# ---- block 1 ----
### Sequential cells grouped by signal name, block 1

Drawn at 3 px/um. Other sequential cells in the stronger gray, the rest of the logic in the fainter gray.
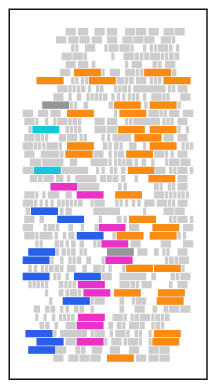

`config.mk`:
```
export PLATFORM = sky130hd
export DESIGN_NAME = mips_instr_encoder
export DESIGN_NICKNAME = d
export VERILOG_FILES = /design/src/rtl/mips_isa_pkg.sv /design/src/rtl/mips_word_pack.sv /design/src/rtl/mips_instr_encoder.sv
export SDC_FILE = /design/constraint.sdc
export NUM_CORES = 1
export LEC_CHECK = 0
export ABC_AREA = 1
export CAP_MARGIN = 5
export CORE_ASPECT_RATIO = 2
export CORE_MARGIN = 4
export CORE_UTILIZATION = 44
export DETAILED_ROUTE_END_ITERATION = 7
export PLACE_DENSITY = 0.81
export SLEW_MARGIN = 30
export SYNTH_ARGS = -nofsm -noshare
export SYNTH_HDL_FRONTEND = slang
export SYNTH_SLANG_ARGS = --single-unit
```
`constraint.sdc`:
```
create_clock -name clk -period 2.4 [get_ports clk]
set_input_delay 0.48 -clock clk [delete_from_list [all_inputs] [get_ports clk]]
set_output_delay 0.48 -clock clk [all_outputs]
set_load 0.05 [all_outputs]
```
`src/rtl/mips_isa_pkg.sv`:
```
// Shared ISA constants for the P4 core: opcodes, function codes, the
// symbolic instruction kinds accepted by the loader, and the loader FSM states.
package mips_isa_pkg;

    localparam logic [5:0] OP_RTYPE = 6'b000000;
    localparam logic [5:0] OP_ORI   = 6'b001101;
    localparam logic [5:0] OP_LW    = 6'b100011;
    localparam logic [5:0] OP_SW    = 6'b101011;
    localparam logic [5:0] OP_BEQ   = 6'b000100;
    localparam logic [5:0] OP_LUI   = 6'b001111;
    localparam logic [5:0] OP_JAL   = 6'b000011;

    localparam logic [5:0] FN_ADD   = 6'b100000;
    localparam logic [5:0] FN_SUB   = 6'b100010;
    localparam logic [5:0] FN_JR    = 6'b001000;

    typedef enum logic [3:0] {
        KIND_NOP = 4'd0,
        KIND_ADD = 4'd1,
        KIND_SUB = 4'd2,
        KIND_JR  = 4'd3,
        KIND_ORI = 4'd4,
        KIND_LW  = 4'd5,
        KIND_SW  = 4'd6,
        KIND_BEQ = 4'd7,
        KIND_LUI = 4'd8,
        KIND_JAL = 4'd9
    } kind_e;

    typedef enum logic [1:0] {
        ST_IDLE = 2'd0,
        ST_LOAD = 2'd1,
        ST_FULL = 2'd2
    } load_state_e;

endpackage

```
`src/rtl/mips_word_pack.sv`:
```
// Combinational encoder: symbolic kind plus fields -> 32-bit MIPS word.
// Kinds 10-15 come back with legal=0 and a zero word.
module mips_word_pack
    import mips_isa_pkg::*;
(
    input  logic [3:0]  kind,
    input  logic [4:0]  rs,
    input  logic [4:0]  rt,
    input  logic [4:0]  rd,
    input  logic [15:0] imm,
    input  logic [25:0] target,
    output logic [31:0] word,
    output logic        legal
);

    // Field packing per kind; shamt is always zero, unused fields are dropped.
    always_comb begin
        word  = 32'h0;
        legal = 1'b1;
        case (kind_e'(kind))
            KIND_NOP: word = 32'h0;
            KIND_ADD: word = {OP_RTYPE, rs, rt, rd, 5'b0, FN_ADD};
            KIND_SUB: word = {OP_RTYPE, rs, rt, rd, 5'b0, FN_SUB};
            KIND_JR:  word = {OP_RTYPE, rs, 15'b0, FN_JR};
            KIND_ORI: word = {OP_ORI, rs, rt, imm};
            KIND_LW:  word = {OP_LW, rs, rt, imm};
            KIND_SW:  word = {OP_SW, rs, rt, imm};
            KIND_BEQ: word = {OP_BEQ, rs, rt, imm};
            KIND_LUI: word = {OP_LUI, 5'b0, rt, imm};
            KIND_JAL: word = {OP_JAL, target};
            default:  legal = 1'b0;
        endcase
    end

endmodule

```
`src/rtl/mips_instr_encoder.sv`:
```
// Program loader: accepts symbolic instructions, encodes them and writes
// the words sequentially into instruction memory starting at address 0.
//
//  state   | meaning
//  --------+-----------------------------------------------------------
//  IDLE    | no load in progress, input stalled
//  LOAD    | accepting beats, one memory write per legal beat
//  FULL    | DEPTH words written, input stalled until finish or start
module mips_instr_encoder
    import mips_isa_pkg::*;
#(
    parameter int DEPTH  = 1024,
    parameter int ADDR_W = 10
) (
    input  logic              clk,
    input  logic              reset_n,
    input  logic              start,
    input  logic              finish,
    input  logic              in_valid,
    output logic              in_ready,
    input  logic [3:0]        kind,
    input  logic [4:0]        rs,
    input  logic [4:0]        rt,
    input  logic [4:0]        rd,
    input  logic [15:0]       imm,
    input  logic [25:0]       target,
    output logic              im_we,
    output logic [ADDR_W-1:0] im_addr,
    output logic [31:0]       im_wdata,
    output logic              busy,
    output logic              full,
    output logic [ADDR_W:0]   words_written,
    output logic              err_illegal
);

    load_state_e      state;
    load_state_e      stateNext;
    logic [31:0]      packWord;
    logic             packLegal;
    logic             beatFire;
    logic             writeFire;
    logic             lastWord;

    mips_word_pack uPack (
        .kind   (kind),
        .rs     (rs),
        .rt     (rt),
        .rd     (rd),
        .imm    (imm),
        .target (target),
        .word   (packWord),
        .legal  (packLegal)
    );

    // start and finish both pre-empt a beat presented on the same cycle.
    assign in_ready  = (state == ST_LOAD);
    assign beatFire  = in_valid && (state == ST_LOAD) && !start && !finish;
    assign writeFire = beatFire && packLegal;
    assign lastWord  = (words_written == (ADDR_W+1)'(DEPTH - 1));
    assign busy      = (state != ST_IDLE);
    assign full      = (state == ST_FULL);

    // Next-state logic, priority start > finish > beat.
    always_comb begin
        stateNext = state;
        case (state)
            ST_IDLE: begin
                if (start) stateNext = ST_LOAD;
            end
            ST_LOAD: begin
                if (start)                      stateNext = ST_LOAD;
                else if (finish)                stateNext = ST_IDLE;
                else if (writeFire && lastWord) stateNext = ST_FULL;
            end
            ST_FULL: begin
                if (start)       stateNext = ST_LOAD;
                else if (finish) stateNext = ST_IDLE;
            end
            default: stateNext = ST_IDLE;
        endcase
    end

    // State register.
    always_ff @(posedge clk or negedge reset_n) begin
        if (!reset_n) state <= ST_IDLE;
        else          state <= stateNext;
    end

    // Write port register, word counter and sticky illegal flag.
    always_ff @(posedge clk or negedge reset_n) begin
        if (!reset_n) begin
            im_we         <= 1'b0;
            im_addr       <= '0;
            im_wdata      <= 32'h0;
            words_written <= '0;
            err_illegal   <= 1'b0;
        end else begin
            im_we <= writeFire;
            if (start) begin
                words_written <= '0;
                err_illegal   <= 1'b0;
            end else if (writeFire) begin
                im_addr       <= words_written[ADDR_W-1:0];
                im_wdata      <= packWord;
                words_written <= words_written + 1'b1;
            end else if (beatFire) begin
                err_illegal   <= 1'b1;
            end
        end
    end

endmodule

```
# ---- block 2 ----
`src/rtl/mem_access_ctrl.sv`:
```
// Single-word load/store front-end for a clocked block RAM with a valid/ready response channel.
// Optional memory-mapped I/O window above MMIO_BASE is compiled in with `define LSU_MMIO_EN.
module mem_access_ctrl #(
    parameter int                     WIDTH         = 16,
    parameter int                     RAM_ADDR_BITS = 16,
    parameter logic [RAM_ADDR_BITS-1:0] MMIO_BASE   = 16'hFF00
) (
    input  logic                     clk,
    input  logic                     reset_n,
    input  logic                     req_valid,
    input  logic                     req_we,
    input  logic [RAM_ADDR_BITS-1:0] req_addr,
    input  logic [WIDTH-1:0]         req_wdata,
    output logic                     req_ready,
    output logic                     rsp_valid,
    input  logic                     rsp_ready,
    output logic [WIDTH-1:0]         rsp_rdata,
    output logic                     mem_en,
    output logic                     mem_write,
    output logic                     mem_read,
    output logic [RAM_ADDR_BITS-1:0] mem_adr,
    output logic [WIDTH-1:0]         mem_wdata,
    input  logic [WIDTH-1:0]         mem_rdata,
    input  logic [WIDTH-1:0]         io_in,
    output logic [WIDTH-1:0]         io_out
);

`ifdef LSU_MMIO_EN
    localparam bit MMIO = 1'b1;
`else
    localparam bit MMIO = 1'b0;
`endif

    typedef enum logic [1:0] {IDLE, ISSUE, CAPTURE, RESP} state_t;

    state_t                   state_q;
    logic                     we_q;
    logic                     mmio_q;
    logic                     req_ready_q;
    logic                     rsp_valid_q;
    logic [WIDTH-1:0]         rsp_rdata_q;
    logic                     mem_en_q;
    logic                     mem_write_q;
    logic                     mem_read_q;
    logic [RAM_ADDR_BITS-1:0] mem_adr_q;
    logic [WIDTH-1:0]         mem_wdata_q;
    logic [WIDTH-1:0]         io_out_q;
    logic                     mmio_d;

    // Decoded at accept time so the RAM strobes can be registered for the ISSUE cycle.
    assign mmio_d = MMIO && (req_addr >= MMIO_BASE);

    always_ff @(posedge clk or negedge reset_n) begin
        if (!reset_n) begin
            state_q     <= IDLE;
            we_q        <= 1'b0;
            mmio_q      <= 1'b0;
            req_ready_q <= 1'b1;
            rsp_valid_q <= 1'b0;
            rsp_rdata_q <= '0;
            mem_en_q    <= 1'b0;
            mem_write_q <= 1'b0;
            mem_read_q  <= 1'b0;
            mem_adr_q   <= '0;
            mem_wdata_q <= '0;
            io_out_q    <= '0;
        end else begin
            case (state_q)
                IDLE: begin
                    if (req_valid) begin
                        state_q     <= ISSUE;
                        req_ready_q <= 1'b0;
                        we_q        <= req_we;
                        mmio_q      <= mmio_d;
                        mem_adr_q   <= req_addr;
                        mem_wdata_q <= req_wdata;
                        mem_en_q    <= ~mmio_d;
                        mem_write_q <= req_we & ~mmio_d;
                        mem_read_q  <= ~req_we & ~mmio_d;
                    end
                end
                ISSUE: begin
                    mem_en_q    <= 1'b0;
                    mem_write_q <= 1'b0;
                    mem_read_q  <= 1'b0;
                    if (we_q) begin
                        state_q     <= RESP;
                        rsp_valid_q <= 1'b1;
                        rsp_rdata_q <= '0;
                        if (mmio_q) io_out_q <= mem_wdata_q;
                    end else begin
                        state_q <= CAPTURE;
                        if (mmio_q) rsp_rdata_q <= io_in;
                    end
                end
                CAPTURE: begin
                    // RAM read data is valid in this cycle; I/O loads already hold io_in.
                    if (!mmio_q) rsp_rdata_q <= mem_rdata;
                    rsp_valid_q <= 1'b1;
                    state_q     <= RESP;
                end
                RESP: begin
                    if (rsp_ready) begin
                        rsp_valid_q <= 1'b0;
                        req_ready_q <= 1'b1;
                        state_q     <= IDLE;
                    end
                end
                default: state_q <= IDLE;
            endcase
        end
    end

    assign req_ready = req_ready_q;
    assign rsp_valid = rsp_valid_q;
    assign rsp_rdata = rsp_rdata_q;
    assign mem_en    = mem_en_q;
    assign mem_write = mem_write_q;
    assign mem_read  = mem_read_q;
    assign mem_adr   = mem_adr_q;
    assign mem_wdata = mem_wdata_q;
    assign io_out    = io_out_q;

endmodule
```
`config.mk`:
```
export PLATFORM = sky130hd
export DESIGN_NAME = mem_access_ctrl
export DESIGN_NICKNAME = d
export VERILOG_FILES = /design/src/rtl/mem_access_ctrl.sv
export SDC_FILE = /design/constraint.sdc
export NUM_CORES = 1
export LEC_CHECK = 0
export ABC_AREA = 1
export CAP_MARGIN = 20
export CORE_MARGIN = 3
export CORE_UTILIZATION = 36
export CTS_BUF_LIST = sky130_fd_sc_hd__clkbuf_8
export CTS_CLUSTER_SIZE = 20
export DETAILED_ROUTE_END_ITERATION = 10
export PLACE_DENSITY = 0.78
export SETUP_SLACK_MARGIN = 0.05
export SYNTH_ARGS = -nofsm -noshare
export SYNTH_HDL_FRONTEND = slang
export SYNTH_SLANG_ARGS = --single-unit
```
`constraint.sdc`:
```
create_clock -name clk -period 1.4 [get_ports clk]
set_input_delay 0.35 -clock clk [delete_from_list [all_inputs] [get_ports clk]]
set_output_delay 0.35 -clock clk [all_outputs]
set_load 0.02 [all_outputs]
```
# ---- block 3 ----
==> config.mk <==
export PLATFORM = sky130hd
export DESIGN_NAME = instr_sequencer
export DESIGN_NICKNAME = d
export VERILOG_FILES = /design/src/rtl/instr_sequencer.sv
export SDC_FILE = /design/constraint.sdc
export NUM_CORES = 1
export LEC_CHECK = 0
export CAP_MARGIN = 10
export CELL_PAD_IN_SITES_DETAIL_PLACEMENT = 0
export CELL_PAD_IN_SITES_GLOBAL_PLACEMENT = 1
export CORE_MARGIN = 1
export CORE_UTILIZATION = 25
export CTS_BUF_LIST = sky130_fd_sc_hd__clkbuf_8
export DETAILED_ROUTE_END_ITERATION = 8
export GPL_TIMING_DRIVEN = 0
export PLACE_DENSITY_LB_ADDON = 0.1
export RECOVER_POWER = 100
export SLEW_MARGIN = 20
export SYNTH_ARGS = -nofsm -noshare
export SYNTH_HDL_FRONTEND = slang
export SYNTH_SLANG_ARGS = --single-unit
==> constraint.sdc <==
create_clock -name clk -period 2.1 [get_ports clk]
set_input_delay 0.42 -clock clk [delete_from_list [all_inputs] [get_ports clk]]
set_output_delay 0.42 -clock clk [all_outputs]
set_load 0.1 [all_outputs]
==> src/rtl/instr_sequencer.sv <==
// instr_sequencer: program counter and instruction-fetch stage.
// Fetches 16-bit words over a req/valid handshake, holds them in an
// instruction register, presents the fields for one EXEC cycle and
// computes the next PC from the decoder's PL/JB/BC and the A-bus value.
module instr_sequencer (
  input  logic        clk,
  input  logic        rst,
  input  logic        run,
  output logic        imem_req,
  output logic [7:0]  imem_addr,
  input  logic        imem_valid,
  input  logic [15:0] imem_rdata,
  input  logic        pl,
  input  logic        jb,
  input  logic        bc,
  input  logic [7:0]  ad_out,
  output logic [6:0]  opcode,
  output logic [2:0]  dr,
  output logic [2:0]  sa,
  output logic [2:0]  sb,
  output logic [7:0]  constant_in,
  output logic        instr_valid,
  output logic [7:0]  pc,
  output logic        halted
);

  typedef enum logic [1:0] {
    S_IDLE  = 2'd0,
    S_FETCH = 2'd1,
    S_EXEC  = 2'd2,
    S_HALT  = 2'd3
  } state_t;

  localparam logic [6:0] OP_HLT = 7'b1111111;

  state_t      state_r;
  state_t      state_next_s;
  logic [15:0] ir_r;
  logic [7:0]  pc_r;
  logic [7:0]  pc_next_s;
  logic [7:0]  pc_target_s;
  logic        ir_load_s;
  logic        req_r;
  logic        valid_r;
  logic        halted_r;

  // Sign-extend the 6-bit branch offset {dr,sb} to 8 bits.
  function automatic logic [7:0] branch_offset(input logic [15:0] ir);
    return {{2{ir[8]}}, ir[8:6], ir[2:0]};
  endfunction

  // Select the PC that follows a non-halt EXEC from PL/JB/BC and the A-bus.
  always_comb begin
    pc_target_s = pc_r + 8'd1;
    if (!pl) begin
      pc_target_s = pc_r + 8'd1;
    end else if (jb) begin
      pc_target_s = ad_out;
    end else if (bc) begin
      if (ad_out == 8'd0) begin
        pc_target_s = pc_r + branch_offset(ir_r);
      end else begin
        pc_target_s = pc_r + 8'd1;
      end
    end else begin
      if (ad_out[7]) begin
        pc_target_s = pc_r + branch_offset(ir_r);
      end else begin
        pc_target_s = pc_r + 8'd1;
      end
    end
  end

  // Next-state, PC update and IR load decisions for the fetch/exec FSM.
  always_comb begin
    state_next_s = state_r;
    pc_next_s    = pc_r;
    ir_load_s    = 1'b0;
    case (state_r)
      S_IDLE: begin
        if (run) begin
          state_next_s = S_FETCH;
        end else begin
          state_next_s = S_IDLE;
        end
      end
      S_FETCH: begin
        if (imem_valid) begin
          ir_load_s    = 1'b1;
          state_next_s = S_EXEC;
        end else begin
          state_next_s = S_FETCH;
        end
      end
      S_EXEC: begin
        if (ir_r[15:9] == OP_HLT) begin
          state_next_s = S_HALT;
        end else begin
          pc_next_s = pc_target_s;
          if (run) begin
            state_next_s = S_FETCH;
          end else begin
            state_next_s = S_IDLE;
          end
        end
      end
      S_HALT: begin
        state_next_s = S_HALT;
      end
      default: begin
        state_next_s = S_IDLE;
      end
    endcase
  end

  // State, PC, IR and registered status outputs; rst clears everything.
  always_ff @(posedge clk) begin
    if (rst) begin
      state_r  <= S_IDLE;
      pc_r     <= 8'd0;
      ir_r     <= 16'd0;
      req_r    <= 1'b0;
      valid_r  <= 1'b0;
      halted_r <= 1'b0;
    end else begin
      state_r  <= state_next_s;
      pc_r     <= pc_next_s;
      if (ir_load_s) begin
        ir_r <= imem_rdata;
      end
      req_r    <= (state_next_s == S_FETCH);
      valid_r  <= (state_next_s == S_EXEC);
      halted_r <= (state_next_s == S_HALT);
    end
  end

  assign imem_req    = req_r;
  assign imem_addr   = pc_r;
  assign pc          = pc_r;
  assign instr_valid = valid_r;
  assign halted      = halted_r;
  assign opcode      = ir_r[15:9];
  assign dr          = ir_r[8:6];
  assign sa          = ir_r[5:3];
  assign sb          = ir_r[2:0];
  assign constant_in = {5'b00000, ir_r[2:0]};

endmodule

### Placed standard cells, block 2

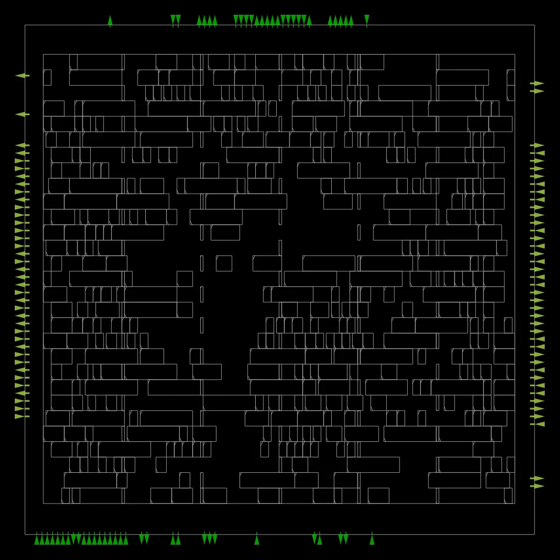
Fillers: 600
flop share of the area: 0.3765
Core Region: 6531 sq um

==> flow_summary_export.csv, block 2 <==
group,metric,value,unit
finish,final_cell_mix,"nand2_1, nand3_1, dfrtp_1",
final_timing,min_period,1322,ps
detailed_routing,drcViolationCount,0,
final_timing,drv_slew,0,
global_route,grt_pass1_vias,2196,
final_timing,finalClockPeriodUsage,0.9445,
finish,largest_cell_class,"flip-flops and latches",
placement,dpl_worst_slack,-127.4,ps
final_timing,rsz0062_at_grt,"true",
setup_path,path_max_fanout,2,
floorplanning,dieWidth,89.48,um
outcome,status,"finished clean",
setup_path,worstSetupEndpointType,"output port",
global_route,grt_max_degree,57,
placement,hpwl,4.489,mm
clock_tree,cts_setup_buffers,0,
finish,inverters,9,
finish,finalNonFillerCells,479,
pwr,pg_clk,0.933,mW
finish,comb_cells,208,
global_route,grt.overflow.total,0,
placement,placed_area,3666,sq um
pwr,power_switching,3.552,mW
setup_path,start_kind,"register",
logic_synthesis,synth_seq_share,0.5591,
setup_path,cp.arrival,970,ps
finish,final_common_cell,"nand2_1",
setup_path,critical-path-top-delay-family,"flip-flops",
clock_tree,ctsResizeCount,147,
floorplanning,die.size.y,89.48,um
-- block 2: Yosys cell counts (all sizes together) --
master / count / share of area
nand2: 124 / 0.19
dfrtp: 55 / 0.55
nand3: 55 / 0.11
buf: 25 / 0.070
inv: 9 / 0.013
ha: 7 / 0.035
clkbuf: 6 / 0.0090
nor2: 2 / 0.0030
o21ai: 2 / 0.0055
a21oi: 1 / 0.0020
conb: 1 / 0.0015
dfstp: 1 / 0.010
nand3b: 1 / 0.0030
-- block 2: routing by layer --
metal	global-route usage	part of all wire
met1	0.1792	0.42
met2	0.2780	0.49
met3	0.05346	0.083
met4	0.02977	0.0074
met5	0	0
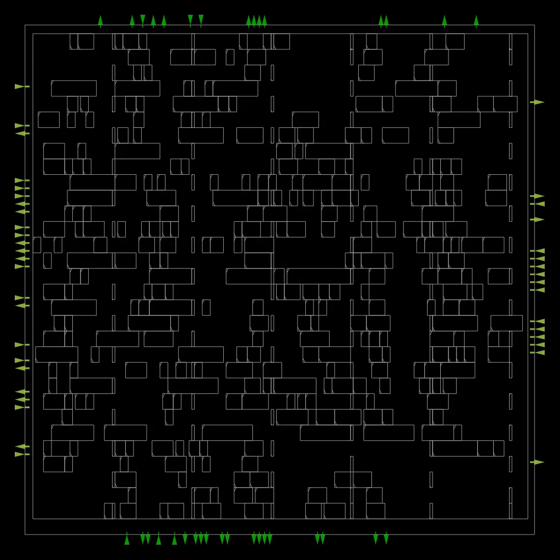
*Placed standard cells, block 3*
row cnt: 31
flop share of the area: 0.2228

==> flow_summary_export.csv, block 3 <==
group,metric,value,unit
outcome,status,"finished with violations",
outcome,violations,"setup timing",
finish,design.seq.count,29,
final_timing,final.setup.tns,-18.04,ps
finish,final_cell_mix,"nand2_1, clkbuf_1, a21oi_1",
run,cap_violations,0,
logic_synthesis,numSynthFlops,29,
final_timing,fin_worst_skew,5.032,ps
placement,dpl_worst_slack,-683.4,ps
logic_synthesis,synth_seq_share,0.3100,
floorplanning,num_tap_cells,99,
placement,placed_area,2726,sq um
finish,nets,371,
final_timing,setup_slack,-18.04,ps
pwr,p_total,1.585,mW
finish,sh_comb_area,0.4129,
final_timing,finalClockPeriodUsage,1.009,
detailed_routing,top_layer_used,"met4",
detailed_routing,vias_per_cell,4.503,
clock_tree,ctsResizeCount,59,
logic_synthesis,synth.distinct_cells,51,
logic_synthesis,netlist_instances,245,
pwr,ir_worst_vdd,356.4,uV
floorplanning,fp_util,0.2582,
finish,antenna_cells,0,
floorplanning,core,7253,sq um
final_timing,worst_pin_slew,1195,ps
detailed_routing,wl_met2,2.463,mm
finish,combGateArea,1139,sq um
pwr,swShare,0.3436,
placement,dpl.cell_count,416,
final_timing,setup_viol,1,
logic_synthesis,ff_type,"dfxtp_1",
[block 3: logic make-up (layout without fill, tap and decap cells)]
group	count (synthesis)	after routing	share of synthesized area
compound gates	70	70	0.2532
xor+xnor	7	7	0.03273
fa+ha+maj	9	9	0.06413
buf+inv	35	118	0.1062
flops	29	29	0.3100
mux	1	1	0.005344
other cells	1	5	0.002002
simple gates	93	93	0.2265
[block 3: worst paths after layout]
check	end	cells past startpoint	from
max reg2reg	imem_addr[5]	7	imem_addr[1]
max	imem_addr[2]	8	ad_out[7]
min	ir_r[3]	2	ir_r[3]
min reg2reg	ir_r[3]	2	ir_r[3]
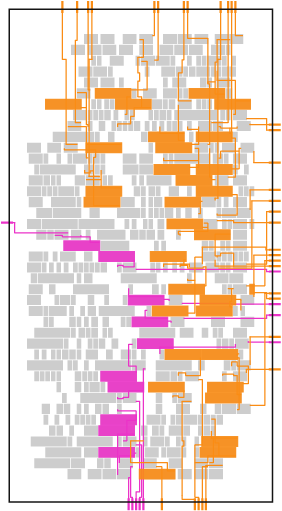
*Nets reached from selected ports, block 1*
Drawn at 4 px/um.
Key: im_addr = magenta [bits 10, direction output, end cells 10, wire 309 um]; im_wdata = orange [bits 32, direction output, end cells 32, wire 1120 um]
PortBufs: 122
I/O Pins: 124

Notes on 'Sequential cells grouped by signal name' of block 1 above:
Key: state = cyan [placed flops 2]; im_addr = magenta [placed flops 10]; im_wdata = orange [placed flops 31]; words_written = blue [placed flops 11]
seq pwr: 1.09 mW
flop share of the area: 0.3194
fin util: 0.6898
Reg area: 1401 sq um

==> flow_summary_export.csv, block 1 <==
group,metric,value,unit
outcome,status,"finished clean",
floorplanning,dieWidth,65.42,um
detailed_routing,ant_nets,0,
finish,non_clock_buffer_area_share,0.2966,
global_route,grtUsageTotal,0.2226,
logic_synthesis,numSynthFlops,56,
hold_path,hp-class,"in -> async",
setup_path,worstSetupEndpointType,"output port",
final_timing,relSlewSlack,0.6074,
pwr,power_switching,0.9468,mW
detailed_routing,route.met3.wl,375,um
final_timing,worst_pin_slew,588.9,ps
clock_tree,clkTransAtPathRegs,70,ps
setup_path,critical_path_class,"reg -> out",
pwr,p_leak,2.106,nW
detailed_routing,drcViolationCount,0,
logic_synthesis,edf_count,0,
setup_path,cp.arrival,1750,ps
final_timing,fin_worst_skew,3.132,ps
pwr,p_total,2.805,mW
logic_synthesis,syn_avg_cell_area,7.459,sq um
finish,comb_cells,281,
finish,clock_area_frac,0.03821,
finish,final_common_cell,"nand2_1",
floorplanning,chip_area,8036,sq um
logic_synthesis,yosysMostFrequentCell,"nand2_1",
-- block 1: metrics by stage --
stage	hold slack [ps]	utilization	setup slack, ps
2_1_floorplan	184.4	-	694.5
3_3_place_gp	454.2	0.6635	355.9
3_5_place_dp	465.9	0.6635	267.4
4_1_cts	193.5	0.6898	160.1
5_1_grt	219.8	0.6898	102.9
6_report	180.4	0.6898	170.1
-- block 1: registers in the layout, summed over array words and instances, names as in the netlist --
name	flops
im_wdata	31
words_written	11
im_addr	10
state	2
err_illegal	1
im_we	1

## Gallery

Routed clock nets over the placement.
Drawn at 3 px/um.
picture 1
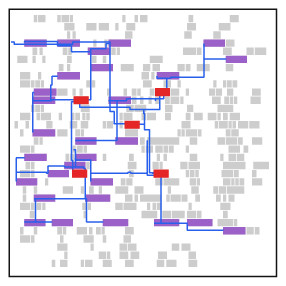
picture 2
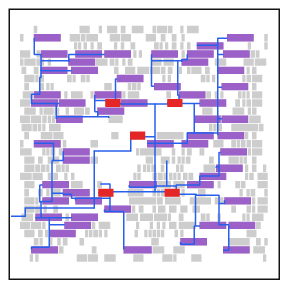
picture 3
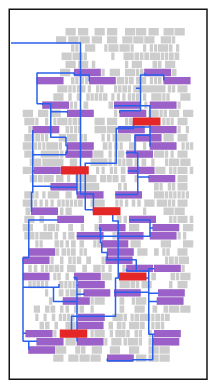
| from | picture |
|---|---|
| block 2 | picture 2 |
| block 3 | picture 1 |
| block 1 | picture 3 |


# ---- block 4 ----
### Routed clock nets over the placement, block 4

Drawn at 2 px/um.
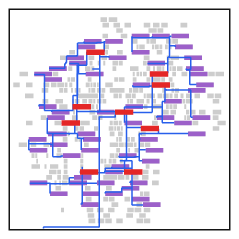

===== src/rtl/harness_run_ctrl.sv =====
// ---------------------------------------------------------------------------
// harness_run_ctrl
//
// Run controller for the test harness. It holds the DUT in reset for a fixed
// number of cycles, then counts run cycles until the tester asks to stop or
// the watchdog expires. After a short drain period it presents a sticky
// done/pass/fail result to the simulation top.
//
// Ports:
//   clock        harness clock from the simulation top
//   reset_n      asynchronous, active-low reset
//   dut_reset    active-high reset to the DUT (registered)
//   stop_valid   tester requests end of run
//   stop_code    tester result, 0 = pass, nonzero = failure code
//   stop_ready   controller can accept a stop (high only in RUN)
//   running      high while in RUN
//   cycle_count  RUN cycles elapsed, saturating
//   done         run finished (sticky)
//   pass         run passed, valid when done = 1
//   fail_code    captured stop_code, or 0xFF on watchdog timeout
//   timeout      watchdog fired (sticky)
// ---------------------------------------------------------------------------
module harness_run_ctrl #(
    parameter int unsigned RESET_CYCLES   = 5,
    parameter int unsigned TIMEOUT_CYCLES = 1000000,
    parameter int unsigned DRAIN_CYCLES   = 2,
    parameter int unsigned CNT_W          = 32
) (
    input  logic             clock,
    input  logic             reset_n,
    output logic             dut_reset,
    input  logic             stop_valid,
    input  logic [7:0]       stop_code,
    output logic             stop_ready,
    output logic             running,
    output logic [CNT_W-1:0] cycle_count,
    output logic             done,
    output logic             pass,
    output logic [7:0]       fail_code,
    output logic             timeout
);

    typedef enum logic [1:0] {
        HOLD  = 2'd0,
        RUN   = 2'd1,
        DRAIN = 2'd2,
        DONE  = 2'd3
    } state_t;

    // Terminal counts are pre-computed so each phase ends on the edge
    // where the counter reaches "length - 1".
    localparam logic [7:0]       HOLD_LAST  = 8'(RESET_CYCLES - 1);
    localparam logic [3:0]       DRAIN_LAST = 4'(DRAIN_CYCLES - 1);
    localparam logic [CNT_W-1:0] CNT_MAX    = '1;
    localparam logic [CNT_W-1:0] CNT_ONE    = CNT_W'(1);
    localparam logic [63:0]      WDOG_LAST  = 64'(TIMEOUT_CYCLES) - 64'd1;
    localparam logic             WDOG_ON    = (TIMEOUT_CYCLES != 0);

    state_t     state;
    logic [7:0] hold_cnt;
    logic [3:0] drain_cnt;
    logic       stop_fire;
    logic       wdog_fire;

    // stop_ready is only ever high in RUN, so it gates the handshake; the
    // state term keeps the intent obvious and guards against stale values.
    assign stop_fire = stop_valid && stop_ready && (state == RUN);

    // Comparison is done at 64 bits so a narrow counter never aliases onto
    // a wider timeout value.
    assign wdog_fire = WDOG_ON && (state == RUN) && (64'(cycle_count) == WDOG_LAST);

    // Single sequencer: every output is a register updated on the state
    // transitions. A stop accepted on the same edge as the watchdog limit
    // wins, so the tester's code is reported instead of a timeout.
    always_ff @(posedge clock or negedge reset_n) begin
        if (!reset_n) begin
            state       <= HOLD;
            hold_cnt    <= 8'd0;
            drain_cnt   <= 4'd0;
            dut_reset   <= 1'b1;
            stop_ready  <= 1'b0;
            running     <= 1'b0;
            cycle_count <= '0;
            done        <= 1'b0;
            pass        <= 1'b0;
            fail_code   <= 8'h00;
            timeout     <= 1'b0;
        end else begin
            case (state)
                HOLD: begin
                    if (hold_cnt == HOLD_LAST) begin
                        state      <= RUN;
                        dut_reset  <= 1'b0;
                        running    <= 1'b1;
                        stop_ready <= 1'b1;
                    end else begin
                        hold_cnt <= hold_cnt + 8'd1;
                    end
                end

                RUN: begin
                    // The accepting / timing-out edge still counts as a run cycle.
                    if (cycle_count != CNT_MAX) begin
                        cycle_count <= cycle_count + CNT_ONE;
                    end
                    if (stop_fire) begin
                        state      <= DRAIN;
                        fail_code  <= stop_code;
                        stop_ready <= 1'b0;
                        running    <= 1'b0;
                        drain_cnt  <= 4'd0;
                    end else if (wdog_fire) begin
                        state      <= DRAIN;
                        fail_code  <= 8'hFF;
                        timeout    <= 1'b1;
                        stop_ready <= 1'b0;
                        running    <= 1'b0;
                        drain_cnt  <= 4'd0;
                    end
                end

                DRAIN: begin
                    if (drain_cnt == DRAIN_LAST) begin
                        state <= DONE;
                        done  <= 1'b1;
                        pass  <= (fail_code == 8'h00) && !timeout;
                    end else begin
                        drain_cnt <= drain_cnt + 4'd1;
                    end
                end

                DONE: begin
                    state <= DONE;
                end

                default: begin
                    state <= HOLD;
                end
            endcase
        end
    end

endmodule


===== config.mk =====
export PLATFORM = sky130hd
export DESIGN_NAME = harness_run_ctrl
export DESIGN_NICKNAME = d
export VERILOG_FILES = /design/src/rtl/harness_run_ctrl.sv
export SDC_FILE = /design/constraint.sdc
export NUM_CORES = 1
export LEC_CHECK = 0
export CAP_MARGIN = 30
export CORE_UTILIZATION = 25
export CTS_CLUSTER_SIZE = 30
export DETAILED_ROUTE_END_ITERATION = 10
export PLACE_DENSITY = 0.52
export SLEW_MARGIN = 20
export SYNTH_ARGS = -nofsm -noshare
export SYNTH_HDL_FRONTEND = slang
export SYNTH_SLANG_ARGS = --single-unit

===== constraint.sdc =====
create_clock -name clock -period 2.2 [get_ports clock]
set_input_delay 0.66 -clock clock [delete_from_list [all_inputs] [get_ports clock]]
set_output_delay 0.66 -clock clock [all_outputs]
set_load 0.03 [all_outputs]

# ---- block 5 ----
**src/rtl/tlv5618_pkg.sv**
```systemverilog
`default_nettype none
// ============================================================================
//  Module      : tlv5618_pkg
//  Description : Shared constants, command codes and FSM state type for the
//                TLV5618 serial-port receiver.
//  Revision    : 1.0 - initial release
// ============================================================================
package tlv5618_pkg;

  localparam int WORD_W = 16;
  localparam int DATA_W = 12;

  // Control-bit positions inside the 16-bit serial word
  localparam int BIT_R1  = 15;
  localparam int BIT_SPD = 14;
  localparam int BIT_PWR = 13;
  localparam int BIT_R0  = 12;

  // Register-select codes carried in {R1,R0}
  localparam logic [1:0] CMD_B_BUF = 2'b00;
  localparam logic [1:0] CMD_BUF   = 2'b01;
  localparam logic [1:0] CMD_A_UPD = 2'b10;
  localparam logic [1:0] CMD_RSVD  = 2'b11;

  typedef enum logic [0:0] {
    IDLE  = 1'b0,
    SHIFT = 1'b1
  } state_t;

  // The select bits are not adjacent in the word, so gather them here
  function automatic logic [1:0] r1r0_of(input logic [WORD_W-1:0] w);
    return {w[BIT_R1], w[BIT_R0]};
  endfunction

endpackage
`default_nettype wire

```
**src/rtl/tlv5618_spi_rx_sig_sync.sv**
```systemverilog
`default_nettype none
// ============================================================================
//  Module      : tlv5618_spi_rx_sig_sync
//  Description : Multi-flop synchronizer for one asynchronous serial line plus
//                an extra delay flop for edge detection.
//  Revision    : 1.0 - initial release
// ============================================================================
module tlv5618_spi_rx_sig_sync #(
  parameter int   SYNC_STAGES = 2,
  parameter logic IDLE_LVL    = 1'b1
) (
  input  logic clk,
  input  logic rst,
  input  logic i_sig,
  output logic o_level,
  output logic o_rise,
  output logic o_fall
);

  logic [SYNC_STAGES-1:0] r_sync;
  logic                   r_dly;

  // Shift the pin through the synchronizer chain; reset to the idle level so
  // leaving reset never looks like an edge
  always_ff @(posedge clk) begin
    if (rst) begin
      r_sync <= {SYNC_STAGES{IDLE_LVL}};
      r_dly  <= IDLE_LVL;
    end else begin
      r_sync <= {r_sync[SYNC_STAGES-2:0], i_sig};
      r_dly  <= r_sync[SYNC_STAGES-1];
    end
  end

  assign o_level = r_sync[SYNC_STAGES-1];
  assign o_rise  =  r_sync[SYNC_STAGES-1] & ~r_dly;
  assign o_fall  = ~r_sync[SYNC_STAGES-1] &  r_dly;

endmodule
`default_nettype wire

```
**src/rtl/tlv5618_spi_rx.sv**
```systemverilog
`default_nettype none
// ============================================================================
//  Module      : tlv5618_spi_rx
//  Description : Responder-side model of the TLV5618 3-wire serial port.
//                Oversamples cs_n/sclk/din, assembles 16-bit words and
//                applies them to the DAC A / DAC B / BUFFER / SPD / PWR map.
//  Revision    : 1.0 - initial release
// ============================================================================
module tlv5618_spi_rx
  import tlv5618_pkg::*;
#(
  parameter int                SYNC_STAGES = 2,
  parameter logic [DATA_W-1:0] RESET_CODE  = 12'h000
) (
  input  logic              clk,
  input  logic              rst,
  input  logic              DAC_cs_n,
  input  logic              DAC_sclk,
  input  logic              DAC_din,
  output logic [WORD_W-1:0] word,
  output logic              word_vld,
  output logic [DATA_W-1:0] dac_a,
  output logic [DATA_W-1:0] dac_b,
  output logic [DATA_W-1:0] buffer,
  output logic              spd,
  output logic              pwr_dn,
  output logic              frame_err,
  output logic              cmd_err,
  output logic              busy
);

  localparam logic [4:0] c_FULL_CNT = 5'd16;
  localparam logic [4:0] c_SAT_CNT  = 5'd17;

  logic w_cs_lvl, w_cs_rise, w_cs_fall;
  logic w_sclk_lvl, w_sclk_rise, w_sclk_fall;
  logic w_din_lvl, w_din_rise, w_din_fall;

  state_t            r_state;
  logic [WORD_W-1:0] r_sr;
  logic [4:0]        r_bit_cnt;
  logic [WORD_W-1:0] r_word;
  logic              r_word_vld;
  logic [DATA_W-1:0] r_dac_a;
  logic [DATA_W-1:0] r_dac_b;
  logic [DATA_W-1:0] r_buffer;
  logic              r_spd;
  logic              r_pwr_dn;
  logic              r_frame_err;
  logic              r_cmd_err;

  tlv5618_spi_rx_sig_sync #(.SYNC_STAGES(SYNC_STAGES), .IDLE_LVL(1'b1)) u_sync_cs (
    .clk(clk), .rst(rst), .i_sig(DAC_cs_n),
    .o_level(w_cs_lvl), .o_rise(w_cs_rise), .o_fall(w_cs_fall)
  );

  tlv5618_spi_rx_sig_sync #(.SYNC_STAGES(SYNC_STAGES), .IDLE_LVL(1'b1)) u_sync_sclk (
    .clk(clk), .rst(rst), .i_sig(DAC_sclk),
    .o_level(w_sclk_lvl), .o_rise(w_sclk_rise), .o_fall(w_sclk_fall)
  );

  tlv5618_spi_rx_sig_sync #(.SYNC_STAGES(SYNC_STAGES), .IDLE_LVL(1'b0)) u_sync_din (
    .clk(clk), .rst(rst), .i_sig(DAC_din),
    .o_level(w_din_lvl), .o_rise(w_din_rise), .o_fall(w_din_fall)
  );

  // Only edges of cs_n, the falling edge of sclk and the level of din matter
  logic w_unused_sync;
  assign w_unused_sync = &{1'b0, w_cs_lvl, w_sclk_lvl, w_sclk_rise, w_din_rise, w_din_fall};

  // Frame FSM: collect bits while cs_n is low, decode and commit on its rise
  always_ff @(posedge clk) begin
    if (rst) begin
      r_state     <= IDLE;
      r_sr        <= '0;
      r_bit_cnt   <= '0;
      r_word      <= '0;
      r_word_vld  <= 1'b0;
      r_dac_a     <= RESET_CODE;
      r_dac_b     <= RESET_CODE;
      r_buffer    <= RESET_CODE;
      r_spd       <= 1'b0;
      r_pwr_dn    <= 1'b0;
      r_frame_err <= 1'b0;
      r_cmd_err   <= 1'b0;
    end else begin
      r_word_vld  <= 1'b0;
      r_frame_err <= 1'b0;
      r_cmd_err   <= 1'b0;
      case (r_state)
        IDLE: begin
          if (w_cs_fall) begin
            r_state   <= SHIFT;
            r_sr      <= '0;
            r_bit_cnt <= '0;
          end
        end
        SHIFT: begin
          // cs_n rise has priority: a coincident sclk fall is not shifted in
          if (w_cs_rise) begin
            r_state <= IDLE;
            if (r_bit_cnt != c_FULL_CNT) begin
              r_frame_err <= 1'b1;
            end else begin
              r_word <= r_sr;
              case (r1r0_of(r_sr))
                CMD_B_BUF: begin
                  r_dac_b  <= r_sr[DATA_W-1:0];
                  r_buffer <= r_sr[DATA_W-1:0];
                end
                CMD_BUF: begin
                  r_buffer <= r_sr[DATA_W-1:0];
                end
                CMD_A_UPD: begin
                  r_dac_a <= r_sr[DATA_W-1:0];
                  r_dac_b <= r_buffer;
                end
                default: begin
                  r_cmd_err <= 1'b1;
                end
              endcase
              if (r1r0_of(r_sr) != CMD_RSVD) begin
                r_spd      <= r_sr[BIT_SPD];
                r_pwr_dn   <= r_sr[BIT_PWR];
                r_word_vld <= 1'b1;
              end
            end
          end else if (w_sclk_fall) begin
            r_sr <= {r_sr[WORD_W-2:0], w_din_lvl};
            if (r_bit_cnt != c_SAT_CNT) begin
              r_bit_cnt <= r_bit_cnt + 5'd1;
            end
          end
        end
        default: r_state <= IDLE;
      endcase
    end
  end

  assign word      = r_word;
  assign word_vld  = r_word_vld;
  assign dac_a     = r_dac_a;
  assign dac_b     = r_dac_b;
  assign buffer    = r_buffer;
  assign spd       = r_spd;
  assign pwr_dn    = r_pwr_dn;
  assign frame_err = r_frame_err;
  assign cmd_err   = r_cmd_err;
  assign busy      = (r_state == SHIFT);

endmodule
`default_nettype wire
```
**config.mk**
```make
export PLATFORM = sky130hd
export DESIGN_NAME = tlv5618_spi_rx
export DESIGN_NICKNAME = d
export VERILOG_FILES = /design/src/rtl/tlv5618_pkg.sv /design/src/rtl/tlv5618_spi_rx_sig_sync.sv /design/src/rtl/tlv5618_spi_rx.sv
export SDC_FILE = /design/constraint.sdc
export NUM_CORES = 1
export LEC_CHECK = 0
export CAP_MARGIN = 20
export CORE_ASPECT_RATIO = 1.75
export CORE_UTILIZATION = 46
export CTS_CLUSTER_DIAMETER = 60
export DETAILED_ROUTE_END_ITERATION = 7
export GPL_TIMING_DRIVEN = 0
export HOLD_SLACK_MARGIN = 0.15
export PLACE_DENSITY = 0.79
export SETUP_SLACK_MARGIN = 0.05
export SLEW_MARGIN = 20
export SYNTH_ARGS = -nofsm -noshare
export SYNTH_HDL_FRONTEND = slang
export SYNTH_SLANG_ARGS = --single-unit
```
**constraint.sdc**
```tcl
create_clock -name clk -period 4.59 [get_ports clk]
set_input_delay 0.459 -clock clk [delete_from_list [all_inputs] [get_ports clk]]
set_output_delay 0.459 -clock clk [all_outputs]
set_load 0.005 [all_outputs]
```
### Placed cells, one color a class, block 4

Drawn at 2 px/um.
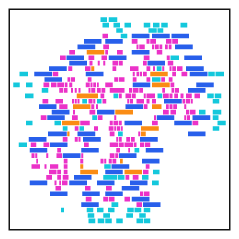
Key: remaining logic cells = magenta [cells 206, share of their area 36%]; remaining buffers and delay cells = cyan [cells 67, share of their area 18%]; sequential cells = blue [cells 59, share of their area 39%]; clock drivers and dummy loads = orange [cells 16, share of their area 7.7%]
design area: 3994 sq um
row cnt: 38
Core Region: 11030 sq um
fin util: 0.3621

About 'Routed clock nets over the placement' of block 4:
Key: clock-net drivers = red [count 9]; flip-flops = purple [count 59]; clock wires = blue [length 892 um]
There are 10 routed clock nets.
clk latency late pin: 320 ps
clock skew: 5.380 ps
clock power share: 0.350
Clk power: 1.38 mW

==> flow_summary_export.csv, block 4 <==
group,metric,value,unit
final_timing,fmax,463.0,MHz
logic_synthesis,netlist_instances,271,
logic_synthesis,synthMuxAreaShare,0.003894,
logic_synthesis,synth.distinct_cells,48,
global_route,grtUsageMet3,0.03260,
floorplanning,fp_util,0.2621,
floorplanning,die.size.y,109.5,um
finish,comb_cells,197,
finish,final_cell_mix,"dfrtp_1, clkdlybuf4s50_1, xnor2_1",
setup_path,cp_slowest_stage_delay,720,ps
placement,dpl_worst_slack,174.7,ps
setup_path,setup.worst_path.start,"cycle_count[7]",
outcome,status,"finished clean",
logic_synthesis,numSynthFlops,59,
global_route,grt_max_degree,27,
logic_synthesis,synthArstFlopShare,1.000,
global_route,grt_antenna_before_repair,0,
setup_path,r2r_start,"cycle_count[1]",
finish,final_common_cell,"dfrtp_1",
run,tool_warnings,28,
logic_synthesis,ff_type,"dfrtp_1",
clock_tree,postCtsHoldBufs,0,
detailed_routing,routed_wl,7.046,mm
detailed_routing,vias,2306,
logic_synthesis,logic_family,"simple AND/OR/NAND/NOR gates",
logic_synthesis,netlist.area_leader.share,0.5019,
finish,layout-drive-gt1-share,0.1063,
[block 4: metrics by stage]
| step | utilization | cells | cell area, sq um | total power, mW |
|---|---|---|---|---|
| final | 0.3621 | 488 | 3994 | 3.934 |
| after global routing | 0.3621 | 488 | 3994 | 4.154 |
| after CTS | 0.3598 | 488 | 3969 | 3.999 |
| after detailed placement | 0.3333 | 472 | 3676 | 2.588 |
| after global placement | 0.3333 | 472 | 3676 | 2.575 |
| after floorplan | - | 271 | 2892 | 2.133 |
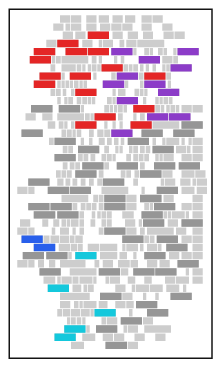
*Sequential cells grouped by signal name, block 5*
Drawn at 3 px/um. Other sequential cells in the stronger gray, the rest of the logic in the fainter gray.
Key: word = red [placed flops 16]; u_sync_cs.r_sync = blue [placed flops 2]; dac_a = purple [placed flops 12]; r_bit_cnt = cyan [placed flops 5]
Another 52 sequential cells are not colored.
Reg area: 1742 sq um
fin util: 0.6129

==> flow_summary_export.csv, block 5 <==
group,metric,value,unit
outcome,status,"finished clean",
setup_path,path_cells,"clkdlybuf4s50_1",
global_route,grt_busiest_layer,"met2",
floorplanning,rows,41,
finish,final_cell_mix,"dfxtp_1, nand2_1, clkdlybuf4s50_1",
finish,nClkBuffers,10,
detailed_routing,drcViolationCount,0,
setup_path,critPathRequiredTime,4130,ps
finish,design.seq.count,87,
placement,placed_area,4126,sq um
placement,gp_routability_congestion,0.8795,
setup_path,cp.arrival,1340,ps
detailed_routing,wl_met2,4.568,mm
finish,n_all_buffers,87,
logic_synthesis,yosysMostFrequentCell,"dfxtp_1",
clock_tree,insertion_delay,350,ps
final_timing,fin_worst_skew,3.769,ps
hold_path,hp-class,"reg -> reg",
setup_path,crit_buf_inv,1,
clock_tree,postCtsHoldBufs,0,
detailed_routing,routed_wl,8.561,mm
placement,port_buffers,61,
detailed_routing,drt-wirelength-per-cell,16.09,um
-- block 5: worst max-delay path by stage --
stage                       from           end  cells after the start  slack [ps]
finish                      busy          busy                      1        2790
floorplan           r_bit_cnt[1]    buffer[10]                      7        3030
detailed placement           rst  r_bit_cnt[2]                      4        2820
global placement             rst  r_bit_cnt[1]                      4        2830
CTS                         busy          busy                      1        2790
global route        r_bit_cnt[0]      word[10]                      7        2710

# ---- block 6 ----
### Sequential cells grouped by signal name, block 6

Drawn at 3 px/um. Other sequential cells in the stronger gray, the rest of the logic in the fainter gray.
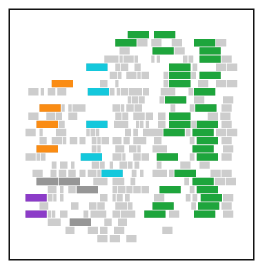

## src/rtl/bus_drive_decoder.sv

```systemverilog
// bus_drive_decoder: sequential 5-to-32 bus-source enable decoder.
// A binary source code is accepted through a valid/ready handshake. The
// matching one-hot enable is then driven for in_hold+1 cycles. Afterwards,
// GAP_CYCLES dead cycles keep all enables low (break-before-make).
// Optional feature macro: BUS_DRIVE_DECODER_ERR_EN. When it is defined, the
// block gains a sticky err output, and an illegal code skips the drive phase.
module bus_drive_decoder #(
  parameter int NUM_OUT    = 32,
  parameter int HOLD_W     = 4,
  parameter int GAP_CYCLES = 1
) (
  input  logic               clock,
  input  logic               clear,
  input  logic               in_valid,
  input  logic [4:0]         in_code,
  input  logic [HOLD_W-1:0]  in_hold,
  output logic               in_ready,
  output logic [NUM_OUT-1:0] out_sel,
  output logic               out_active,
  output logic               done
`ifdef BUS_DRIVE_DECODER_ERR_EN
  ,
  output logic               err
`endif
);

  typedef enum logic [1:0] {
    IDLE  = 2'd0,
    DRIVE = 2'd1,
    GAP   = 2'd2
  } state_t;

  localparam logic [1:0] GAP_LOAD   = (GAP_CYCLES > 0) ? 2'(GAP_CYCLES - 1) : 2'd0;
  localparam state_t     POST_DRIVE = (GAP_CYCLES > 0) ? GAP : IDLE;

  state_t              state;
  state_t              state_n;
  logic [4:0]          code_q;
  logic [4:0]          code_n;
  logic [HOLD_W-1:0]   hold_cnt;
  logic [1:0]          gap_cnt;
  logic                accept;
  logic                skip;
  logic [NUM_OUT-1:0]  sel_n;
  logic                active_n;
  logic                done_n;

  assign in_ready = (state == IDLE) && !clear;
  assign accept   = in_valid && in_ready;

`ifdef BUS_DRIVE_DECODER_ERR_EN
  logic illegal;
  assign illegal = ({27'd0, in_code} >= 32'(NUM_OUT));
  assign skip    = accept && illegal;
`else
  assign skip    = 1'b0;
`endif

  // State register, counters and registered outputs
  always_ff @(posedge clock) begin
    if (clear) begin
      state      <= IDLE;
      code_q     <= '0;
      hold_cnt   <= '0;
      gap_cnt    <= '0;
      out_sel    <= '0;
      out_active <= 1'b0;
      done       <= 1'b0;
    end else begin
      state      <= state_n;
      out_sel    <= sel_n;
      out_active <= active_n;
      done       <= done_n;
      if (accept) begin
        code_q   <= in_code;
        hold_cnt <= in_hold;
      end else if (state == DRIVE && hold_cnt != '0) begin
        hold_cnt <= hold_cnt - 1'b1;
      end
      if (state_n == GAP && state != GAP) begin
        gap_cnt <= GAP_LOAD;
      end else if (state == GAP && gap_cnt != '0) begin
        gap_cnt <= gap_cnt - 1'b1;
      end
    end
  end

`ifdef BUS_DRIVE_DECODER_ERR_EN
  // Sticky illegal-code flag, cleared only by clear
  always_ff @(posedge clock) begin
    if (clear) begin
      err <= 1'b0;
    end else if (skip) begin
      err <= 1'b1;
    end
  end
`endif

  // Next-state logic
  always_comb begin
    state_n = state;
    unique case (state)
      IDLE: begin
        if (accept) begin
          state_n = skip ? POST_DRIVE : DRIVE;
        end
      end
      DRIVE: begin
        if (hold_cnt == '0) begin
          state_n = POST_DRIVE;
        end
      end
      GAP: begin
        if (gap_cnt == '0) begin
          state_n = IDLE;
        end
      end
      default: state_n = IDLE;
    endcase
  end

  // Next output values; they are registered, so they are decoded from next state
  always_comb begin
    code_n   = accept ? in_code : code_q;
    sel_n    = '0;
    active_n = (state_n == DRIVE);
    done_n   = ((state == DRIVE) && (hold_cnt == '0)) || skip;
    for (int unsigned i = 0; i < NUM_OUT; i++) begin
      if (state_n == DRIVE && code_n == 5'(i)) begin
        sel_n[i] = 1'b1;
      end
    end
  end

endmodule

```

## config.mk

```make
export PLATFORM = sky130hd
export DESIGN_NAME = bus_drive_decoder
export DESIGN_NICKNAME = d
export VERILOG_FILES = /design/src/rtl/bus_drive_decoder.sv
export SDC_FILE = /design/constraint.sdc
export NUM_CORES = 1
export LEC_CHECK = 0
export CORE_AREA = 5 5 76 78
export DETAILED_ROUTE_END_ITERATION = 10
export DIE_AREA = 0 0 81 83
export SLEW_MARGIN = 10
export SYNTH_ARGS = -nofsm -noshare
export SYNTH_HDL_FRONTEND = slang
export SYNTH_SLANG_ARGS = --single-unit
```

## constraint.sdc

```tcl
create_clock -name clock -period 2.5 [get_ports clock]
set_clock_uncertainty 0.2 [all_clocks]
set_input_delay 0.5 -clock clock [delete_from_list [all_inputs] [get_ports clock]]
set_output_delay 0.5 -clock clock [all_outputs]
set_load 0.02 [all_outputs]
```

# ---- block 7 ----
## src/rtl/sysa_array.sv

```systemverilog
// ---------------------------------------------------------------------------
// sysa_array -- 3x3 weight-stationary systolic array (edu TPU compute core)
//
// Each advancing cycle (en=1) consumes one input word holding three DW-bit
// lanes.  A word with w=1 loads one weight row (row index from an internal
// load counter that wraps 0,1,2); a word with w=0 is one activation vector.
// Vectors are supplied unskewed; lane r is delayed r cycles internally so
// that the diagonal wavefront lines up with the partial sums flowing down.
//
// Latency (advancing edges): vector captured at edge t -> out1 after t+3,
// out2 after t+4, out3 after t+5.  Back-to-back vectors give one result per
// cycle per column.
//
// Ports:
//   clk   in   1   rising-edge clock
//   rst   in   1   asynchronous active-high reset, clears all state
//   en    in   1   global advance; 0 freezes everything
//   w     in   1   1 = weight-load word, 0 = activation vector
//   in    in   32  lane r = in[8r+7:8r]; in[31:24] unused
//   out1  out  OW  column 0 dot product
//   out2  out  OW  column 1 dot product
//   out3  out  OW  column 2 dot product
//
// Build option: define SIGNED_EN to treat lanes and weights as two's
// complement (products sign-extended); otherwise everything is unsigned.
// Arithmetic always wraps modulo 2^OW.  The skew line is written for N=3.
// ---------------------------------------------------------------------------
module sysa_array #(
    parameter int DW = 8,
    parameter int OW = 16,
    parameter int N  = 3
) (
    input  logic          clk,
    input  logic          rst,
    input  logic          en,
    input  logic          w,
    input  logic [31:0]   in,
    output logic [OW-1:0] out1,
    output logic [OW-1:0] out2,
    output logic [OW-1:0] out3
);

    // Lanes entering the array: zero activations are injected on load cycles.
    logic [DW-1:0] lane0, lane1, lane2;
    // Input skew registers: lane 1 delayed once, lane 2 twice.
    logic [DW-1:0] sk1, sk2_0, sk2_1;
    // Weight-row load counter.
    logic [1:0]    lc;

    // Activation arriving at each PE and partial sum leaving each PE.
    logic [DW-1:0] a_in [N][N];
    logic [OW-1:0] psum [N][N];

    logic unused_in;
    assign unused_in = ^in[31:3*DW];

    always_comb begin
        lane0 = w ? '0 : in[DW-1:0];
        lane1 = w ? '0 : in[2*DW-1:DW];
        lane2 = w ? '0 : in[3*DW-1:2*DW];
    end

    // Column 0 of each row is fed by the skew line for that lane.
    assign a_in[0][0] = lane0;
    assign a_in[1][0] = sk1;
    assign a_in[2][0] = sk2_1;

    always_ff @(posedge clk or posedge rst) begin
        if (rst) begin
            sk1   <= '0;
            sk2_0 <= '0;
            sk2_1 <= '0;
            lc    <= '0;
            out1  <= '0;
            out2  <= '0;
            out3  <= '0;
        end else if (en) begin
            sk1   <= lane1;
            sk2_0 <= lane2;
            sk2_1 <= sk2_0;
            // Any activation cycle restarts row loading at row 0.
            if (w) begin
                lc <= (lc == 2'd2) ? 2'd0 : lc + 2'd1;
            end else begin
                lc <= 2'd0;
            end
            out1 <= psum[N-1][0];
            out2 <= psum[N-1][1];
            out3 <= psum[N-1][2];
        end
    end

    genvar r, c;
    generate
        for (r = 0; r < N; r++) begin : g_row
            for (c = 0; c < N; c++) begin : g_col
                logic [DW-1:0] wq;
                logic [OW-1:0] p_q;
                logic [OW-1:0] p_in;
                logic [OW-1:0] prod;

                if (r == 0) begin : g_top
                    assign p_in = '0;
                end else begin : g_mid
                    assign p_in = psum[r-1][c];
                end

                // Widen both operands to OW first so the low OW bits of the
                // product are correct for either signedness.
`ifdef SIGNED_EN
                assign prod = {{(OW-DW){a_in[r][c][DW-1]}}, a_in[r][c]} *
                              {{(OW-DW){wq[DW-1]}}, wq};
`else
                assign prod = {{(OW-DW){1'b0}}, a_in[r][c]} *
                              {{(OW-DW){1'b0}}, wq};
`endif

                always_ff @(posedge clk or posedge rst) begin
                    if (rst) begin
                        wq  <= '0;
                        p_q <= '0;
                    end else if (en) begin
                        if (w && (lc == 2'(r))) begin
                            wq <= in[DW*c +: DW];
                        end
                        p_q <= p_in + prod;
                    end
                end

                assign psum[r][c] = p_q;

                // Rightmost column has nobody to pass its activation to.
                if (c < N-1) begin : g_act
                    logic [DW-1:0] a_q;
                    always_ff @(posedge clk or posedge rst) begin
                        if (rst) begin
                            a_q <= '0;
                        end else if (en) begin
                            a_q <= a_in[r][c];
                        end
                    end
                    assign a_in[r][c+1] = a_q;
                end
            end
        end
    endgenerate

endmodule

```

## config.mk

```make
export PLATFORM = sky130hd
export DESIGN_NAME = sysa_array
export DESIGN_NICKNAME = d
export VERILOG_FILES = /design/src/rtl/sysa_array.sv
export SDC_FILE = /design/constraint.sdc
export NUM_CORES = 2
export LEC_CHECK = 0
export CAP_MARGIN = 20
export CORE_UTILIZATION = 35
export CTS_CLUSTER_DIAMETER = 150
export DETAILED_ROUTE_END_ITERATION = 12
export GPL_ROUTABILITY_DRIVEN = 0
export PLACE_DENSITY = 0.49
export SKIP_LAST_GASP = 1
export SYNTH_ARGS = -nofsm -noshare
export SYNTH_HDL_FRONTEND = slang
export SYNTH_SLANG_ARGS = --single-unit
```

## constraint.sdc

```tcl
create_clock -name clk -period 13 [get_ports clk]
set_clock_uncertainty 0.2 [all_clocks]
set_input_delay 1.3 -clock clk [delete_from_list [all_inputs] [get_ports clk]]
set_output_delay 1.3 -clock clk [all_outputs]
set_load 0.005 [all_outputs]
```

# ---- block 8 ----
===== src/rtl/asteroid_spawn_scheduler.sv =====
// ============================================================================
// Module   : asteroid_spawn_scheduler
// Brief    : Game progression: BCD survival score, level ramp and spawn pulses
//            with LFSR lanes. Optional macro DOUBLE_SPAWN_EN adds a second
//            spawn 2 clocks after each spawn issued at level >= 8.
// Revision : 1.0 - initial release
// ============================================================================
`default_nettype none
`timescale 1ns/1ps

module asteroid_spawn_scheduler #(
   parameter int unsigned START_INTERVAL = 4,
   parameter int unsigned MIN_INTERVAL   = 1,
   parameter int unsigned LEVEL_UP_SECS  = 10,
   parameter logic [7:0]  LFSR_SEED      = 8'hA5
) (
   input  logic        clk,
   input  logic        rst,
   input  logic        secPulse,
   input  logic        start,
   input  logic        collision,
   output logic        timerEnable,
   output logic        spawnPulse,
   output logic [2:0]  spawnLane,
   output logic [3:0]  level,
   output logic [11:0] score,
   output logic        gameOver
);

   localparam logic [3:0] START_C = 4'(START_INTERVAL);
   localparam logic [3:0] MIN_C   = 4'(MIN_INTERVAL);
   localparam logic [3:0] LVLUP_C = 4'(LEVEL_UP_SECS);

   typedef enum logic [1:0] {
      S_IDLE = 2'd0,
      S_RUN  = 2'd1,
      S_OVER = 2'd2
   } state_t;

   state_t      state_q;
   logic        timer_en_q, spawn_q, game_over_q;
   logic [2:0]  lane_q;
   logic [3:0]  level_q, lvl_sec_q, int_cnt_q;
   logic [11:0] score_q, score_d;
   logic [7:0]  lfsr_q, lfsr_d;
   logic [3:0]  interval_d, int_diff, lvl_sec_inc, int_cnt_inc;
   logic        spawn_now;
`ifdef DOUBLE_SPAWN_EN
   logic [1:0]  pend_q;
`endif

   // Fibonacci LFSR, taps 8,6,5,4
   assign lfsr_d = {lfsr_q[6:0], lfsr_q[7] ^ lfsr_q[5] ^ lfsr_q[4] ^ lfsr_q[3]};

   // Guarded subtraction: level >= START falls straight to the floor
   always_comb begin
      interval_d = MIN_C;
      int_diff   = 4'd0;
      if (level_q < START_C) begin
         int_diff = START_C - level_q;
         if (int_diff > MIN_C) interval_d = int_diff;
      end
   end

   always_comb begin
      score_d = score_q;
      if (score_q != 12'h999) begin
         if (score_q[3:0] != 4'd9) begin
            score_d[3:0] = score_q[3:0] + 4'd1;
         end else begin
            score_d[3:0] = 4'd0;
            if (score_q[7:4] != 4'd9) begin
               score_d[7:4] = score_q[7:4] + 4'd1;
            end else begin
               score_d[7:4]  = 4'd0;
               score_d[11:8] = score_q[11:8] + 4'd1;
            end
         end
      end
   end

   assign lvl_sec_inc = lvl_sec_q + 4'd1;
   assign int_cnt_inc = int_cnt_q + 4'd1;
   assign spawn_now   = (int_cnt_inc >= interval_d);

   always_ff @(posedge clk or posedge rst) begin
      if (rst) begin
         state_q     <= S_IDLE;
         timer_en_q  <= 1'b0;
         spawn_q     <= 1'b0;
         lane_q      <= 3'd0;
         level_q     <= 4'd0;
         score_q     <= 12'h000;
         game_over_q <= 1'b0;
         lfsr_q      <= LFSR_SEED;
         lvl_sec_q   <= 4'd0;
         int_cnt_q   <= 4'd0;
`ifdef DOUBLE_SPAWN_EN
         pend_q      <= 2'd0;
`endif
      end else begin
         lfsr_q  <= lfsr_d;
         spawn_q <= 1'b0;
         case (state_q)
            S_IDLE: begin
               if (start) begin
                  state_q    <= S_RUN;
                  timer_en_q <= 1'b1;
                  score_q    <= 12'h000;
                  level_q    <= 4'd0;
                  lvl_sec_q  <= 4'd0;
                  int_cnt_q  <= 4'd0;
               end
            end
            S_RUN: begin
               if (collision) begin
                  state_q     <= S_OVER;
                  timer_en_q  <= 1'b0;
                  game_over_q <= 1'b1;
`ifdef DOUBLE_SPAWN_EN
                  pend_q      <= 2'd0;
`endif
               end else begin
`ifdef DOUBLE_SPAWN_EN
                  // A fresh spawn on the same edge takes precedence over the pending one
                  if (pend_q != 2'd0) pend_q <= pend_q - 2'd1;
                  if (pend_q == 2'd1 && !(secPulse && spawn_now)) begin
                     spawn_q <= 1'b1;
                     lane_q  <= (lfsr_q[2:0] == lane_q) ? (lfsr_q[2:0] ^ 3'b001) : lfsr_q[2:0];
                  end
`endif
                  if (secPulse) begin
                     score_q <= score_d;
                     if (lvl_sec_inc == LVLUP_C) begin
                        lvl_sec_q <= 4'd0;
                        if (level_q != 4'd15) level_q <= level_q + 4'd1;
                     end else begin
                        lvl_sec_q <= lvl_sec_inc;
                     end
                     if (spawn_now) begin
                        int_cnt_q <= 4'd0;
                        spawn_q   <= 1'b1;
                        lane_q    <= lfsr_q[2:0];
`ifdef DOUBLE_SPAWN_EN
                        if (level_q >= 4'd8) pend_q <= 2'd2;
`endif
                     end else begin
                        int_cnt_q <= int_cnt_inc;
                     end
                  end
               end
            end
            S_OVER: begin
               if (!start) begin
                  state_q     <= S_IDLE;
                  game_over_q <= 1'b0;
               end
            end
            default: begin
               state_q     <= S_IDLE;
               timer_en_q  <= 1'b0;
               game_over_q <= 1'b0;
            end
         endcase
      end
   end

   assign timerEnable = timer_en_q;
   assign spawnPulse  = spawn_q;
   assign spawnLane   = lane_q;
   assign level       = level_q;
   assign score       = score_q;
   assign gameOver    = game_over_q;

endmodule

`default_nettype wire


===== config.mk =====
export PLATFORM = sky130hd
export DESIGN_NAME = asteroid_spawn_scheduler
export DESIGN_NICKNAME = d
export VERILOG_FILES = /design/src/rtl/asteroid_spawn_scheduler.sv
export SDC_FILE = /design/constraint.sdc
export NUM_CORES = 1
export LEC_CHECK = 0
export ABC_AREA = 0
export CAP_MARGIN = 10
export CORE_AREA = 2 2 72 74
export DETAILED_ROUTE_END_ITERATION = 16
export DIE_AREA = 0 0 74 76
export GPL_TIMING_DRIVEN = 0
export PLACE_DENSITY = 0.72
export REMOVE_ABC_BUFFERS = 1
export SLEW_MARGIN = 20
export SYNTH_ARGS = -nofsm -noshare
export SYNTH_HDL_FRONTEND = slang
export SYNTH_SLANG_ARGS = --single-unit

===== constraint.sdc =====
create_clock -name clk -period 5.06 [get_ports clk]
set_input_delay 1.012 -clock clk [delete_from_list [all_inputs] [get_ports clk]]
set_output_delay 1.012 -clock clk [all_outputs]
set_load 0.1 [all_outputs]

# ---- block 9 ----
## config.mk

```make
export PLATFORM = sky130hd
export DESIGN_NAME = instruction_fetch_queue
export DESIGN_NICKNAME = d
export VERILOG_FILES = /design/src/rtl/instruction_fetch_queue.sv
export SDC_FILE = /design/constraint.sdc
export NUM_CORES = 1
export LEC_CHECK = 0
export CORE_MARGIN = 1
export CORE_UTILIZATION = 25
export CTS_CLUSTER_DIAMETER = 80
export CTS_CLUSTER_SIZE = 16
export DETAILED_ROUTE_END_ITERATION = 12
export GPL_ROUTABILITY_DRIVEN = 0
export PLACE_DENSITY = 0.47
export REMOVE_ABC_BUFFERS = 1
export SETUP_SLACK_MARGIN = 0.3
export SYNTH_ARGS = -nofsm -noshare
export SYNTH_HDL_FRONTEND = slang
export SYNTH_SLANG_ARGS = --single-unit
```

## constraint.sdc

```tcl
create_clock -name i_Clock -period 4.2 [get_ports i_Clock]
set_input_delay 0.84 -clock i_Clock [delete_from_list [all_inputs] [get_ports i_Clock]]
set_output_delay 0.84 -clock i_Clock [all_outputs]
set_load 0.02 [all_outputs]
```

## src/rtl/instruction_fetch_queue.sv

```systemverilog
// Fetch front end: owns the fetch PC, issues pipelined memory requests and queues responses for decode.
// Optional FETCH_BYPASS_EN: a response arriving at an empty queue is presented to decode in the same cycle.
module instruction_fetch_queue #(
    parameter int unsigned     XLEN         = 32,
    parameter int unsigned     QUEUE_DEPTH  = 4,
    parameter logic [XLEN-1:0] RESET_VECTOR = '0
) (
    input  logic            i_Clock,
    input  logic            i_Reset,
    output logic            o_MemReqValid,
    input  logic            i_MemReqReady,
    output logic [XLEN-1:0] o_MemReqAddress,
    input  logic            i_MemRespValid,
    input  logic [31:0]     i_MemRespData,
    input  logic            i_Redirect,
    input  logic [XLEN-1:0] i_RedirectTarget,
    output logic            o_InstrValid,
    input  logic            i_InstrReady,
    output logic [31:0]     o_InstrWord,
    output logic [XLEN-1:0] o_InstrAddress
);
    localparam int unsigned IDXW = $clog2(QUEUE_DEPTH);
    localparam int unsigned PTRW = IDXW + 1;
    localparam int unsigned DISW = $clog2(QUEUE_DEPTH + 1);

    logic [XLEN-1:0]        r_FetchPc;
    logic [PTRW-1:0]        r_Head;
    logic [PTRW-1:0]        r_Tail;
    logic [PTRW-1:0]        r_Fill;
    logic [QUEUE_DEPTH-1:0] r_DataValid;
    logic [DISW-1:0]        r_Discard;
    logic [XLEN-1:0]        r_Addr [QUEUE_DEPTH];
    logic [31:0]            r_Data [QUEUE_DEPTH];

    logic [IDXW-1:0] w_HeadIdx;
    logic [IDXW-1:0] w_TailIdx;
    logic [IDXW-1:0] w_FillIdx;
    logic [PTRW-1:0] w_Reserved;
    logic [PTRW-1:0] w_InFlight;
    logic            w_ReqValid;
    logic            w_ReqFire;
    logic            w_Discarding;
    logic            w_RespKeep;
    logic            w_QueueValid;
    logic            w_Bypass;
    logic            w_InstrValid;
    logic            w_Pop;
    logic            w_Write;
    logic [DISW:0]   w_DiscardSum;
    logic [XLEN-1:0] w_RedirectPc;

    assign w_HeadIdx    = r_Head[IDXW-1:0];
    assign w_TailIdx    = r_Tail[IDXW-1:0];
    assign w_FillIdx    = r_Fill[IDXW-1:0];
    assign w_Reserved   = r_Tail - r_Head;
    assign w_InFlight   = r_Tail - r_Fill;
    assign w_ReqValid   = !i_Reset && !i_Redirect && (w_Reserved < PTRW'(QUEUE_DEPTH));
    assign w_ReqFire    = w_ReqValid && i_MemReqReady;
    assign w_Discarding = (r_Discard != '0);
    assign w_RespKeep   = i_MemRespValid && !w_Discarding;
    assign w_QueueValid = r_DataValid[w_HeadIdx] && (r_Head != r_Tail);
    assign w_RedirectPc = i_RedirectTarget & ~XLEN'(3);

`ifdef FETCH_BYPASS_EN
    assign w_Bypass = w_RespKeep && (r_Head == r_Fill);
`else
    assign w_Bypass = 1'b0;
`endif

    assign w_InstrValid = !i_Reset && (w_QueueValid || w_Bypass);
    assign w_Pop        = w_InstrValid && i_InstrReady;
    // A bypassed response that decode takes this cycle never occupies its slot.
    assign w_Write      = w_RespKeep && !(w_Bypass && i_InstrReady);

    // Every response still owed to us becomes stale on redirect; one arriving now is already accounted for.
    assign w_DiscardSum = (DISW+1)'(r_Discard) + (DISW+1)'(w_InFlight) - (DISW+1)'(i_MemRespValid);

    assign o_MemReqValid   = w_ReqValid;
    assign o_MemReqAddress = r_FetchPc;
    assign o_InstrValid    = w_InstrValid;

    always_comb begin
        o_InstrWord    = '0;
        o_InstrAddress = '0;
        if (w_InstrValid) begin
            o_InstrAddress = r_Addr[w_HeadIdx];
            o_InstrWord    = w_Bypass ? i_MemRespData : r_Data[w_HeadIdx];
        end
    end

    always_ff @(posedge i_Clock) begin
        if (i_Reset) begin
            r_FetchPc   <= RESET_VECTOR;
            r_Head      <= '0;
            r_Tail      <= '0;
            r_Fill      <= '0;
            r_DataValid <= '0;
            r_Discard   <= '0;
        end else if (i_Redirect) begin
            r_FetchPc   <= w_RedirectPc;
            r_Head      <= '0;
            r_Tail      <= '0;
            r_Fill      <= '0;
            r_DataValid <= '0;
            r_Discard   <= w_DiscardSum[DISW-1:0];
        end else begin
            if (w_ReqFire) begin
                r_Tail    <= r_Tail + PTRW'(1);
                r_FetchPc <= r_FetchPc + XLEN'(4);
            end
            if (i_MemRespValid && w_Discarding) begin
                r_Discard <= r_Discard - DISW'(1);
            end
            if (w_RespKeep) begin
                r_Fill <= r_Fill + PTRW'(1);
            end
            if (w_Pop) begin
                r_DataValid[w_HeadIdx] <= 1'b0;
                r_Head                 <= r_Head + PTRW'(1);
            end
            if (w_Write) begin
                r_DataValid[w_FillIdx] <= 1'b1;
            end
        end
    end

    always_ff @(posedge i_Clock) begin
        if (w_ReqFire) begin
            r_Addr[w_TailIdx] <= r_FetchPc;
        end
        if (w_Write) begin
            r_Data[w_FillIdx] <= i_MemRespData;
        end
    end

    a_resp_has_owner: assert property (@(posedge i_Clock) disable iff (i_Reset)
        i_MemRespValid |-> (w_Discarding || (r_Tail != r_Fill)));

    a_discard_fits: assert property (@(posedge i_Clock) disable iff (i_Reset)
        i_Redirect |-> (w_DiscardSum <= (DISW+1)'(QUEUE_DEPTH)));

endmodule

```

# ---- block 10 ----
## src/rtl/dmg_timer.sv

```systemverilog
// dmg_timer: DMG DIV/TIMA/TMA/TAC timer peripheral at 0xFF04-0xFF07.
// Falling-edge TIMA clocking, delayed overflow reload, DIV/TAC glitches.
module dmg_timer #(
    parameter logic [15:0] DIV_RESET_VALUE = 16'h0000
) (
    input  logic        clock,
    input  logic        reset,
    input  logic [15:0] cpu_addr,
    input  logic        cpu_wren,
    input  logic [7:0]  cpu_data_in,
    output logic [7:0]  cpu_data_out,
    output logic        sel,
    output logic        timer_int
);

    typedef enum logic [1:0] {
        RUN    = 2'd0,
        DELAY  = 2'd1,
        RELOAD = 2'd2
    } state_t;

    localparam logic [15:0] A_DIV  = 16'hFF04;
    localparam logic [15:0] A_TIMA = 16'hFF05;
    localparam logic [15:0] A_TMA  = 16'hFF06;
    localparam logic [15:0] A_TAC  = 16'hFF07;

    logic [15:0] div_q, div_d;
    logic [7:0]  tima_q, tima_d;
    logic [7:0]  tma_q, tma_d;
    logic [2:0]  tac_q, tac_d;
    logic        tick_q, tick;
    logic        tap_bit;
    logic        fall;
    state_t      state_q, state_d;
    logic [1:0]  cnt_q, cnt_d;
    logic        int_q, int_d;
    logic        wr_div, wr_tima, wr_tma, wr_tac;

    assign wr_div  = cpu_wren && (cpu_addr == A_DIV);
    assign wr_tima = cpu_wren && (cpu_addr == A_TIMA);
    assign wr_tma  = cpu_wren && (cpu_addr == A_TMA);
    assign wr_tac  = cpu_wren && (cpu_addr == A_TAC);

    // Address decode and combinational read mux
    always_comb begin
        sel = (cpu_addr[15:2] == 14'h3FC1);
        case (cpu_addr)
            A_DIV:   cpu_data_out = div_q[15:8];
            A_TIMA:  cpu_data_out = tima_q;
            A_TMA:   cpu_data_out = tma_q;
            A_TAC:   cpu_data_out = {5'b11111, tac_q};
            default: cpu_data_out = 8'hFF;
        endcase
    end

    // Divider tap selected by TAC[1:0]
    always_comb begin
        unique case (tac_q[1:0])
            2'b00: tap_bit = div_q[9];
            2'b01: tap_bit = div_q[3];
            2'b10: tap_bit = div_q[5];
            2'b11: tap_bit = div_q[7];
        endcase
    end

    assign tick = tac_q[2] & tap_bit;
    assign fall = tick_q & ~tick;

    // Simple register next-state: divider, TMA, TAC
    always_comb begin
        div_d = wr_div ? 16'h0000 : div_q + 16'h0001;
        tma_d = wr_tma ? cpu_data_in : tma_q;
        tac_d = wr_tac ? cpu_data_in[2:0] : tac_q;
    end

    // Overflow FSM next state; DELAY counts 2,1,0 then one RELOAD cycle
    always_comb begin
        state_d = state_q;
        cnt_d   = cnt_q;
        unique case (state_q)
            RUN: begin
                if (fall && !wr_tima && (tima_q == 8'hFF)) begin
                    state_d = DELAY;
                    cnt_d   = 2'd2;
                end
            end
            DELAY: begin
                if (wr_tima) begin
                    state_d = RUN;
                end else if (cnt_q == 2'd0) begin
                    state_d = RELOAD;
                end else begin
                    cnt_d = cnt_q - 2'd1;
                end
            end
            RELOAD: begin
                state_d = RUN;
            end
            default: begin
                state_d = RUN;
            end
        endcase
    end

    // Overflow FSM outputs: TIMA update and interrupt pulse
    always_comb begin
        tima_d = tima_q;
        int_d  = 1'b0;
        unique case (state_q)
            RUN: begin
                if (wr_tima) begin
                    tima_d = cpu_data_in;
                end else if (fall) begin
                    tima_d = tima_q + 8'h01;
                end
            end
            DELAY: begin
                tima_d = wr_tima ? cpu_data_in : 8'h00;
            end
            RELOAD: begin
                // TIMA writes lose here; a same-edge TMA write is used
                tima_d = tma_d;
                int_d  = 1'b1;
            end
            default: begin
                tima_d = tima_q;
            end
        endcase
    end

    // State register for all timer state
    always_ff @(posedge clock) begin
        if (reset) begin
            div_q   <= DIV_RESET_VALUE;
            tima_q  <= 8'h00;
            tma_q   <= 8'h00;
            tac_q   <= 3'b000;
            tick_q  <= 1'b0;
            state_q <= RUN;
            cnt_q   <= 2'd0;
            int_q   <= 1'b0;
        end else begin
            div_q   <= div_d;
            tima_q  <= tima_d;
            tma_q   <= tma_d;
            tac_q   <= tac_d;
            tick_q  <= tick;
            state_q <= state_d;
            cnt_q   <= cnt_d;
            int_q   <= int_d;
        end
    end

    assign timer_int = int_q;

endmodule
```

## config.mk

```make
export PLATFORM = sky130hd
export DESIGN_NAME = dmg_timer
export DESIGN_NICKNAME = d
export VERILOG_FILES = /design/src/rtl/dmg_timer.sv
export SDC_FILE = /design/constraint.sdc
export NUM_CORES = 1
export LEC_CHECK = 0
export ABC_AREA = 1
export CAP_MARGIN = 20
export CORE_UTILIZATION = 35
export CTS_BUF_LIST = sky130_fd_sc_hd__clkbuf_4
export CTS_CLUSTER_SIZE = 24
export DETAILED_ROUTE_END_ITERATION = 8
export PLACE_DENSITY = 0.51
export SLEW_MARGIN = 5
export SYNTH_ARGS = -nofsm -noshare
export SYNTH_HDL_FRONTEND = slang
export SYNTH_SLANG_ARGS = --single-unit
```

## constraint.sdc

```tcl
create_clock -name clock -period 1.8 [get_ports clock]
set_input_delay 0.36 -clock clock [delete_from_list [all_inputs] [get_ports clock]]
set_output_delay 0.36 -clock clock [all_outputs]
set_load 0.05 [all_outputs]
```

### Placed standard cells, block 8

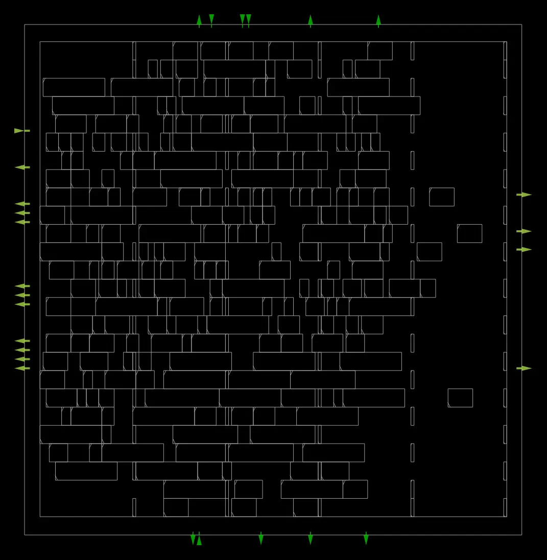
flop share of the area: 0.3978
Seq cells: 40
Core Region: 4912 sq um
Tap Cells: 70

==> flow_summary_export.csv, block 8 <==
group,metric,value,unit
clock_tree,clockBufferDepth,2,
finish,nClkBuffers,5,
finish,combGateArea,1002,sq um
finish,comb_cells,147,
clock_tree,insertion_delay,300,ps
global_route,grt_antenna_before_repair,0,
floorplanning,chip_area,5624,sq um
detailed_routing,drcViolationCount,0,
finish,non_clock_buffer_area_share,0.1108,
placement,dpl_worst_slack,2076,ps
pwr,power.share.clock,0.260,
finish,fin_area,2529,sq um
clock_tree,cts-buffers-inserted,5,
finish,fillers,470,
final_timing,fin_worst_skew,6.190,ps
setup_path,critPathRequiredTime,4050,ps
pwr,powerComb,0.367,mW
final_timing,worst_pin_slew,977.2,ps
finish,largest_cell_class,"flip-flops and latches",
outcome,status,"finished clean",
[block 8: path summary, 6_finish.rpt]
path | startpoint | end | slack [ps] | cells past startpoint
worst max-delay path | level[3] | level[3] | 2110 | 1
worst min-delay path | lfsr_q[6] | lfsr_q[7] | 360 | 0
worst max register to register | level[0] | spawnLane[0] | 2270 | 9
worst min register to register | lfsr_q[6] | lfsr_q[7] | 360 | 0
max in group asynchronous | rst | lfsr_q[5] | 3530 | 3
min in group asynchronous | rst | spawnLane[2] | 1000 | 2
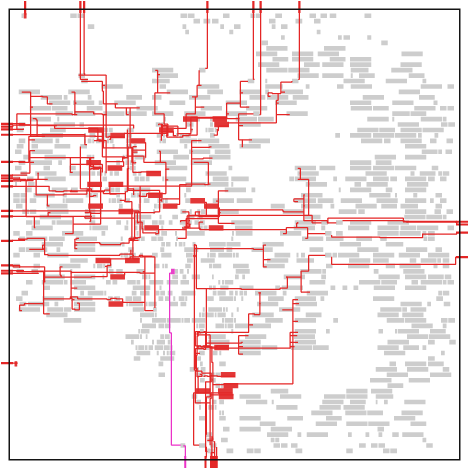
*Nets reached from selected ports, block 9*
Drawn at 2 px/um.
Key: o_MemReqValid = magenta [bits 1, direction output, end cells 1, wire 99.7 um]; o_MemReqAddress = red [bits 32, direction output, end cells 32, wire 4430 um]
PortBufs: 161
I/O Pins: 168

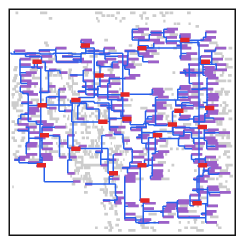
*Routed clock nets over the placement, block 9*
Drawn at 1 px/um.
Key: flip-flops = purple [count 296]; clock wires = blue [length 3910 um]; clock-net drivers = red [count 24]
There are 25 routed clock nets. Position of the flops: spread over the die.
clock skew: 18.81 ps
clk latency late pin: 550 ps

==> flow_summary_export.csv, block 9 <==
group,metric,value,unit
global_route,grt_busiest_layer,"met2",
pwr,power.share.clock,0.370,
final_timing,min_period,3716,ps
logic_synthesis,ff_type,"edfxtp_1",
finish,comb_cells,407,
setup_path,cp.arrival,2880,ps
finish,largest_register,"r_Data",
outcome,status,"finished clean",
detailed_routing,drt-wirelength-per-cell,19.97,um
final_timing,fmax,269.1,MHz
pwr,power-top-group,"registers",
clock_tree,clkTransAtPathRegs,70,ps
final_timing,worst_pin_slew,700.2,ps
run,tool_warnings,37,
final_timing,setup_slack,484.0,ps
floorplanning,rows,81,
global_route,grt_pass1_vias,7458,
pwr,powerComb,0.503,mW
finish,area_delta_synth_final,26.28,%
global_route,grt.overflow.total,0,
hold_path,holdPathStages,2,
clock_tree,cts-buffers-inserted,24,
logic_synthesis,syn_avg_cell_area,16.21,sq um
pwr,ir_worst_vdd,243.4,uV
placement,hpwl,21.31,mm
pwr,comb_power_share,0.081,
global_route,grt.met1_usage,0.1845,
finish,regArea,8416,sq um
final_timing,final-hold-violation-count,0,
clock_tree,cts_sinks,296,
detailed_routing,top_layer_used,"met4",
## block 9: through the flow
| step | total power, mW | area (sq um) | cells |
|---|---|---|---|
| floorplan | 3.699 | 12200 | 723 |
| global placement | 3.972 | 14870 | 1574 |
| detailed placement | 3.974 | 14870 | 1574 |
| CTS | 6.284 | 15640 | 1618 |
| global route | 6.434 | 15640 | 1618 |
| finish | 6.189 | 15640 | 1618 |
## block 9: critical path, stage by stage
cell and delay [ps]:
clkdlybuf4s50_1 510, inv_1 170, o211a_2 250, buf_12 220, and2_1 170, clkdlybuf4s50_1 660
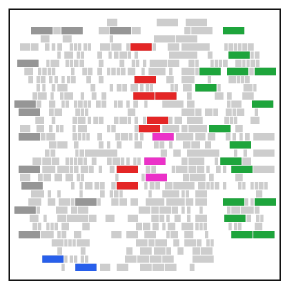
*Sequential cells grouped by signal name, block 10*
Drawn at 3 px/um. Other sequential cells in the stronger gray, the rest of the logic in the fainter gray.
Key: cnt_q = blue [placed flops 2]; tac_q = magenta [placed flops 3]; tma_q = red [placed flops 8]; div_q = green [placed flops 16]
Another 12 sequential cells are not colored.
Reg area: 820.8 sq um
flop share of the area: 0.2078

==> flow_summary_export.csv, block 10 <==
group,metric,value,unit
detailed_routing,route.met3.wl,269,um
clock_tree,clockBufferDepth,2,
final_timing,final-hold-violation-count,0,
setup_path,r2r_cells,8,
final_timing,relSlewSlack,0.6779,
final_timing,setup_viol,8,
detailed_routing,vias_per_cell,4.712,
outcome,violations,"setup timing",
floorplanning,io_pins,37,
outcome,status,"finished with violations",
finish,antenna_cells,0,
floorplanning,chip_area,8073,sq um
global_route,grtUsageMet2,0.3372,
setup_path,path_max_fanout,6,
setup_path,reg2reg_slack,190,ps
logic_synthesis,aoi_share,0.1084,
global_route,grt_antenna_before_repair,0,
hold_path,hp-class,"reg -> reg",
final_timing,hold_slack,464.1,ps
logic_synthesis,syn_avg_cell_area,6.557,sq um
global_route,grt.met1_usage,0.2444,
final_timing,setup_slack,-172.3,ps
logic_synthesis,yosys_cells,412,
final_timing,final.setup.tns,-1005,ps
clock_tree,ctsResizeCount,88,
placement,dpl.cell_count,577,
pwr,p_leak,1.620,nW
run,cap_violations,0,
finish,finalNonFillerCells,591,
## block 10: placed cells by master (no fill, tap or decap), types with 4 or more instances in the layout
cell and n:
ha_1 6, nor3_1 7, buf_2 4, nand2_1 81
xor2_1 7, buf_4 41, nor2_1 38, o21ai_1 6
buf_12 12, nand2_2 9, dfxtp_1 41, nand3_1 64
clkdlybuf4s50_1 10, nand4_1 5, inv_2 7, nand2_4 7
buf_6 12, a21oi_1 11, inv_1 53, nor2_4 10
clkbuf_4 5, nor2_2 5, a21oi_2 10
## block 10: power by group
group	internal, mW	switching (mW)
clock	0.437	0.344
combinational	0.501	0.717
sequential	0.983	0.0435
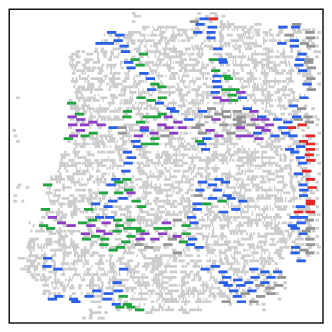
*Sequential cells grouped by signal name, block 7*
Drawn at 1 px/um. Other sequential cells in the stronger gray, the rest of the logic in the fainter gray.
Key: out1 = red [placed flops 16, where right middle]; g_row.g_col.p_q = blue [placed flops 144, where spread over the die]; g_row.g_col.wq = green [placed flops 72]; g_row.g_col.g_act.a_q = purple [placed flops 48]
Another 58 sequential cells are not colored.
fin util: 0.3916
Reg area: 8458 sq um

==> flow_summary_export.csv, block 7 <==
group,metric,value,unit
final_timing,finalClockPeriodUsage,0.4684,
clock_tree,clockBufferDepth,3,
finish,design.seq.count,338,
final_timing,fmax,164.2,MHz
finish,fin_area,37260,sq um
finish,seq_area_frac,0.2270,
detailed_routing,ant_nets,0,
setup_path,critical-path-top-delay-family,"adder cells",
setup_path,r2r-end,"g_row[2].g_col[0].p_q[13]",
finish,n_all_buffers,86,
logic_synthesis,edf_count,0,
pwr,power_switching,3.933,mW
setup_path,crit_cells,17,
outcome,status,"finished clean",
finish,sh_comb_area,0.5914,
setup_path,path_max_fanout,9,
global_route,grtUsageTotal,0.1626,
clock_tree,cts_sinks,338,
block 7: layer usage:
metal	global-route usage	vias to the layer above	part of all wire
met5	0	-	0
met4	0.04133	0	0.023
met3	0.01606	77	0.023
met2	0.2641	213	0.45
met1	0.2319	10930	0.50
li1	-	10622	-
block 7: through the flow:
step,total power [mW],utilization
after floorplan,6.042,-
after global placement,7.493,0.3754
after detailed placement,7.534,0.3754
after CTS,8.907,0.3916
after global routing,9.821,0.3916
final,8.735,0.3916
block 7: worst min-delay path, delay by kind of cell (launching register included):
family	cells	cell delay (ps)
AND-OR/OR-AND	1	50
AND/OR/NAND/NOR	1	50
flip-flops	1	340
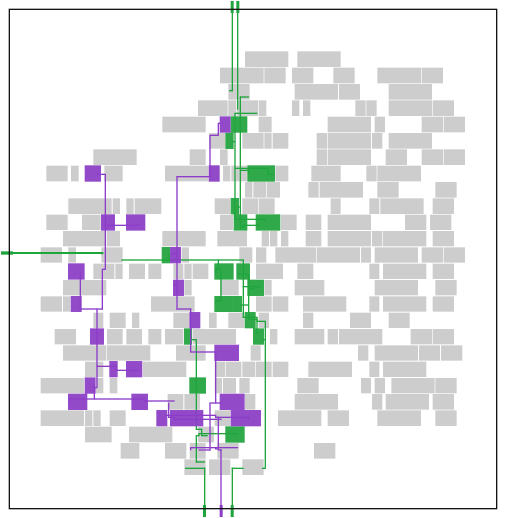
*Nets reached from selected ports, block 6*
Drawn at 6 px/um.
Key: clear = purple [bits 1, direction input, end cells 21, wire 205 um]; in_code = green [bits 5, direction input, end cells 17, wire 247 um]
PortBufs: 46
I/O Pins: 47

## Picture notes: 'Sequential cells grouped by signal name' of block 6
Key: code_q = cyan [placed flops 5]; gap_cnt = purple [placed flops 2]; out_sel = green [placed flops 32, where a column on the right]; hold_cnt = orange [placed flops 4, where left middle]
Another 4 sequential cells are not colored.
fin util: 0.5030
Reg area: 940.9 sq um
flop share of the area: 0.3734
seq pwr: 0.785 mW

==> flow_summary_export.csv, block 6 <==
group,metric,value,unit
logic_synthesis,synth_nets,200,
final_timing,drv_slew,0,
placement,dpl_worst_slack,-87.81,ps
placement,placed_area,2422,sq um
logic_synthesis,aoi_share,0.1290,
finish,sh_comb_area,0.3108,
finish,largest_reg_flops,32,
final_timing,hold_slack,300.3,ps
finish,combGateArea,783.3,sq um
global_route,grt_busiest_layer,"met2",
run,cap_violations,0,
clock_tree,cts_sinks,47,
final_timing,worst_pin_slew,749.4,ps
finish,comb_cells,124,
pwr,p_total,1.451,mW
logic_synthesis,numSynthFlops,47,
logic_synthesis,edf_count,0,
logic_synthesis,yosysMostFrequentCell,"dfxtp_1",
setup_path,worstSetupEndpointType,"register",
floorplanning,fp_util,0.3621,
final_timing,setup_slack,227.2,ps
outcome,status,"finished clean",
setup_path,start_kind,"primary input",
placement,gp_routability_congestion,0.8078,
logic_synthesis,yosys_cells,186,
pwr,power_switching,0.3724,mW
logic_synthesis,synth_warnings,0,
pwr,ir_worst_vdd,290.7,uV
clock_tree,cts_setup_buffers,0,
[block 6: final timing paths]
kind / cells after the start / slack (ps) / start / end
max: 6 / 230 / clear / out_sel[26]
min: 2 / 300 / code_q[4] / code_q[4]
max reg2reg: 7 / 440 / hold_cnt[0] / out_sel[31]
min reg2reg: 2 / 300 / code_q[4] / code_q[4]
[block 6: worst register-to-register path: cells and delay by family (launching register included)]
kind / cells / cell delay, ps
fa+ha+maj: 1 / 230
buf+inv: 2 / 240
flops: 1 / 380
compound gates: 2 / 360
simple gates: 2 / 560

==> notes/layouts.md <==
Pictures saved along the way, in no particular order.

Placed cells, one color a class.
image #1
Drawn at 3 px/um.
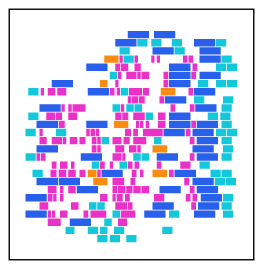
image #2
Drawn at 4 px/um.
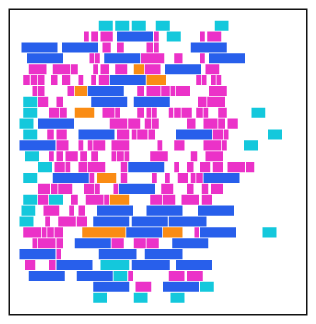
image #3
Drawn at 3 px/um.
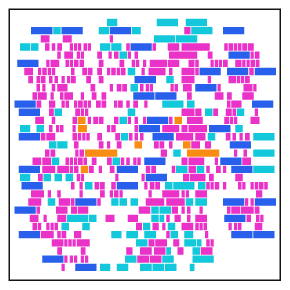
image #4
Drawn at 1 px/um.
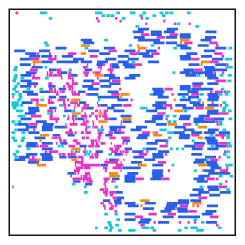
image #5
Drawn at 1 px/um.
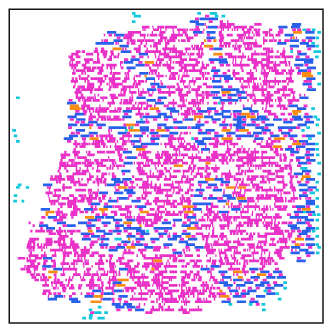
Image #2 comes from block 8.
Image #4 comes from block 9.
Image #5 comes from block 7.
Image #1 comes from block 6.
Image #3 comes from block 10.
- most cells: image #5
- largest die: image #5


# ---- block 11 ----
### Nets reached from selected ports, block 11

Drawn at 1.5 px/um.
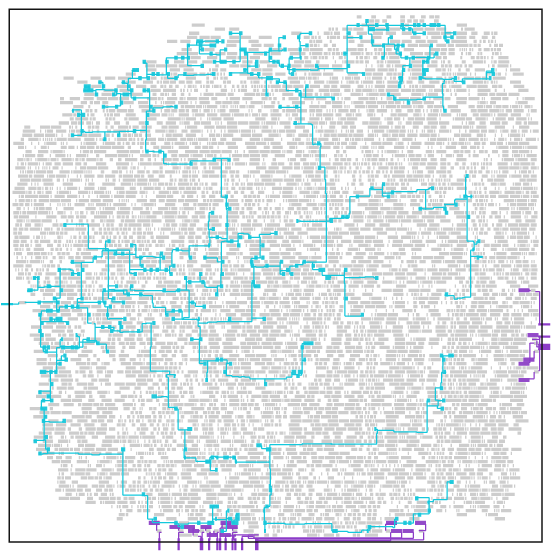

**config.mk**
```make
export PLATFORM = sky130hd
export DESIGN_NAME = sine_filter_flat
export DESIGN_NICKNAME = d
export VERILOG_FILES = /design/src/rtl/sine_filter_if.sv /design/src/rtl/sine_filter.sv /design/src/flat_wrapper.sv
export SDC_FILE = /design/constraint.sdc
export NUM_CORES = 2
export LEC_CHECK = 0
export ABC_AREA = 0
export CAP_MARGIN = 10
export CORE_UTILIZATION = 55
export DETAILED_ROUTE_END_ITERATION = 8
export MAX_ROUTING_LAYER = met4
export PLACE_DENSITY = 0.7
export SYNTH_ARGS = -nofsm -noshare
export SYNTH_HDL_FRONTEND = slang
export SYNTH_SLANG_ARGS = --single-unit
export TNS_END_PERCENT = 20
```
**constraint.sdc**
```tcl
create_clock -name clk -period 5.34 [get_ports clk]
set_input_delay 1.068 -clock clk [delete_from_list [all_inputs] [get_ports clk]]
set_output_delay 1.068 -clock clk [all_outputs]
set_load 0.01 [all_outputs]
```
**src/rtl/sine_filter_if.sv**
```systemverilog
// Sample bus for the sine/pulse-shaping FIR.
// Ports (signals):
//   x_in : signed 1s17 input sample, driven by the master every clock
//   y    : signed 1s17 filtered output, driven by the filter
// Modports:
//   master : drives x_in, observes y (sample source / testbench)
//   slave  : observes x_in, drives y (the filter)
interface sine_filter_if #(
    parameter int DATA_W = 18
);
    logic signed [DATA_W-1:0] x_in;
    logic signed [DATA_W-1:0] y;

    modport master (output x_in, input y);
    modport slave  (input x_in, output y);
endinterface

```
**src/rtl/sine_filter.sv**
```systemverilog
// Fixed-coefficient 17-tap symmetric low-pass FIR, one sample per clock.
// Ports:
//   clk   : rising-edge clock
//   reset : synchronous active-low reset, clears every pipeline register
//   bus   : sine_filter_if slave (x_in in, y out), both signed 1s17
// Pipeline: d[0..16] delay line (d[0] is the input register) -> symmetric
// pre-add -> 9 multiplies -> accumulate -> registered y.  A sample taken at
// edge E shows its h0 term on y after edge E+4 and its h_k term after E+4+k.
module sine_filter #(
    parameter int DATA_W = 18,
    parameter int NTAPS  = 17
) (
    input  logic          clk,
    input  logic          reset,
    sine_filter_if.slave  bus
);

    localparam int NHALF  = NTAPS / 2;       // index of the centre tap (8)
    localparam int NUNIQ  = NHALF + 1;       // distinct coefficients (9)
    localparam int PRE_W  = DATA_W + 1;      // pre-add width (19)
    localparam int PROD_W = PRE_W + DATA_W;  // product width (37)
    localparam int ACC_W  = PROD_W + 1;      // accumulator width (38)

    // h[k] = h[16-k]; only the first half plus the centre tap are stored.
    localparam logic signed [DATA_W-1:0] H [NUNIQ] = '{
        -18'sd327, -18'sd655, 18'sd0,     18'sd1966,
         18'sd5243, 18'sd9830, 18'sd14418, 18'sd17694,
         18'sd18350
    };

    logic signed [DATA_W-1:0] d    [NTAPS];
    logic signed [PRE_W-1:0]  pre  [NUNIQ];
    logic signed [PROD_W-1:0] prod [NUNIQ];
    logic signed [ACC_W-1:0]  acc;
    logic signed [ACC_W-1:0]  acc_sum;
    logic signed [DATA_W-1:0] y_r;

    // Delay line; d[0] doubles as the input register.
    always_ff @(posedge clk) begin
        if (!reset) begin
            for (int i = 0; i < NTAPS; i++) d[i] <= '0;
        end else begin
            d[0] <= bus.x_in;
            for (int i = 1; i < NTAPS; i++) d[i] <= d[i-1];
        end
    end

    // Fold symmetric taps so only 9 multipliers are needed.
    always_ff @(posedge clk) begin
        if (!reset) begin
            for (int k = 0; k < NUNIQ; k++) pre[k] <= '0;
        end else begin
            for (int k = 0; k < NHALF; k++)
                pre[k] <= {d[k][DATA_W-1], d[k]}
                        + {d[NTAPS-1-k][DATA_W-1], d[NTAPS-1-k]};
            pre[NHALF] <= {d[NHALF][DATA_W-1], d[NHALF]};
        end
    end

    always_ff @(posedge clk) begin
        if (!reset) begin
            for (int k = 0; k < NUNIQ; k++) prod[k] <= '0;
        end else begin
            for (int k = 0; k < NUNIQ; k++)
                prod[k] <= PROD_W'(pre[k]) * PROD_W'(H[k]);
        end
    end

    always_comb begin
        acc_sum = '0;
        for (int k = 0; k < NUNIQ; k++)
            acc_sum = acc_sum + ACC_W'(prod[k]);
    end

    // Sum of |h| is below 2^17, so acc[34:17] never wraps; dropping the low
    // bits floors toward minus infinity.
    always_ff @(posedge clk) begin
        if (!reset) begin
            acc <= '0;
            y_r <= '0;
        end else begin
            acc <= acc_sum;
            y_r <= acc[DATA_W+16:17];
        end
    end

    assign bus.y = y_r;

    logic unused_acc_bits;
    assign unused_acc_bits = ^{acc[ACC_W-1:DATA_W+17], acc[16:0]};

endmodule

```
**src/flat_wrapper.sv**
```systemverilog
// flat-port wrapper written by rule: the top's interface ports become plain ports
module sine_filter_flat 
#(
    parameter int DATA_W = 18,
    parameter int NTAPS  = 17
)
  (clk, reset, bus_x_in, bus_y);
  sine_filter_if #(.DATA_W(DATA_W)) bus_i ();
  input  logic clk;
  input  logic reset;
  input wire logic [$bits(bus_i.x_in)-1:0] bus_x_in;
  output wire logic [$bits(bus_i.y)-1:0] bus_y;
  assign bus_i.x_in = bus_x_in;
  assign bus_y = bus_i.y;
  sine_filter #(.DATA_W(DATA_W), .NTAPS(NTAPS)) u_core (.clk(clk), .reset(reset), .bus(bus_i));
endmodule
```
# ---- block 12 ----
**src/rtl/blackjack_pkg.sv**
```systemverilog
// blackjack_pkg: shared types, constants and hand arithmetic for the blackjack datapath
package blackjack_pkg;
  typedef enum logic [1:0] {TGT_P1, TGT_P2, TGT_D, TGT_NONE} target_t;
  typedef enum logic [1:0] {S_IDLE, S_DRAW, S_ADD, S_DONE} state_t;
  typedef logic [3:0] card_t;
  typedef logic [4:0] hand_t;
  localparam hand_t HAND_MAX = 5'd31;
  localparam hand_t ACE_HIGH = 5'd11;

  function automatic hand_t sat(input logic [5:0] v);
    return v > 6'(HAND_MAX) ? HAND_MAX : v[4:0];
  endfunction

  function automatic card_t clamp_card(input card_t c);
    return c == 4'd0 ? 4'd1 : c > 4'd10 ? 4'd10 : c;
  endfunction

  // A hand with low==0 has never held an ace, so the first ace splits it into 11-high / 1-low.
  function automatic logic [9:0] hand_add(input hand_t hi, input hand_t lo, input card_t c);
    logic first_ace;
    hand_t h, l;
    first_ace = lo == 5'd0 && c == 4'd1;
    h = sat(6'(hi) + (first_ace ? 6'(ACE_HIGH) : 6'(c)));
    l = lo != 5'd0 ? sat(6'(lo) + 6'(c)) : first_ace ? sat(6'(hi) + 6'd1) : 5'd0;
    return {h, l};
  endfunction
endpackage

```
**src/rtl/card_lfsr.sv**
```systemverilog
// card_lfsr: free-running 16-bit Galois LFSR (x^16+x^14+x^13+x^11) used as card entropy
module card_lfsr #(
  parameter logic [15:0] SEED = 16'hACE1
) (
  input  logic        clk,
  input  logic        rst_n,
  output logic [15:0] state
);
  // shift right every cycle, folding the ejected bit into the tap positions
  always_ff @(posedge clk or negedge rst_n)
    if (!rst_n) state <= SEED;
    else state <= {1'b0, state[15:1]} ^ (state[0] ? 16'hB400 : 16'h0000);
endmodule

```
**src/rtl/card_dealer.sv**
```systemverilog
// card_dealer: deals pseudo-random cards into P1/P2/dealer high/low totals; DEALER_TEST_CARD_EN adds test-card injection
module card_dealer
  import blackjack_pkg::*;
#(
  parameter logic [15:0] LFSR_SEED = 16'hACE1,
  parameter int          MAX_TRIES = 8
) (
  input  logic       clk,
  input  logic       rst_n,
  input  logic       deal_req,
  input  logic [1:0] deal_target,
  input  logic       clear_hands,
`ifdef DEALER_TEST_CARD_EN
  input  logic       test_card_vld,
  input  logic [3:0] test_card,
`endif
  output logic       cardsUpdated,
  output logic [3:0] last_card,
  output logic [4:0] p1_high,
  output logic [4:0] p1_low,
  output logic [4:0] p2_high,
  output logic [4:0] p2_low,
  output logic [4:0] d_high,
  output logic [4:0] d_low
);
  localparam int TW = $clog2(MAX_TRIES + 1);
  state_t        state, state_nxt;
  target_t       tgt;
  card_t         card, raw, draw_card;
  logic [TW-1:0] tries;
  logic          forced, raw_ok, draw_hit, unused_lfsr;
  logic [15:0]   lfsr;
  hand_t         hi [3];
  hand_t         lo [3];

  card_lfsr #(.SEED(LFSR_SEED)) u_lfsr (.clk(clk), .rst_n(rst_n), .state(lfsr));

  assign raw         = lfsr[3:0];
  assign unused_lfsr = ^lfsr[15:4];
  assign forced      = tries == TW'(MAX_TRIES);
  assign raw_ok      = raw != 4'd0 && raw <= 4'd13;
`ifdef DEALER_TEST_CARD_EN
  assign draw_hit  = test_card_vld || forced || raw_ok;
  assign draw_card = test_card_vld ? clamp_card(test_card) : forced ? 4'd10 : clamp_card(raw);
`else
  assign draw_hit  = forced || raw_ok;
  assign draw_card = forced ? 4'd10 : clamp_card(raw);
`endif

  assign p1_high = hi[0];
  assign p1_low  = lo[0];
  assign p2_high = hi[1];
  assign p2_low  = lo[1];
  assign d_high  = hi[2];
  assign d_low   = lo[2];

  // state register
  always_ff @(posedge clk or negedge rst_n)
    if (!rst_n) state <= S_IDLE;
    else state <= state_nxt;

  // next state: clear_hands aborts from anywhere; the reserved target never leaves IDLE
  always_comb begin
    cardsUpdated = state == S_IDLE;
    state_nxt = state;
    case (state)
      S_IDLE:  state_nxt = deal_req && target_t'(deal_target) != TGT_NONE ? S_DRAW : S_IDLE;
      S_DRAW:  state_nxt = draw_hit ? S_ADD : S_DRAW;
      S_ADD:   state_nxt = S_DONE;
      default: state_nxt = S_IDLE;
    endcase
    if (clear_hands) state_nxt = S_IDLE;
  end

  // datapath: latch target while idle, capture the drawn card, then fold it into the selected hand
  always_ff @(posedge clk or negedge rst_n)
    if (!rst_n) begin
      tgt       <= TGT_P1;
      card      <= '0;
      tries     <= '0;
      last_card <= '0;
      hi        <= '{default: '0};
      lo        <= '{default: '0};
    end else if (clear_hands) begin
      last_card <= '0;
      hi        <= '{default: '0};
      lo        <= '{default: '0};
    end else begin
      if (state == S_IDLE) begin
        tgt   <= target_t'(deal_target);
        tries <= '0;
      end
      if (state == S_DRAW) begin
        card  <= draw_card;
        tries <= tries + TW'(1);
      end
      if (state == S_ADD) begin
        {hi[tgt], lo[tgt]} <= hand_add(hi[tgt], lo[tgt], card);
        last_card          <= card;
      end
    end
endmodule

```
**config.mk**
```make
export PLATFORM = sky130hd
export DESIGN_NAME = card_dealer
export DESIGN_NICKNAME = d
export VERILOG_FILES = /design/src/rtl/blackjack_pkg.sv /design/src/rtl/card_lfsr.sv /design/src/rtl/card_dealer.sv
export SDC_FILE = /design/constraint.sdc
export NUM_CORES = 1
export LEC_CHECK = 0
export ABC_AREA = 0
export CELL_PAD_IN_SITES_DETAIL_PLACEMENT = 0
export CELL_PAD_IN_SITES_GLOBAL_PLACEMENT = 1
export CORE_MARGIN = 2
export CORE_UTILIZATION = 30
export DETAILED_ROUTE_END_ITERATION = 6
export GPL_ROUTABILITY_DRIVEN = 0
export PLACE_DENSITY = 0.7
export RECOVER_POWER = 25
export SYNTH_ARGS = -nofsm -noshare
export SYNTH_HDL_FRONTEND = slang
export SYNTH_SLANG_ARGS = --single-unit
```
**constraint.sdc**
```tcl
create_clock -name clk -period 3 [get_ports clk]
set_input_delay 0.75 -clock clk [delete_from_list [all_inputs] [get_ports clk]]
set_output_delay 0.75 -clock clk [all_outputs]
set_load 0.02 [all_outputs]
```
# ---- block 13 ----
--- src/rtl/load_store_unit.sv ---
`default_nettype none
// ============================================================================
// Module   : load_store_unit
// Brief    : Single-outstanding load/store sequencer between execute and the
//            memory data port; sizes, extends and fault-checks each access.
// Revision : 1.0
// ============================================================================
module load_store_unit #(
    parameter bit ALLOW_MISALIGNED = 1'b1
) (
    input  logic        clk,
    input  logic        rst,
    input  logic        req_valid,
    output logic        req_ready,
    input  logic        req_store,
    input  logic [1:0]  req_size,
    input  logic        req_unsigned,
    input  logic [31:0] req_addr,
    input  logic [31:0] req_wdata,
    output logic        resp_valid,
    input  logic        resp_ready,
    output logic [31:0] resp_rdata,
    output logic        resp_fault,
    output logic [31:0] mem_fetch_addr,
    input  logic [31:0] mem_fetched_data,
    output logic [2:0]  mem_bytes_to_write,
    output logic [31:0] mem_write_addr,
    output logic [31:0] mem_write_data
);

    typedef enum logic [1:0] {
        ST_IDLE   = 2'd0,
        ST_ACCESS = 2'd1,
        ST_RESP   = 2'd2
    } state_t;

    state_t      r_state;
    state_t      w_state_next;

    logic        r_store;
    logic [1:0]  r_size;
    logic        r_unsigned;
    logic [31:0] r_addr;
    logic [31:0] r_wdata;
    logic        r_fault;
    logic [31:0] r_rdata;
    logic        r_resp_fault;

    logic        w_req_fault;
    logic [31:0] w_load_ext;
    logic [2:0]  w_bytes;

    // Fault is decided once, from the incoming request, so ACCESS only
    // ever looks at registered state.
    always_comb begin
        w_req_fault = 1'b0;
        if (req_size == 2'd3) begin
            w_req_fault = 1'b1;
        end else if (ALLOW_MISALIGNED == 1'b0) begin
            if ((req_size == 2'd1) && req_addr[0])
                w_req_fault = 1'b1;
            if ((req_size == 2'd2) && (req_addr[1:0] != 2'b00))
                w_req_fault = 1'b1;
        end
    end

    always_comb begin
        w_load_ext = mem_fetched_data;
        case (r_size)
            2'd0:    w_load_ext = {{24{~r_unsigned & mem_fetched_data[7]}},
                                   mem_fetched_data[7:0]};
            2'd1:    w_load_ext = {{16{~r_unsigned & mem_fetched_data[15]}},
                                   mem_fetched_data[15:0]};
            default: w_load_ext = mem_fetched_data;
        endcase
    end

    always_comb begin
        w_state_next = r_state;
        case (r_state)
            ST_IDLE:   if (req_valid) w_state_next = ST_ACCESS;
            ST_ACCESS: w_state_next = ST_RESP;
            ST_RESP:   if (resp_ready) w_state_next = ST_IDLE;
            default:   w_state_next = ST_IDLE;
        endcase
    end

    always_ff @(posedge clk or negedge rst) begin
        if (!rst) begin
            r_state      <= ST_IDLE;
            r_store      <= 1'b0;
            r_size       <= 2'd0;
            r_unsigned   <= 1'b0;
            r_addr       <= 32'd0;
            r_wdata      <= 32'd0;
            r_fault      <= 1'b0;
            r_rdata      <= 32'd0;
            r_resp_fault <= 1'b0;
        end else begin
            r_state <= w_state_next;
            if ((r_state == ST_IDLE) && req_valid) begin
                r_store    <= req_store;
                r_size     <= req_size;
                r_unsigned <= req_unsigned;
                r_addr     <= req_addr;
                r_wdata    <= req_wdata;
                r_fault    <= w_req_fault;
            end
            if (r_state == ST_ACCESS) begin
                r_resp_fault <= r_fault;
                r_rdata      <= (r_fault || r_store) ? 32'd0 : w_load_ext;
            end
        end
    end

    // Strobe depends only on registered state; async reset kills it at once.
    always_comb begin
        w_bytes = 3'd0;
        if ((r_state == ST_ACCESS) && r_store && !r_fault) begin
            case (r_size)
                2'd0:    w_bytes = 3'd1;
                2'd1:    w_bytes = 3'd2;
                default: w_bytes = 3'd4;
            endcase
        end
    end

    assign req_ready          = (r_state == ST_IDLE);
    assign resp_valid         = (r_state == ST_RESP);
    assign resp_rdata         = r_rdata;
    assign resp_fault         = r_resp_fault;
    assign mem_fetch_addr     = r_addr;
    assign mem_write_addr     = r_addr;
    assign mem_write_data     = r_wdata;
    assign mem_bytes_to_write = w_bytes;

endmodule
`default_nettype wire

--- config.mk ---
export PLATFORM = sky130hd
export DESIGN_NAME = load_store_unit
export DESIGN_NICKNAME = d
export VERILOG_FILES = /design/src/rtl/load_store_unit.sv
export SDC_FILE = /design/constraint.sdc
export NUM_CORES = 1
export LEC_CHECK = 0
export CORE_AREA = 5 5 92 137
export DETAILED_ROUTE_END_ITERATION = 10
export DIE_AREA = 0 0 97 142
export PLACE_DENSITY = 0.91
export SLEW_MARGIN = 20
export SYNTH_ARGS = -nofsm -noshare
export SYNTH_HDL_FRONTEND = slang
export SYNTH_SLANG_ARGS = --single-unit
--- constraint.sdc ---
create_clock -name clk -period 2.1 [get_ports clk]
set_clock_uncertainty 0.05 [all_clocks]
set_input_delay 0.21 -clock clk [delete_from_list [all_inputs] [get_ports clk]]
set_output_delay 0.21 -clock clk [all_outputs]
set_load 0.02 [all_outputs]
### Placed standard cells, block 13

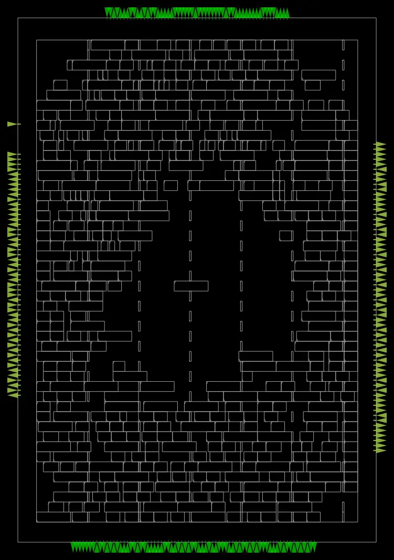
flop share of the area: 0.3785
Core Region: 11350 sq um

==> flow_summary_export.csv, block 13 <==
group,metric,value,unit
outcome,status,"finished clean",
placement,hpwl,9.570,mm
pwr,ir_worst_vdd,1018,uV
pwr,power.share.clock,0.141,
clock_tree,cts-buffers-inserted,9,
finish,design.seq.count,104,
finish,fin_util,0.6058,
pwr,comb_power_share,0.542,
final_timing,hold_slack,380.0,ps
finish,non_clock_buffer_area_share,0.3592,
final_timing,fmax,500.9,MHz
finish,clock_area_frac,0.04185,
floorplanning,die.size.y,142,um
pwr,power-top-group,"combinational cells",
global_route,grtUsageTotal,0.1768,
finish,final_cell_mix,"clkdlybuf4s50_1, dfrtp_1, mux2_2",
hold_path,hp-class,"in -> async",
logic_synthesis,xor_share,0,
detailed_routing,routed_wl,12.33,mm
final_timing,finalClockPeriodUsage,0.9507,
run,cap_violations,0,
pwr,power.density,1688,nW/um^2
detailed_routing,drt-wirelength-per-cell,18.43,um
global_route,grt_pass1_wl,19.44,mm
logic_synthesis,yosysTopAreaCell,"dfrtp_1",
finish,antenna_cells,0,
logic_synthesis,logic_family,"multiplexers",
finish,n_all_buffers,246,
finish,layout-drive-gt1-share,0.1869,
placement,gp_routability_congestion,0.7597,
detailed_routing,first_pass_iters,4,
run,tool_warnings,26,
final_timing,final.setup.tns,0,ps
pwr,power_switching,4.446,mW
clock_tree,cts_setup_buffers,0,
setup_path,reg2reg_slack,370,ps
pwr,p_total,11.60,mW
logic_synthesis,aoi_share,0.07942,
-- block 13: layer usage --
layer	GRT usage	wire [um]	vias up
met5	0	0	-
met4	0.09024	550	0
met3	0.05444	847	37
met2	0.3188	6676	159
met1	0.1854	4257	1604
li1	-	-	1477
-- block 13: sequential cells by signal, summed over array words and instances (netlist names) --
name and cells:
resp_fault 1, r_fault 1, mem_write_data 32, r_size 2, r_state 2, r_unsigned 1, resp_rdata 32, mem_fetch_addr 32
r_store 1
-- block 13: critical path: cells and delay by family, from the launching register on --
kind | cells | cell delay (ps)
buffers and inverters | 1 | 360
flip-flops | 1 | 370
AND/OR/NAND/NOR | 3 | 670
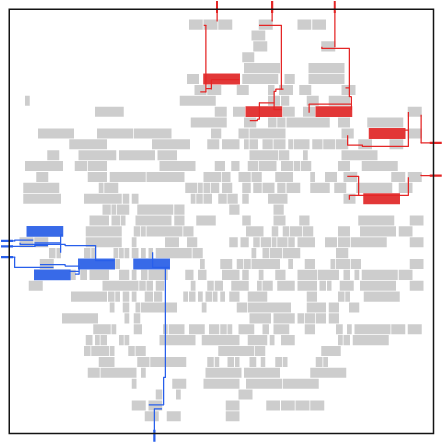
*Nets reached from selected ports, block 12*
Drawn at 4 px/um.
Key: d_high = red [bits 5, direction output, end cells 5, wire 188 um]; last_card = blue [bits 4, direction output, end cells 4, wire 136 um]
PortBufs: 40
I/O Pins: 41

==> flow_summary_export.csv, block 12 <==
group,metric,value,unit
final_timing,final-hold-violation-count,0,
detailed_routing,drt_iter0_drc,88,
clock_tree,cts_root_buffer,"clkbuf_8",
final_timing,fin_worst_skew,8.647,ps
pwr,p_total,2.011,mW
logic_synthesis,synth_seq_share,0.5036,
outcome,status,"finished clean",
logic_synthesis,logic_family,"AND-OR/OR-AND gates",
setup_path,reg2reg_slack,110,ps
finish,finalNonFillerCells,504,
logic_synthesis,edf_count,0,
setup_path,crit_path_end,"p1_high[4]",
setup_path,cp.arrival,3110,ps
finish,seq_area_frac,0.3781,
final_timing,setup_slack,107.3,ps
detailed_routing,top_layer_used,"met4",
run,tool_warnings,27,
setup_path,crit_buf_inv,1,
detailed_routing,route.met3.wl,256,um
logic_synthesis,synth_nets,315,
finish,area_delta_synth_final,33.29,%
hold_path,hp-start,"u_lfsr.state[9]",
logic_synthesis,synthesis.area,3100,sq um
pwr,power_switching,0.4850,mW
logic_synthesis,synthTopCellsByArea,"dfrtp_1, dfstp_2, a22o_1",
global_route,grt_antenna_before_repair,0,
finish,n_all_buffers,71,
logic_synthesis,yosysMostFrequentCell,"dfrtp_1",
logic_synthesis,synthTopCellsByCount,"dfrtp_1, nand2_1, o21ai_0, a21oi_1, a22o_1",
finish,non_clock_buffer_area_share,0.1565,
clock_tree,clockBufferDepth,2,
-- block 12: power by group through the flow --
stage | registers [mW] | clock network (mW) | logic, mW
2_1_floorplan | 0.880 | 0 | 0.159
3_3_place_gp | 0.885 | 0 | 0.244
3_5_place_dp | 0.885 | 0 | 0.245
4_1_cts | 0.868 | 0.872 | 0.256
5_1_grt | 0.871 | 0.913 | 0.317
6_report | 0.869 | 0.849 | 0.292
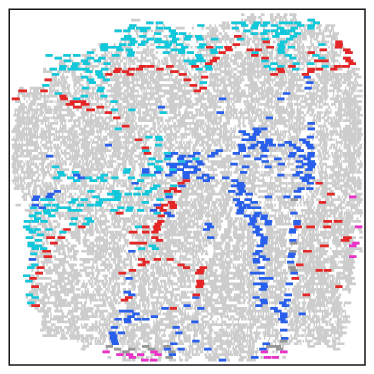
*Sequential cells grouped by signal name, block 11*
Drawn at 1 px/um. Other sequential cells in the stronger gray, the rest of the logic in the fainter gray.
Key: u_core.d = cyan [placed flops 288]; u_core.pre = red [placed flops 150, where spread over the die]; u_core.prod = blue [placed flops 256]; u_core.bus.y = magenta [placed flops 18]
Another 18 sequential cells are not colored.
fin util: 0.6327
Reg area: 14750 sq um

About 'Nets reached from selected ports' of block 11:
Key: bus_y = purple [bits 18, direction output, end cells 18, wire 694 um]; reset = cyan [bits 1, direction input, end cells 434, wire 4550 um]
PortBufs: 37
I/O Pins: 38

==> flow_summary_export.csv, block 11 <==
group,metric,value,unit
pwr,p_leak,39.72,nW
final_timing,final-hold-violation-count,0,
final_timing,hold_slack,431.6,ps
clock_tree,cts-buffers-inserted,82,
logic_synthesis,synthesis.area,68200,sq um
logic_synthesis,numSynthFlops,730,
global_route,grt_pass1_vias,49463,
clock_tree,cts_setup_buffers,5,
global_route,grtUsageMet3,0.04154,
detailed_routing,vias,48323,
setup_path,critPathSlowestCell,"fa_2",
finish,final_common_cell,"inv_1",
outcome,status,"finished with violations",
logic_synthesis,synthMuxAreaShare,0.004311,
logic_synthesis,xor_share,0.04276,
finish,final_cell_mix,"inv_1, ha_1, fa_1",
clock_tree,postCtsHoldBufs,0,
run,cap_violations,0,
final_timing,setup_viol,4,
logic_synthesis,syn_avg_cell_area,9.722,sq um
final_timing,setup_slack,-26.60,ps
floorplanning,rows,128,
detailed_routing,routed_wl,175.9,mm
clock_tree,ctsResizeCount,56,
pwr,power.density,211.7,nW/um^2
placement,dpl.cell_count,8958,
final_timing,finalClockPeriodUsage,1.005,
setup_path,crit_buf_inv,4,
finish,combGateArea,48420,sq um
placement,gp_routability_congestion,0.9747,
clock_tree,cts_root_buffer,"clkbuf_16",
outcome,violations,"setup timing",
final_timing,rsz0062_at_grt,"true",
placement,placed_area,73300,sq um
detailed_routing,ant_nets,0,
setup_path,r2r_cells,20,
hold_path,hp-class,"reg -> reg",
logic_synthesis,logic_family,"adder cells",
block 11: where the power goes:
group	total, mW	switching [mW]	internal (mW)
combinational	4.73	2.75	1.98
clock	5.74	2.43	3.31
sequential	5.92	0.212	5.71
total	16.4	5.39	11.0
block 11: area by class of cell:
cell class | count | area share
Timing Repair Buffer | 445 | 0.04619
Tap cell | 1625 | 0.02626
Clock inverter | 36 | 0.005430
Sequential cell | 730 | 0.1906
Multi-Input combinational cell | 4599 | 0.6254
Antenna cell | 5 | 0.0001616
Clock buffer | 108 | 0.02935
Inverter | 1577 | 0.07661

==> screenshots <==
Routed clock nets over the placement.
panel A
Drawn at 2 px/um.
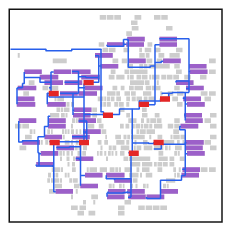
panel B
Drawn at 1 px/um.
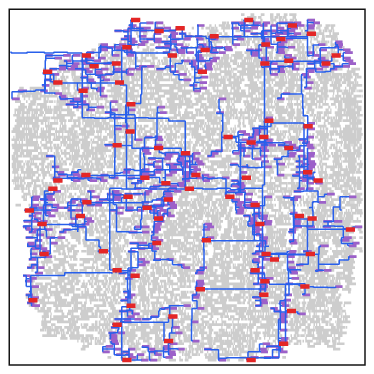
panel C
Drawn at 2 px/um.
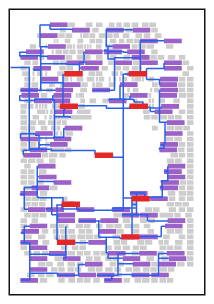
Of these, fewest sequential cells: panel A
Of these, smallest die: panel A
- block 11 = panel B
- block 12 = panel A
- block 13 = panel C

Key to panel C:
Key: clock-net drivers = red [count 9]; clock wires = blue [length 1250 um]; flip-flops = purple [count 104]
There are 10 routed clock nets.


# ---- block 14 ----
### Sequential cells grouped by signal name, block 14

Drawn at 3 px/um. Other sequential cells in the stronger gray, the rest of the logic in the fainter gray.
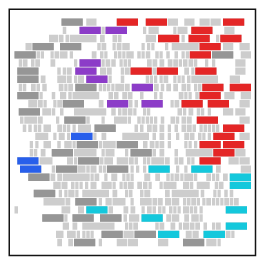
[src/rtl/clocked_video_tpg.sv]
// rtl/clocked_video_tpg.sv - free-running clocked-video test pattern generator
module clocked_video_tpg #(
  parameter int H_ACTIVE = 640,
  parameter int H_FP     = 16,
  parameter int H_SYNC   = 96,
  parameter int H_BP     = 48,
  parameter int V_ACTIVE = 480,
  parameter int V_FP     = 10,
  parameter int V_SYNC   = 2,
  parameter int V_BP     = 33,
  parameter bit SYNC_POL = 1'b1
) (
  input  logic        clk,
  input  logic        reset,
  input  logic        enable,
  input  logic [1:0]  pattern_sel,
  output logic [23:0] vid_data,
  output logic        vid_datavalid,
  output logic        vid_h_sync,
  output logic        vid_v_sync,
  output logic        vid_f,
  output logic        vid_locked
);

  localparam int H_TOTAL = H_ACTIVE + H_FP + H_SYNC + H_BP;
  localparam int V_TOTAL = V_ACTIVE + V_FP + V_SYNC + V_BP;
  // Counters are wide enough to also hold H_TOTAL/V_TOTAL so that the
  // exclusive sync-end bounds below always fit.
  localparam int HW      = $clog2(H_TOTAL + 1);
  localparam int VW      = $clog2(V_TOTAL + 1);
  localparam int BAR_W   = (H_ACTIVE / 8 < 1) ? 1 : H_ACTIVE / 8;

  localparam logic [HW-1:0] H_LAST    = HW'(H_TOTAL - 1);
  localparam logic [HW-1:0] H_ACT_C   = HW'(H_ACTIVE);
  localparam logic [HW-1:0] HS_START  = HW'(H_ACTIVE + H_FP);
  localparam logic [HW-1:0] HS_END    = HW'(H_ACTIVE + H_FP + H_SYNC);
  localparam logic [HW-1:0] BAR_LAST  = HW'(BAR_W - 1);
  localparam logic [VW-1:0] V_LAST    = VW'(V_TOTAL - 1);
  localparam logic [VW-1:0] V_ACT_C   = VW'(V_ACTIVE);
  localparam logic [VW-1:0] VS_START  = VW'(V_ACTIVE + V_FP);
  localparam logic [VW-1:0] VS_END    = VW'(V_ACTIVE + V_FP + V_SYNC);

  typedef enum logic {S_IDLE, S_RUN} state_t;

  state_t        state_q;
  logic [HW-1:0] h_cnt_q;
  logic [VW-1:0] v_cnt_q;
  logic [2:0]    bar_q;
  logic [HW-1:0] inbar_q;
  logic [1:0]    pat_q;
  logic [7:0]    frame_cnt_q;

  logic [23:0]   data_q;
  logic          de_q;
  logic          hs_q;
  logic          vs_q;
  logic          locked_q;

  logic          h_last;
  logic          v_last;
  logic          active;
  logic [23:0]   bar_rgb;
  logic [23:0]   pat_rgb;
  logic [23:0]   data_d;
  logic          de_d;
  logic          hs_d;
  logic          vs_d;

  // Decode the pixel at the current counter position into next output values
  always_comb begin
    h_last = (h_cnt_q == H_LAST);
    v_last = (v_cnt_q == V_LAST);
    active = (h_cnt_q < H_ACT_C) && (v_cnt_q < V_ACT_C);
    hs_d   = ((h_cnt_q >= HS_START) && (h_cnt_q < HS_END)) ? SYNC_POL : !SYNC_POL;
    vs_d   = ((v_cnt_q >= VS_START) && (v_cnt_q < VS_END)) ? SYNC_POL : !SYNC_POL;

    bar_rgb = 24'h000000;
    case (bar_q)
      3'd0: bar_rgb = 24'hFFFFFF;
      3'd1: bar_rgb = 24'hFFFF00;
      3'd2: bar_rgb = 24'h00FFFF;
      3'd3: bar_rgb = 24'h00FF00;
      3'd4: bar_rgb = 24'hFF00FF;
      3'd5: bar_rgb = 24'hFF0000;
      3'd6: bar_rgb = 24'h0000FF;
      3'd7: bar_rgb = 24'h000000;
    endcase

    pat_rgb = bar_rgb;
    case (pat_q)
      2'd0:    pat_rgb = bar_rgb;
      2'd1:    pat_rgb = {3{8'(h_cnt_q)}};
      2'd2:    pat_rgb = (|((8'(h_cnt_q) ^ 8'(v_cnt_q)) & 8'h08)) ? 24'hFFFFFF : 24'h000000;
      default: pat_rgb = {3{frame_cnt_q}};
    endcase

    data_d = active ? pat_rgb : 24'h000000;
    de_d   = active;
  end

  // Run/idle state machine: raster counters, bar tracking and registered outputs
  always_ff @(posedge clk) begin
    if (reset) begin
      state_q     <= S_IDLE;
      h_cnt_q     <= '0;
      v_cnt_q     <= '0;
      bar_q       <= '0;
      inbar_q     <= '0;
      pat_q       <= '0;
      frame_cnt_q <= '0;
      data_q      <= '0;
      de_q        <= 1'b0;
      hs_q        <= !SYNC_POL;
      vs_q        <= !SYNC_POL;
      locked_q    <= 1'b0;
    end else begin
      case (state_q)
        S_IDLE: begin
          h_cnt_q  <= '0;
          v_cnt_q  <= '0;
          bar_q    <= '0;
          inbar_q  <= '0;
          data_q   <= '0;
          de_q     <= 1'b0;
          hs_q     <= !SYNC_POL;
          vs_q     <= !SYNC_POL;
          locked_q <= 1'b0;
          if (enable) begin
            state_q <= S_RUN;
            pat_q   <= pattern_sel;
          end
        end
        S_RUN: begin
          data_q <= data_d;
          de_q   <= de_d;
          hs_q   <= hs_d;
          vs_q   <= vs_d;
          if (h_last) begin
            h_cnt_q <= '0;
            bar_q   <= '0;
            inbar_q <= '0;
            v_cnt_q <= v_last ? '0 : v_cnt_q + VW'(1);
          end else begin
            h_cnt_q <= h_cnt_q + HW'(1);
            // Bar index advances every BAR_W pixels and sticks at the last bar
            if (inbar_q == BAR_LAST) begin
              inbar_q <= '0;
              if (bar_q != 3'd7) bar_q <= bar_q + 3'd1;
            end else begin
              inbar_q <= inbar_q + HW'(1);
            end
          end
          if (h_last && v_last) begin
            frame_cnt_q <= frame_cnt_q + 8'd1;
            if (enable) begin
              pat_q    <= pattern_sel;
              locked_q <= 1'b1;
            end else begin
              state_q  <= S_IDLE;
              locked_q <= 1'b0;
            end
          end
        end
      endcase
    end
  end

  assign vid_data      = data_q;
  assign vid_datavalid = de_q;
  assign vid_h_sync    = hs_q;
  assign vid_v_sync    = vs_q;
  assign vid_f         = 1'b0;
  assign vid_locked    = locked_q;

endmodule
[config.mk]
export PLATFORM = sky130hd
export DESIGN_NAME = clocked_video_tpg
export DESIGN_NICKNAME = d
export VERILOG_FILES = /design/src/rtl/clocked_video_tpg.sv
export SDC_FILE = /design/constraint.sdc
export NUM_CORES = 1
export LEC_CHECK = 0
export ABC_AREA = 1
export CORE_UTILIZATION = 55
export CTS_BUF_LIST = sky130_fd_sc_hd__clkbuf_16
export DETAILED_ROUTE_END_ITERATION = 10
export PLACE_DENSITY = 0.77
export SLEW_MARGIN = 20
export SYNTH_ARGS = -nofsm -noshare
export SYNTH_HDL_FRONTEND = slang
export SYNTH_SLANG_ARGS = --single-unit
export TNS_END_PERCENT = 50
[constraint.sdc]
create_clock -name clk -period 4.2 [get_ports clk]
set_input_delay 1.26 -clock clk [delete_from_list [all_inputs] [get_ports clk]]
set_output_delay 1.26 -clock clk [all_outputs]
set_load 0.01 [all_outputs]
==> flow_summary_export.csv <==
group,metric,value,unit
clock_tree,cts_sinks,75,
setup_path,critPathRequiredTime,4420,ps
setup_path,reg2reg_slack,2340,ps
pwr,ir_worst_vdd,254.2,uV
detailed_routing,vias,3173,
setup_path,r2r_start,"h_cnt_q[0]",
setup_path,r2r-end,"inbar_q[7]",
logic_synthesis,netlist_instances,483,
logic_synthesis,yosys_area,3483,sq um
pwr,comb_power_share,0.077,
logic_synthesis,yosys_cells,483,
final_timing,finalClockPeriodUsage,0.6559,
outcome,status,"finished clean",
placement,gp_routability_congestion,0.8685,
finish,largest_cell_class,"combinational gates",
logic_synthesis,ff_type,"dfxtp_1",
setup_path,critical-path-top-delay-family,"buffers and inverters",
finish,final_cell_mix,"nand2_1, inv_1, dfxtp_1",
global_route,grt_antenna_before_repair,0,
## Picture notes: 'Sequential cells grouped by signal name' of block 14
Key: v_cnt_q = cyan [placed flops 10, where bottom right]; vid_data = red [placed flops 24]; bar_q = blue [placed flops 3]; frame_cnt_q = purple [placed flops 8]
Another 30 sequential cells are not colored.
seq pwr: 0.748 mW
fin util: 0.6877
Reg area: 1501 sq um

==> power by group through the flow <==
stage	Sequential, mW	Clock (mW)	Combinational [mW]
floorplan	0.768	0	0.0702
global placement	0.761	0	0.125
detailed placement	0.763	0	0.128
CTS	0.748	0.802	0.129
global route	0.750	0.838	0.145
finish	0.748	0.792	0.129
==> sequential cells by signal (all words and copies together) (netlist names) <==
register       cells
v_cnt_q           10
inbar_q           10
h_cnt_q           10
bar_q              3
state_q            1
vid_locked         1
vid_data          24
vid_v_sync         1
vid_datavalid      1
bar_rgb            3
vid_h_sync         1
frame_cnt_q        8
pat_q              2


==> layout pictures side by side <==
Sequential cells grouped by signal name.
(a)
Drawn at 3 px/um. Other sequential cells in the stronger gray, the rest of the logic in the fainter gray.
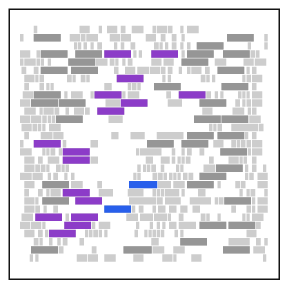
(b)
Drawn at 2 px/um. Other sequential cells in the stronger gray, the rest of the logic in the fainter gray.
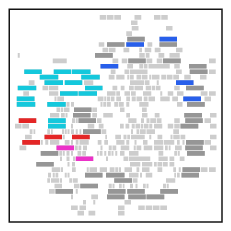
(c)
Drawn at 2 px/um. Other sequential cells in the stronger gray, the rest of the logic in the fainter gray.
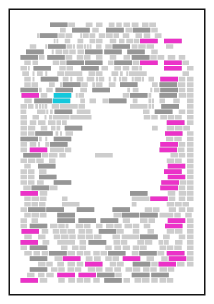
(d)
Drawn at 2 px/um. Other sequential cells in the stronger gray, the rest of the logic in the fainter gray.
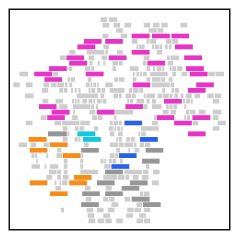
(e)
Drawn at 4 px/um. Other sequential cells in the stronger gray, the rest of the logic in the fainter gray.
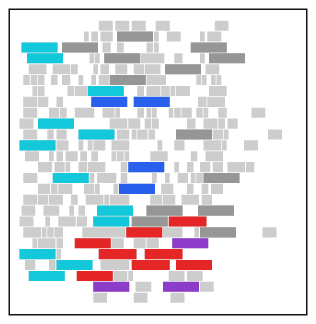
(f)
Drawn at 3 px/um. Other sequential cells in the stronger gray, the rest of the logic in the fainter gray.
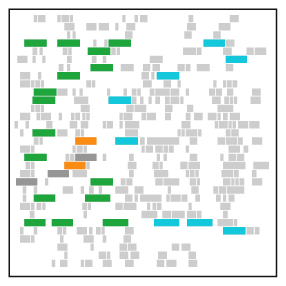
Of these, fewest cells: (e)
Of these, most cells: (c)
block 4 -> (d)
block 2 -> (a)
block 8 -> (e)
block 12 -> (b)
block 3 -> (f)
block 13 -> (c)


==> gallery <==
Nets reached from selected ports.
shot_01.png
Drawn at 6 px/um.
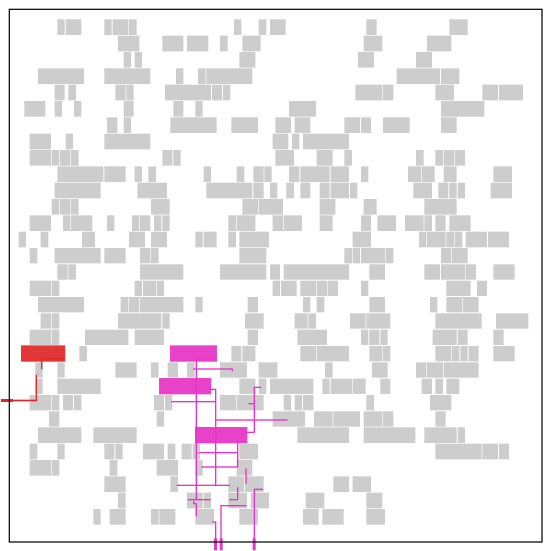
shot_02.png
Drawn at 1.5 px/um.
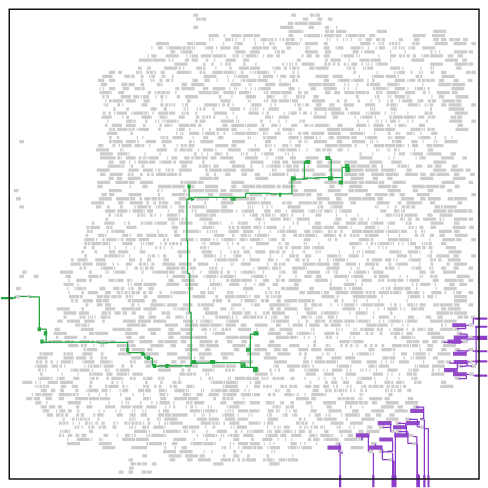
shot_03.png
Drawn at 4 px/um.
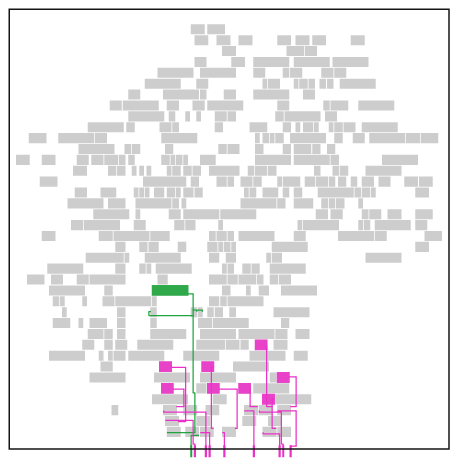
shot_04.png
Drawn at 6 px/um.
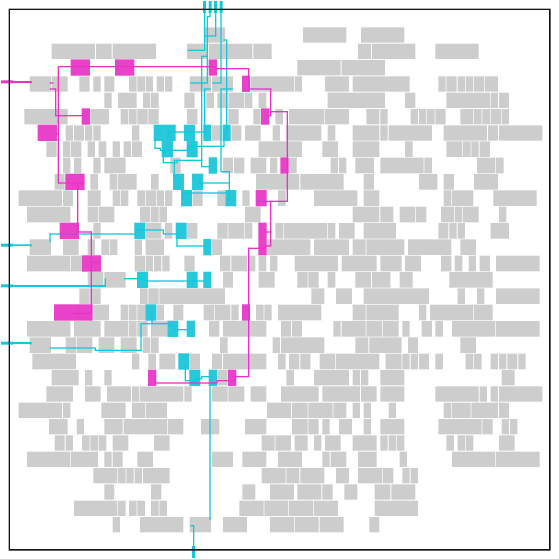
shot_05.png
Drawn at 6 px/um.
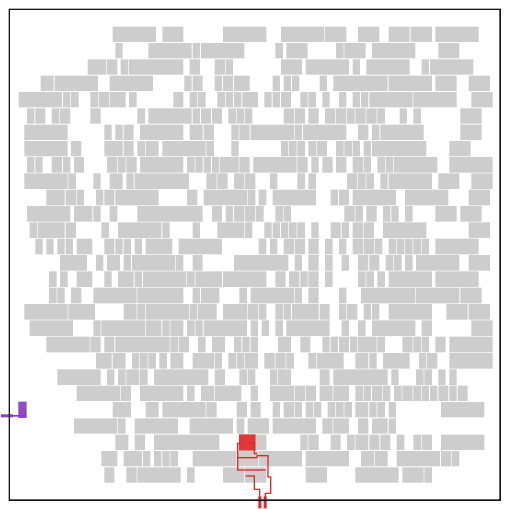
shot_06.png
Drawn at 6 px/um.
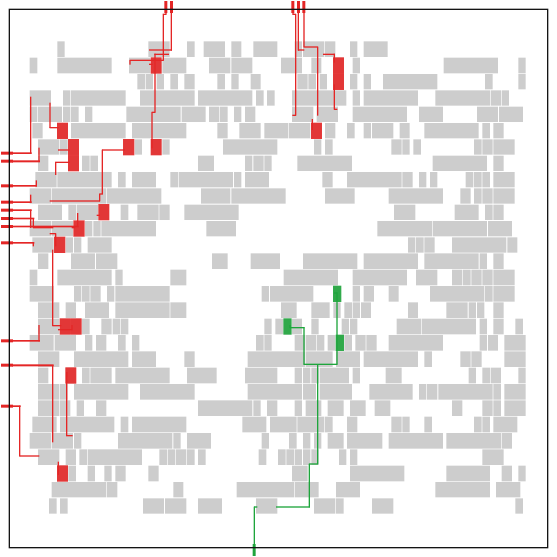
- block 4 = shot_03.png
- block 10 = shot_04.png
- block 3 = shot_01.png
- block 14 = shot_05.png
- block 7 = shot_02.png
- block 2 = shot_06.png
The one with the most cells is shot_02.png.
The one with the largest die is shot_02.png.

Key to shot_03.png:
Key: stop_code = magenta [bits 8, direction input, end cells 8, wire 194 um]; stop_ready = green [bits 1, direction output, end cells 1, wire 63.7 um]

Power is estimated from default activity; no workload was simulated.
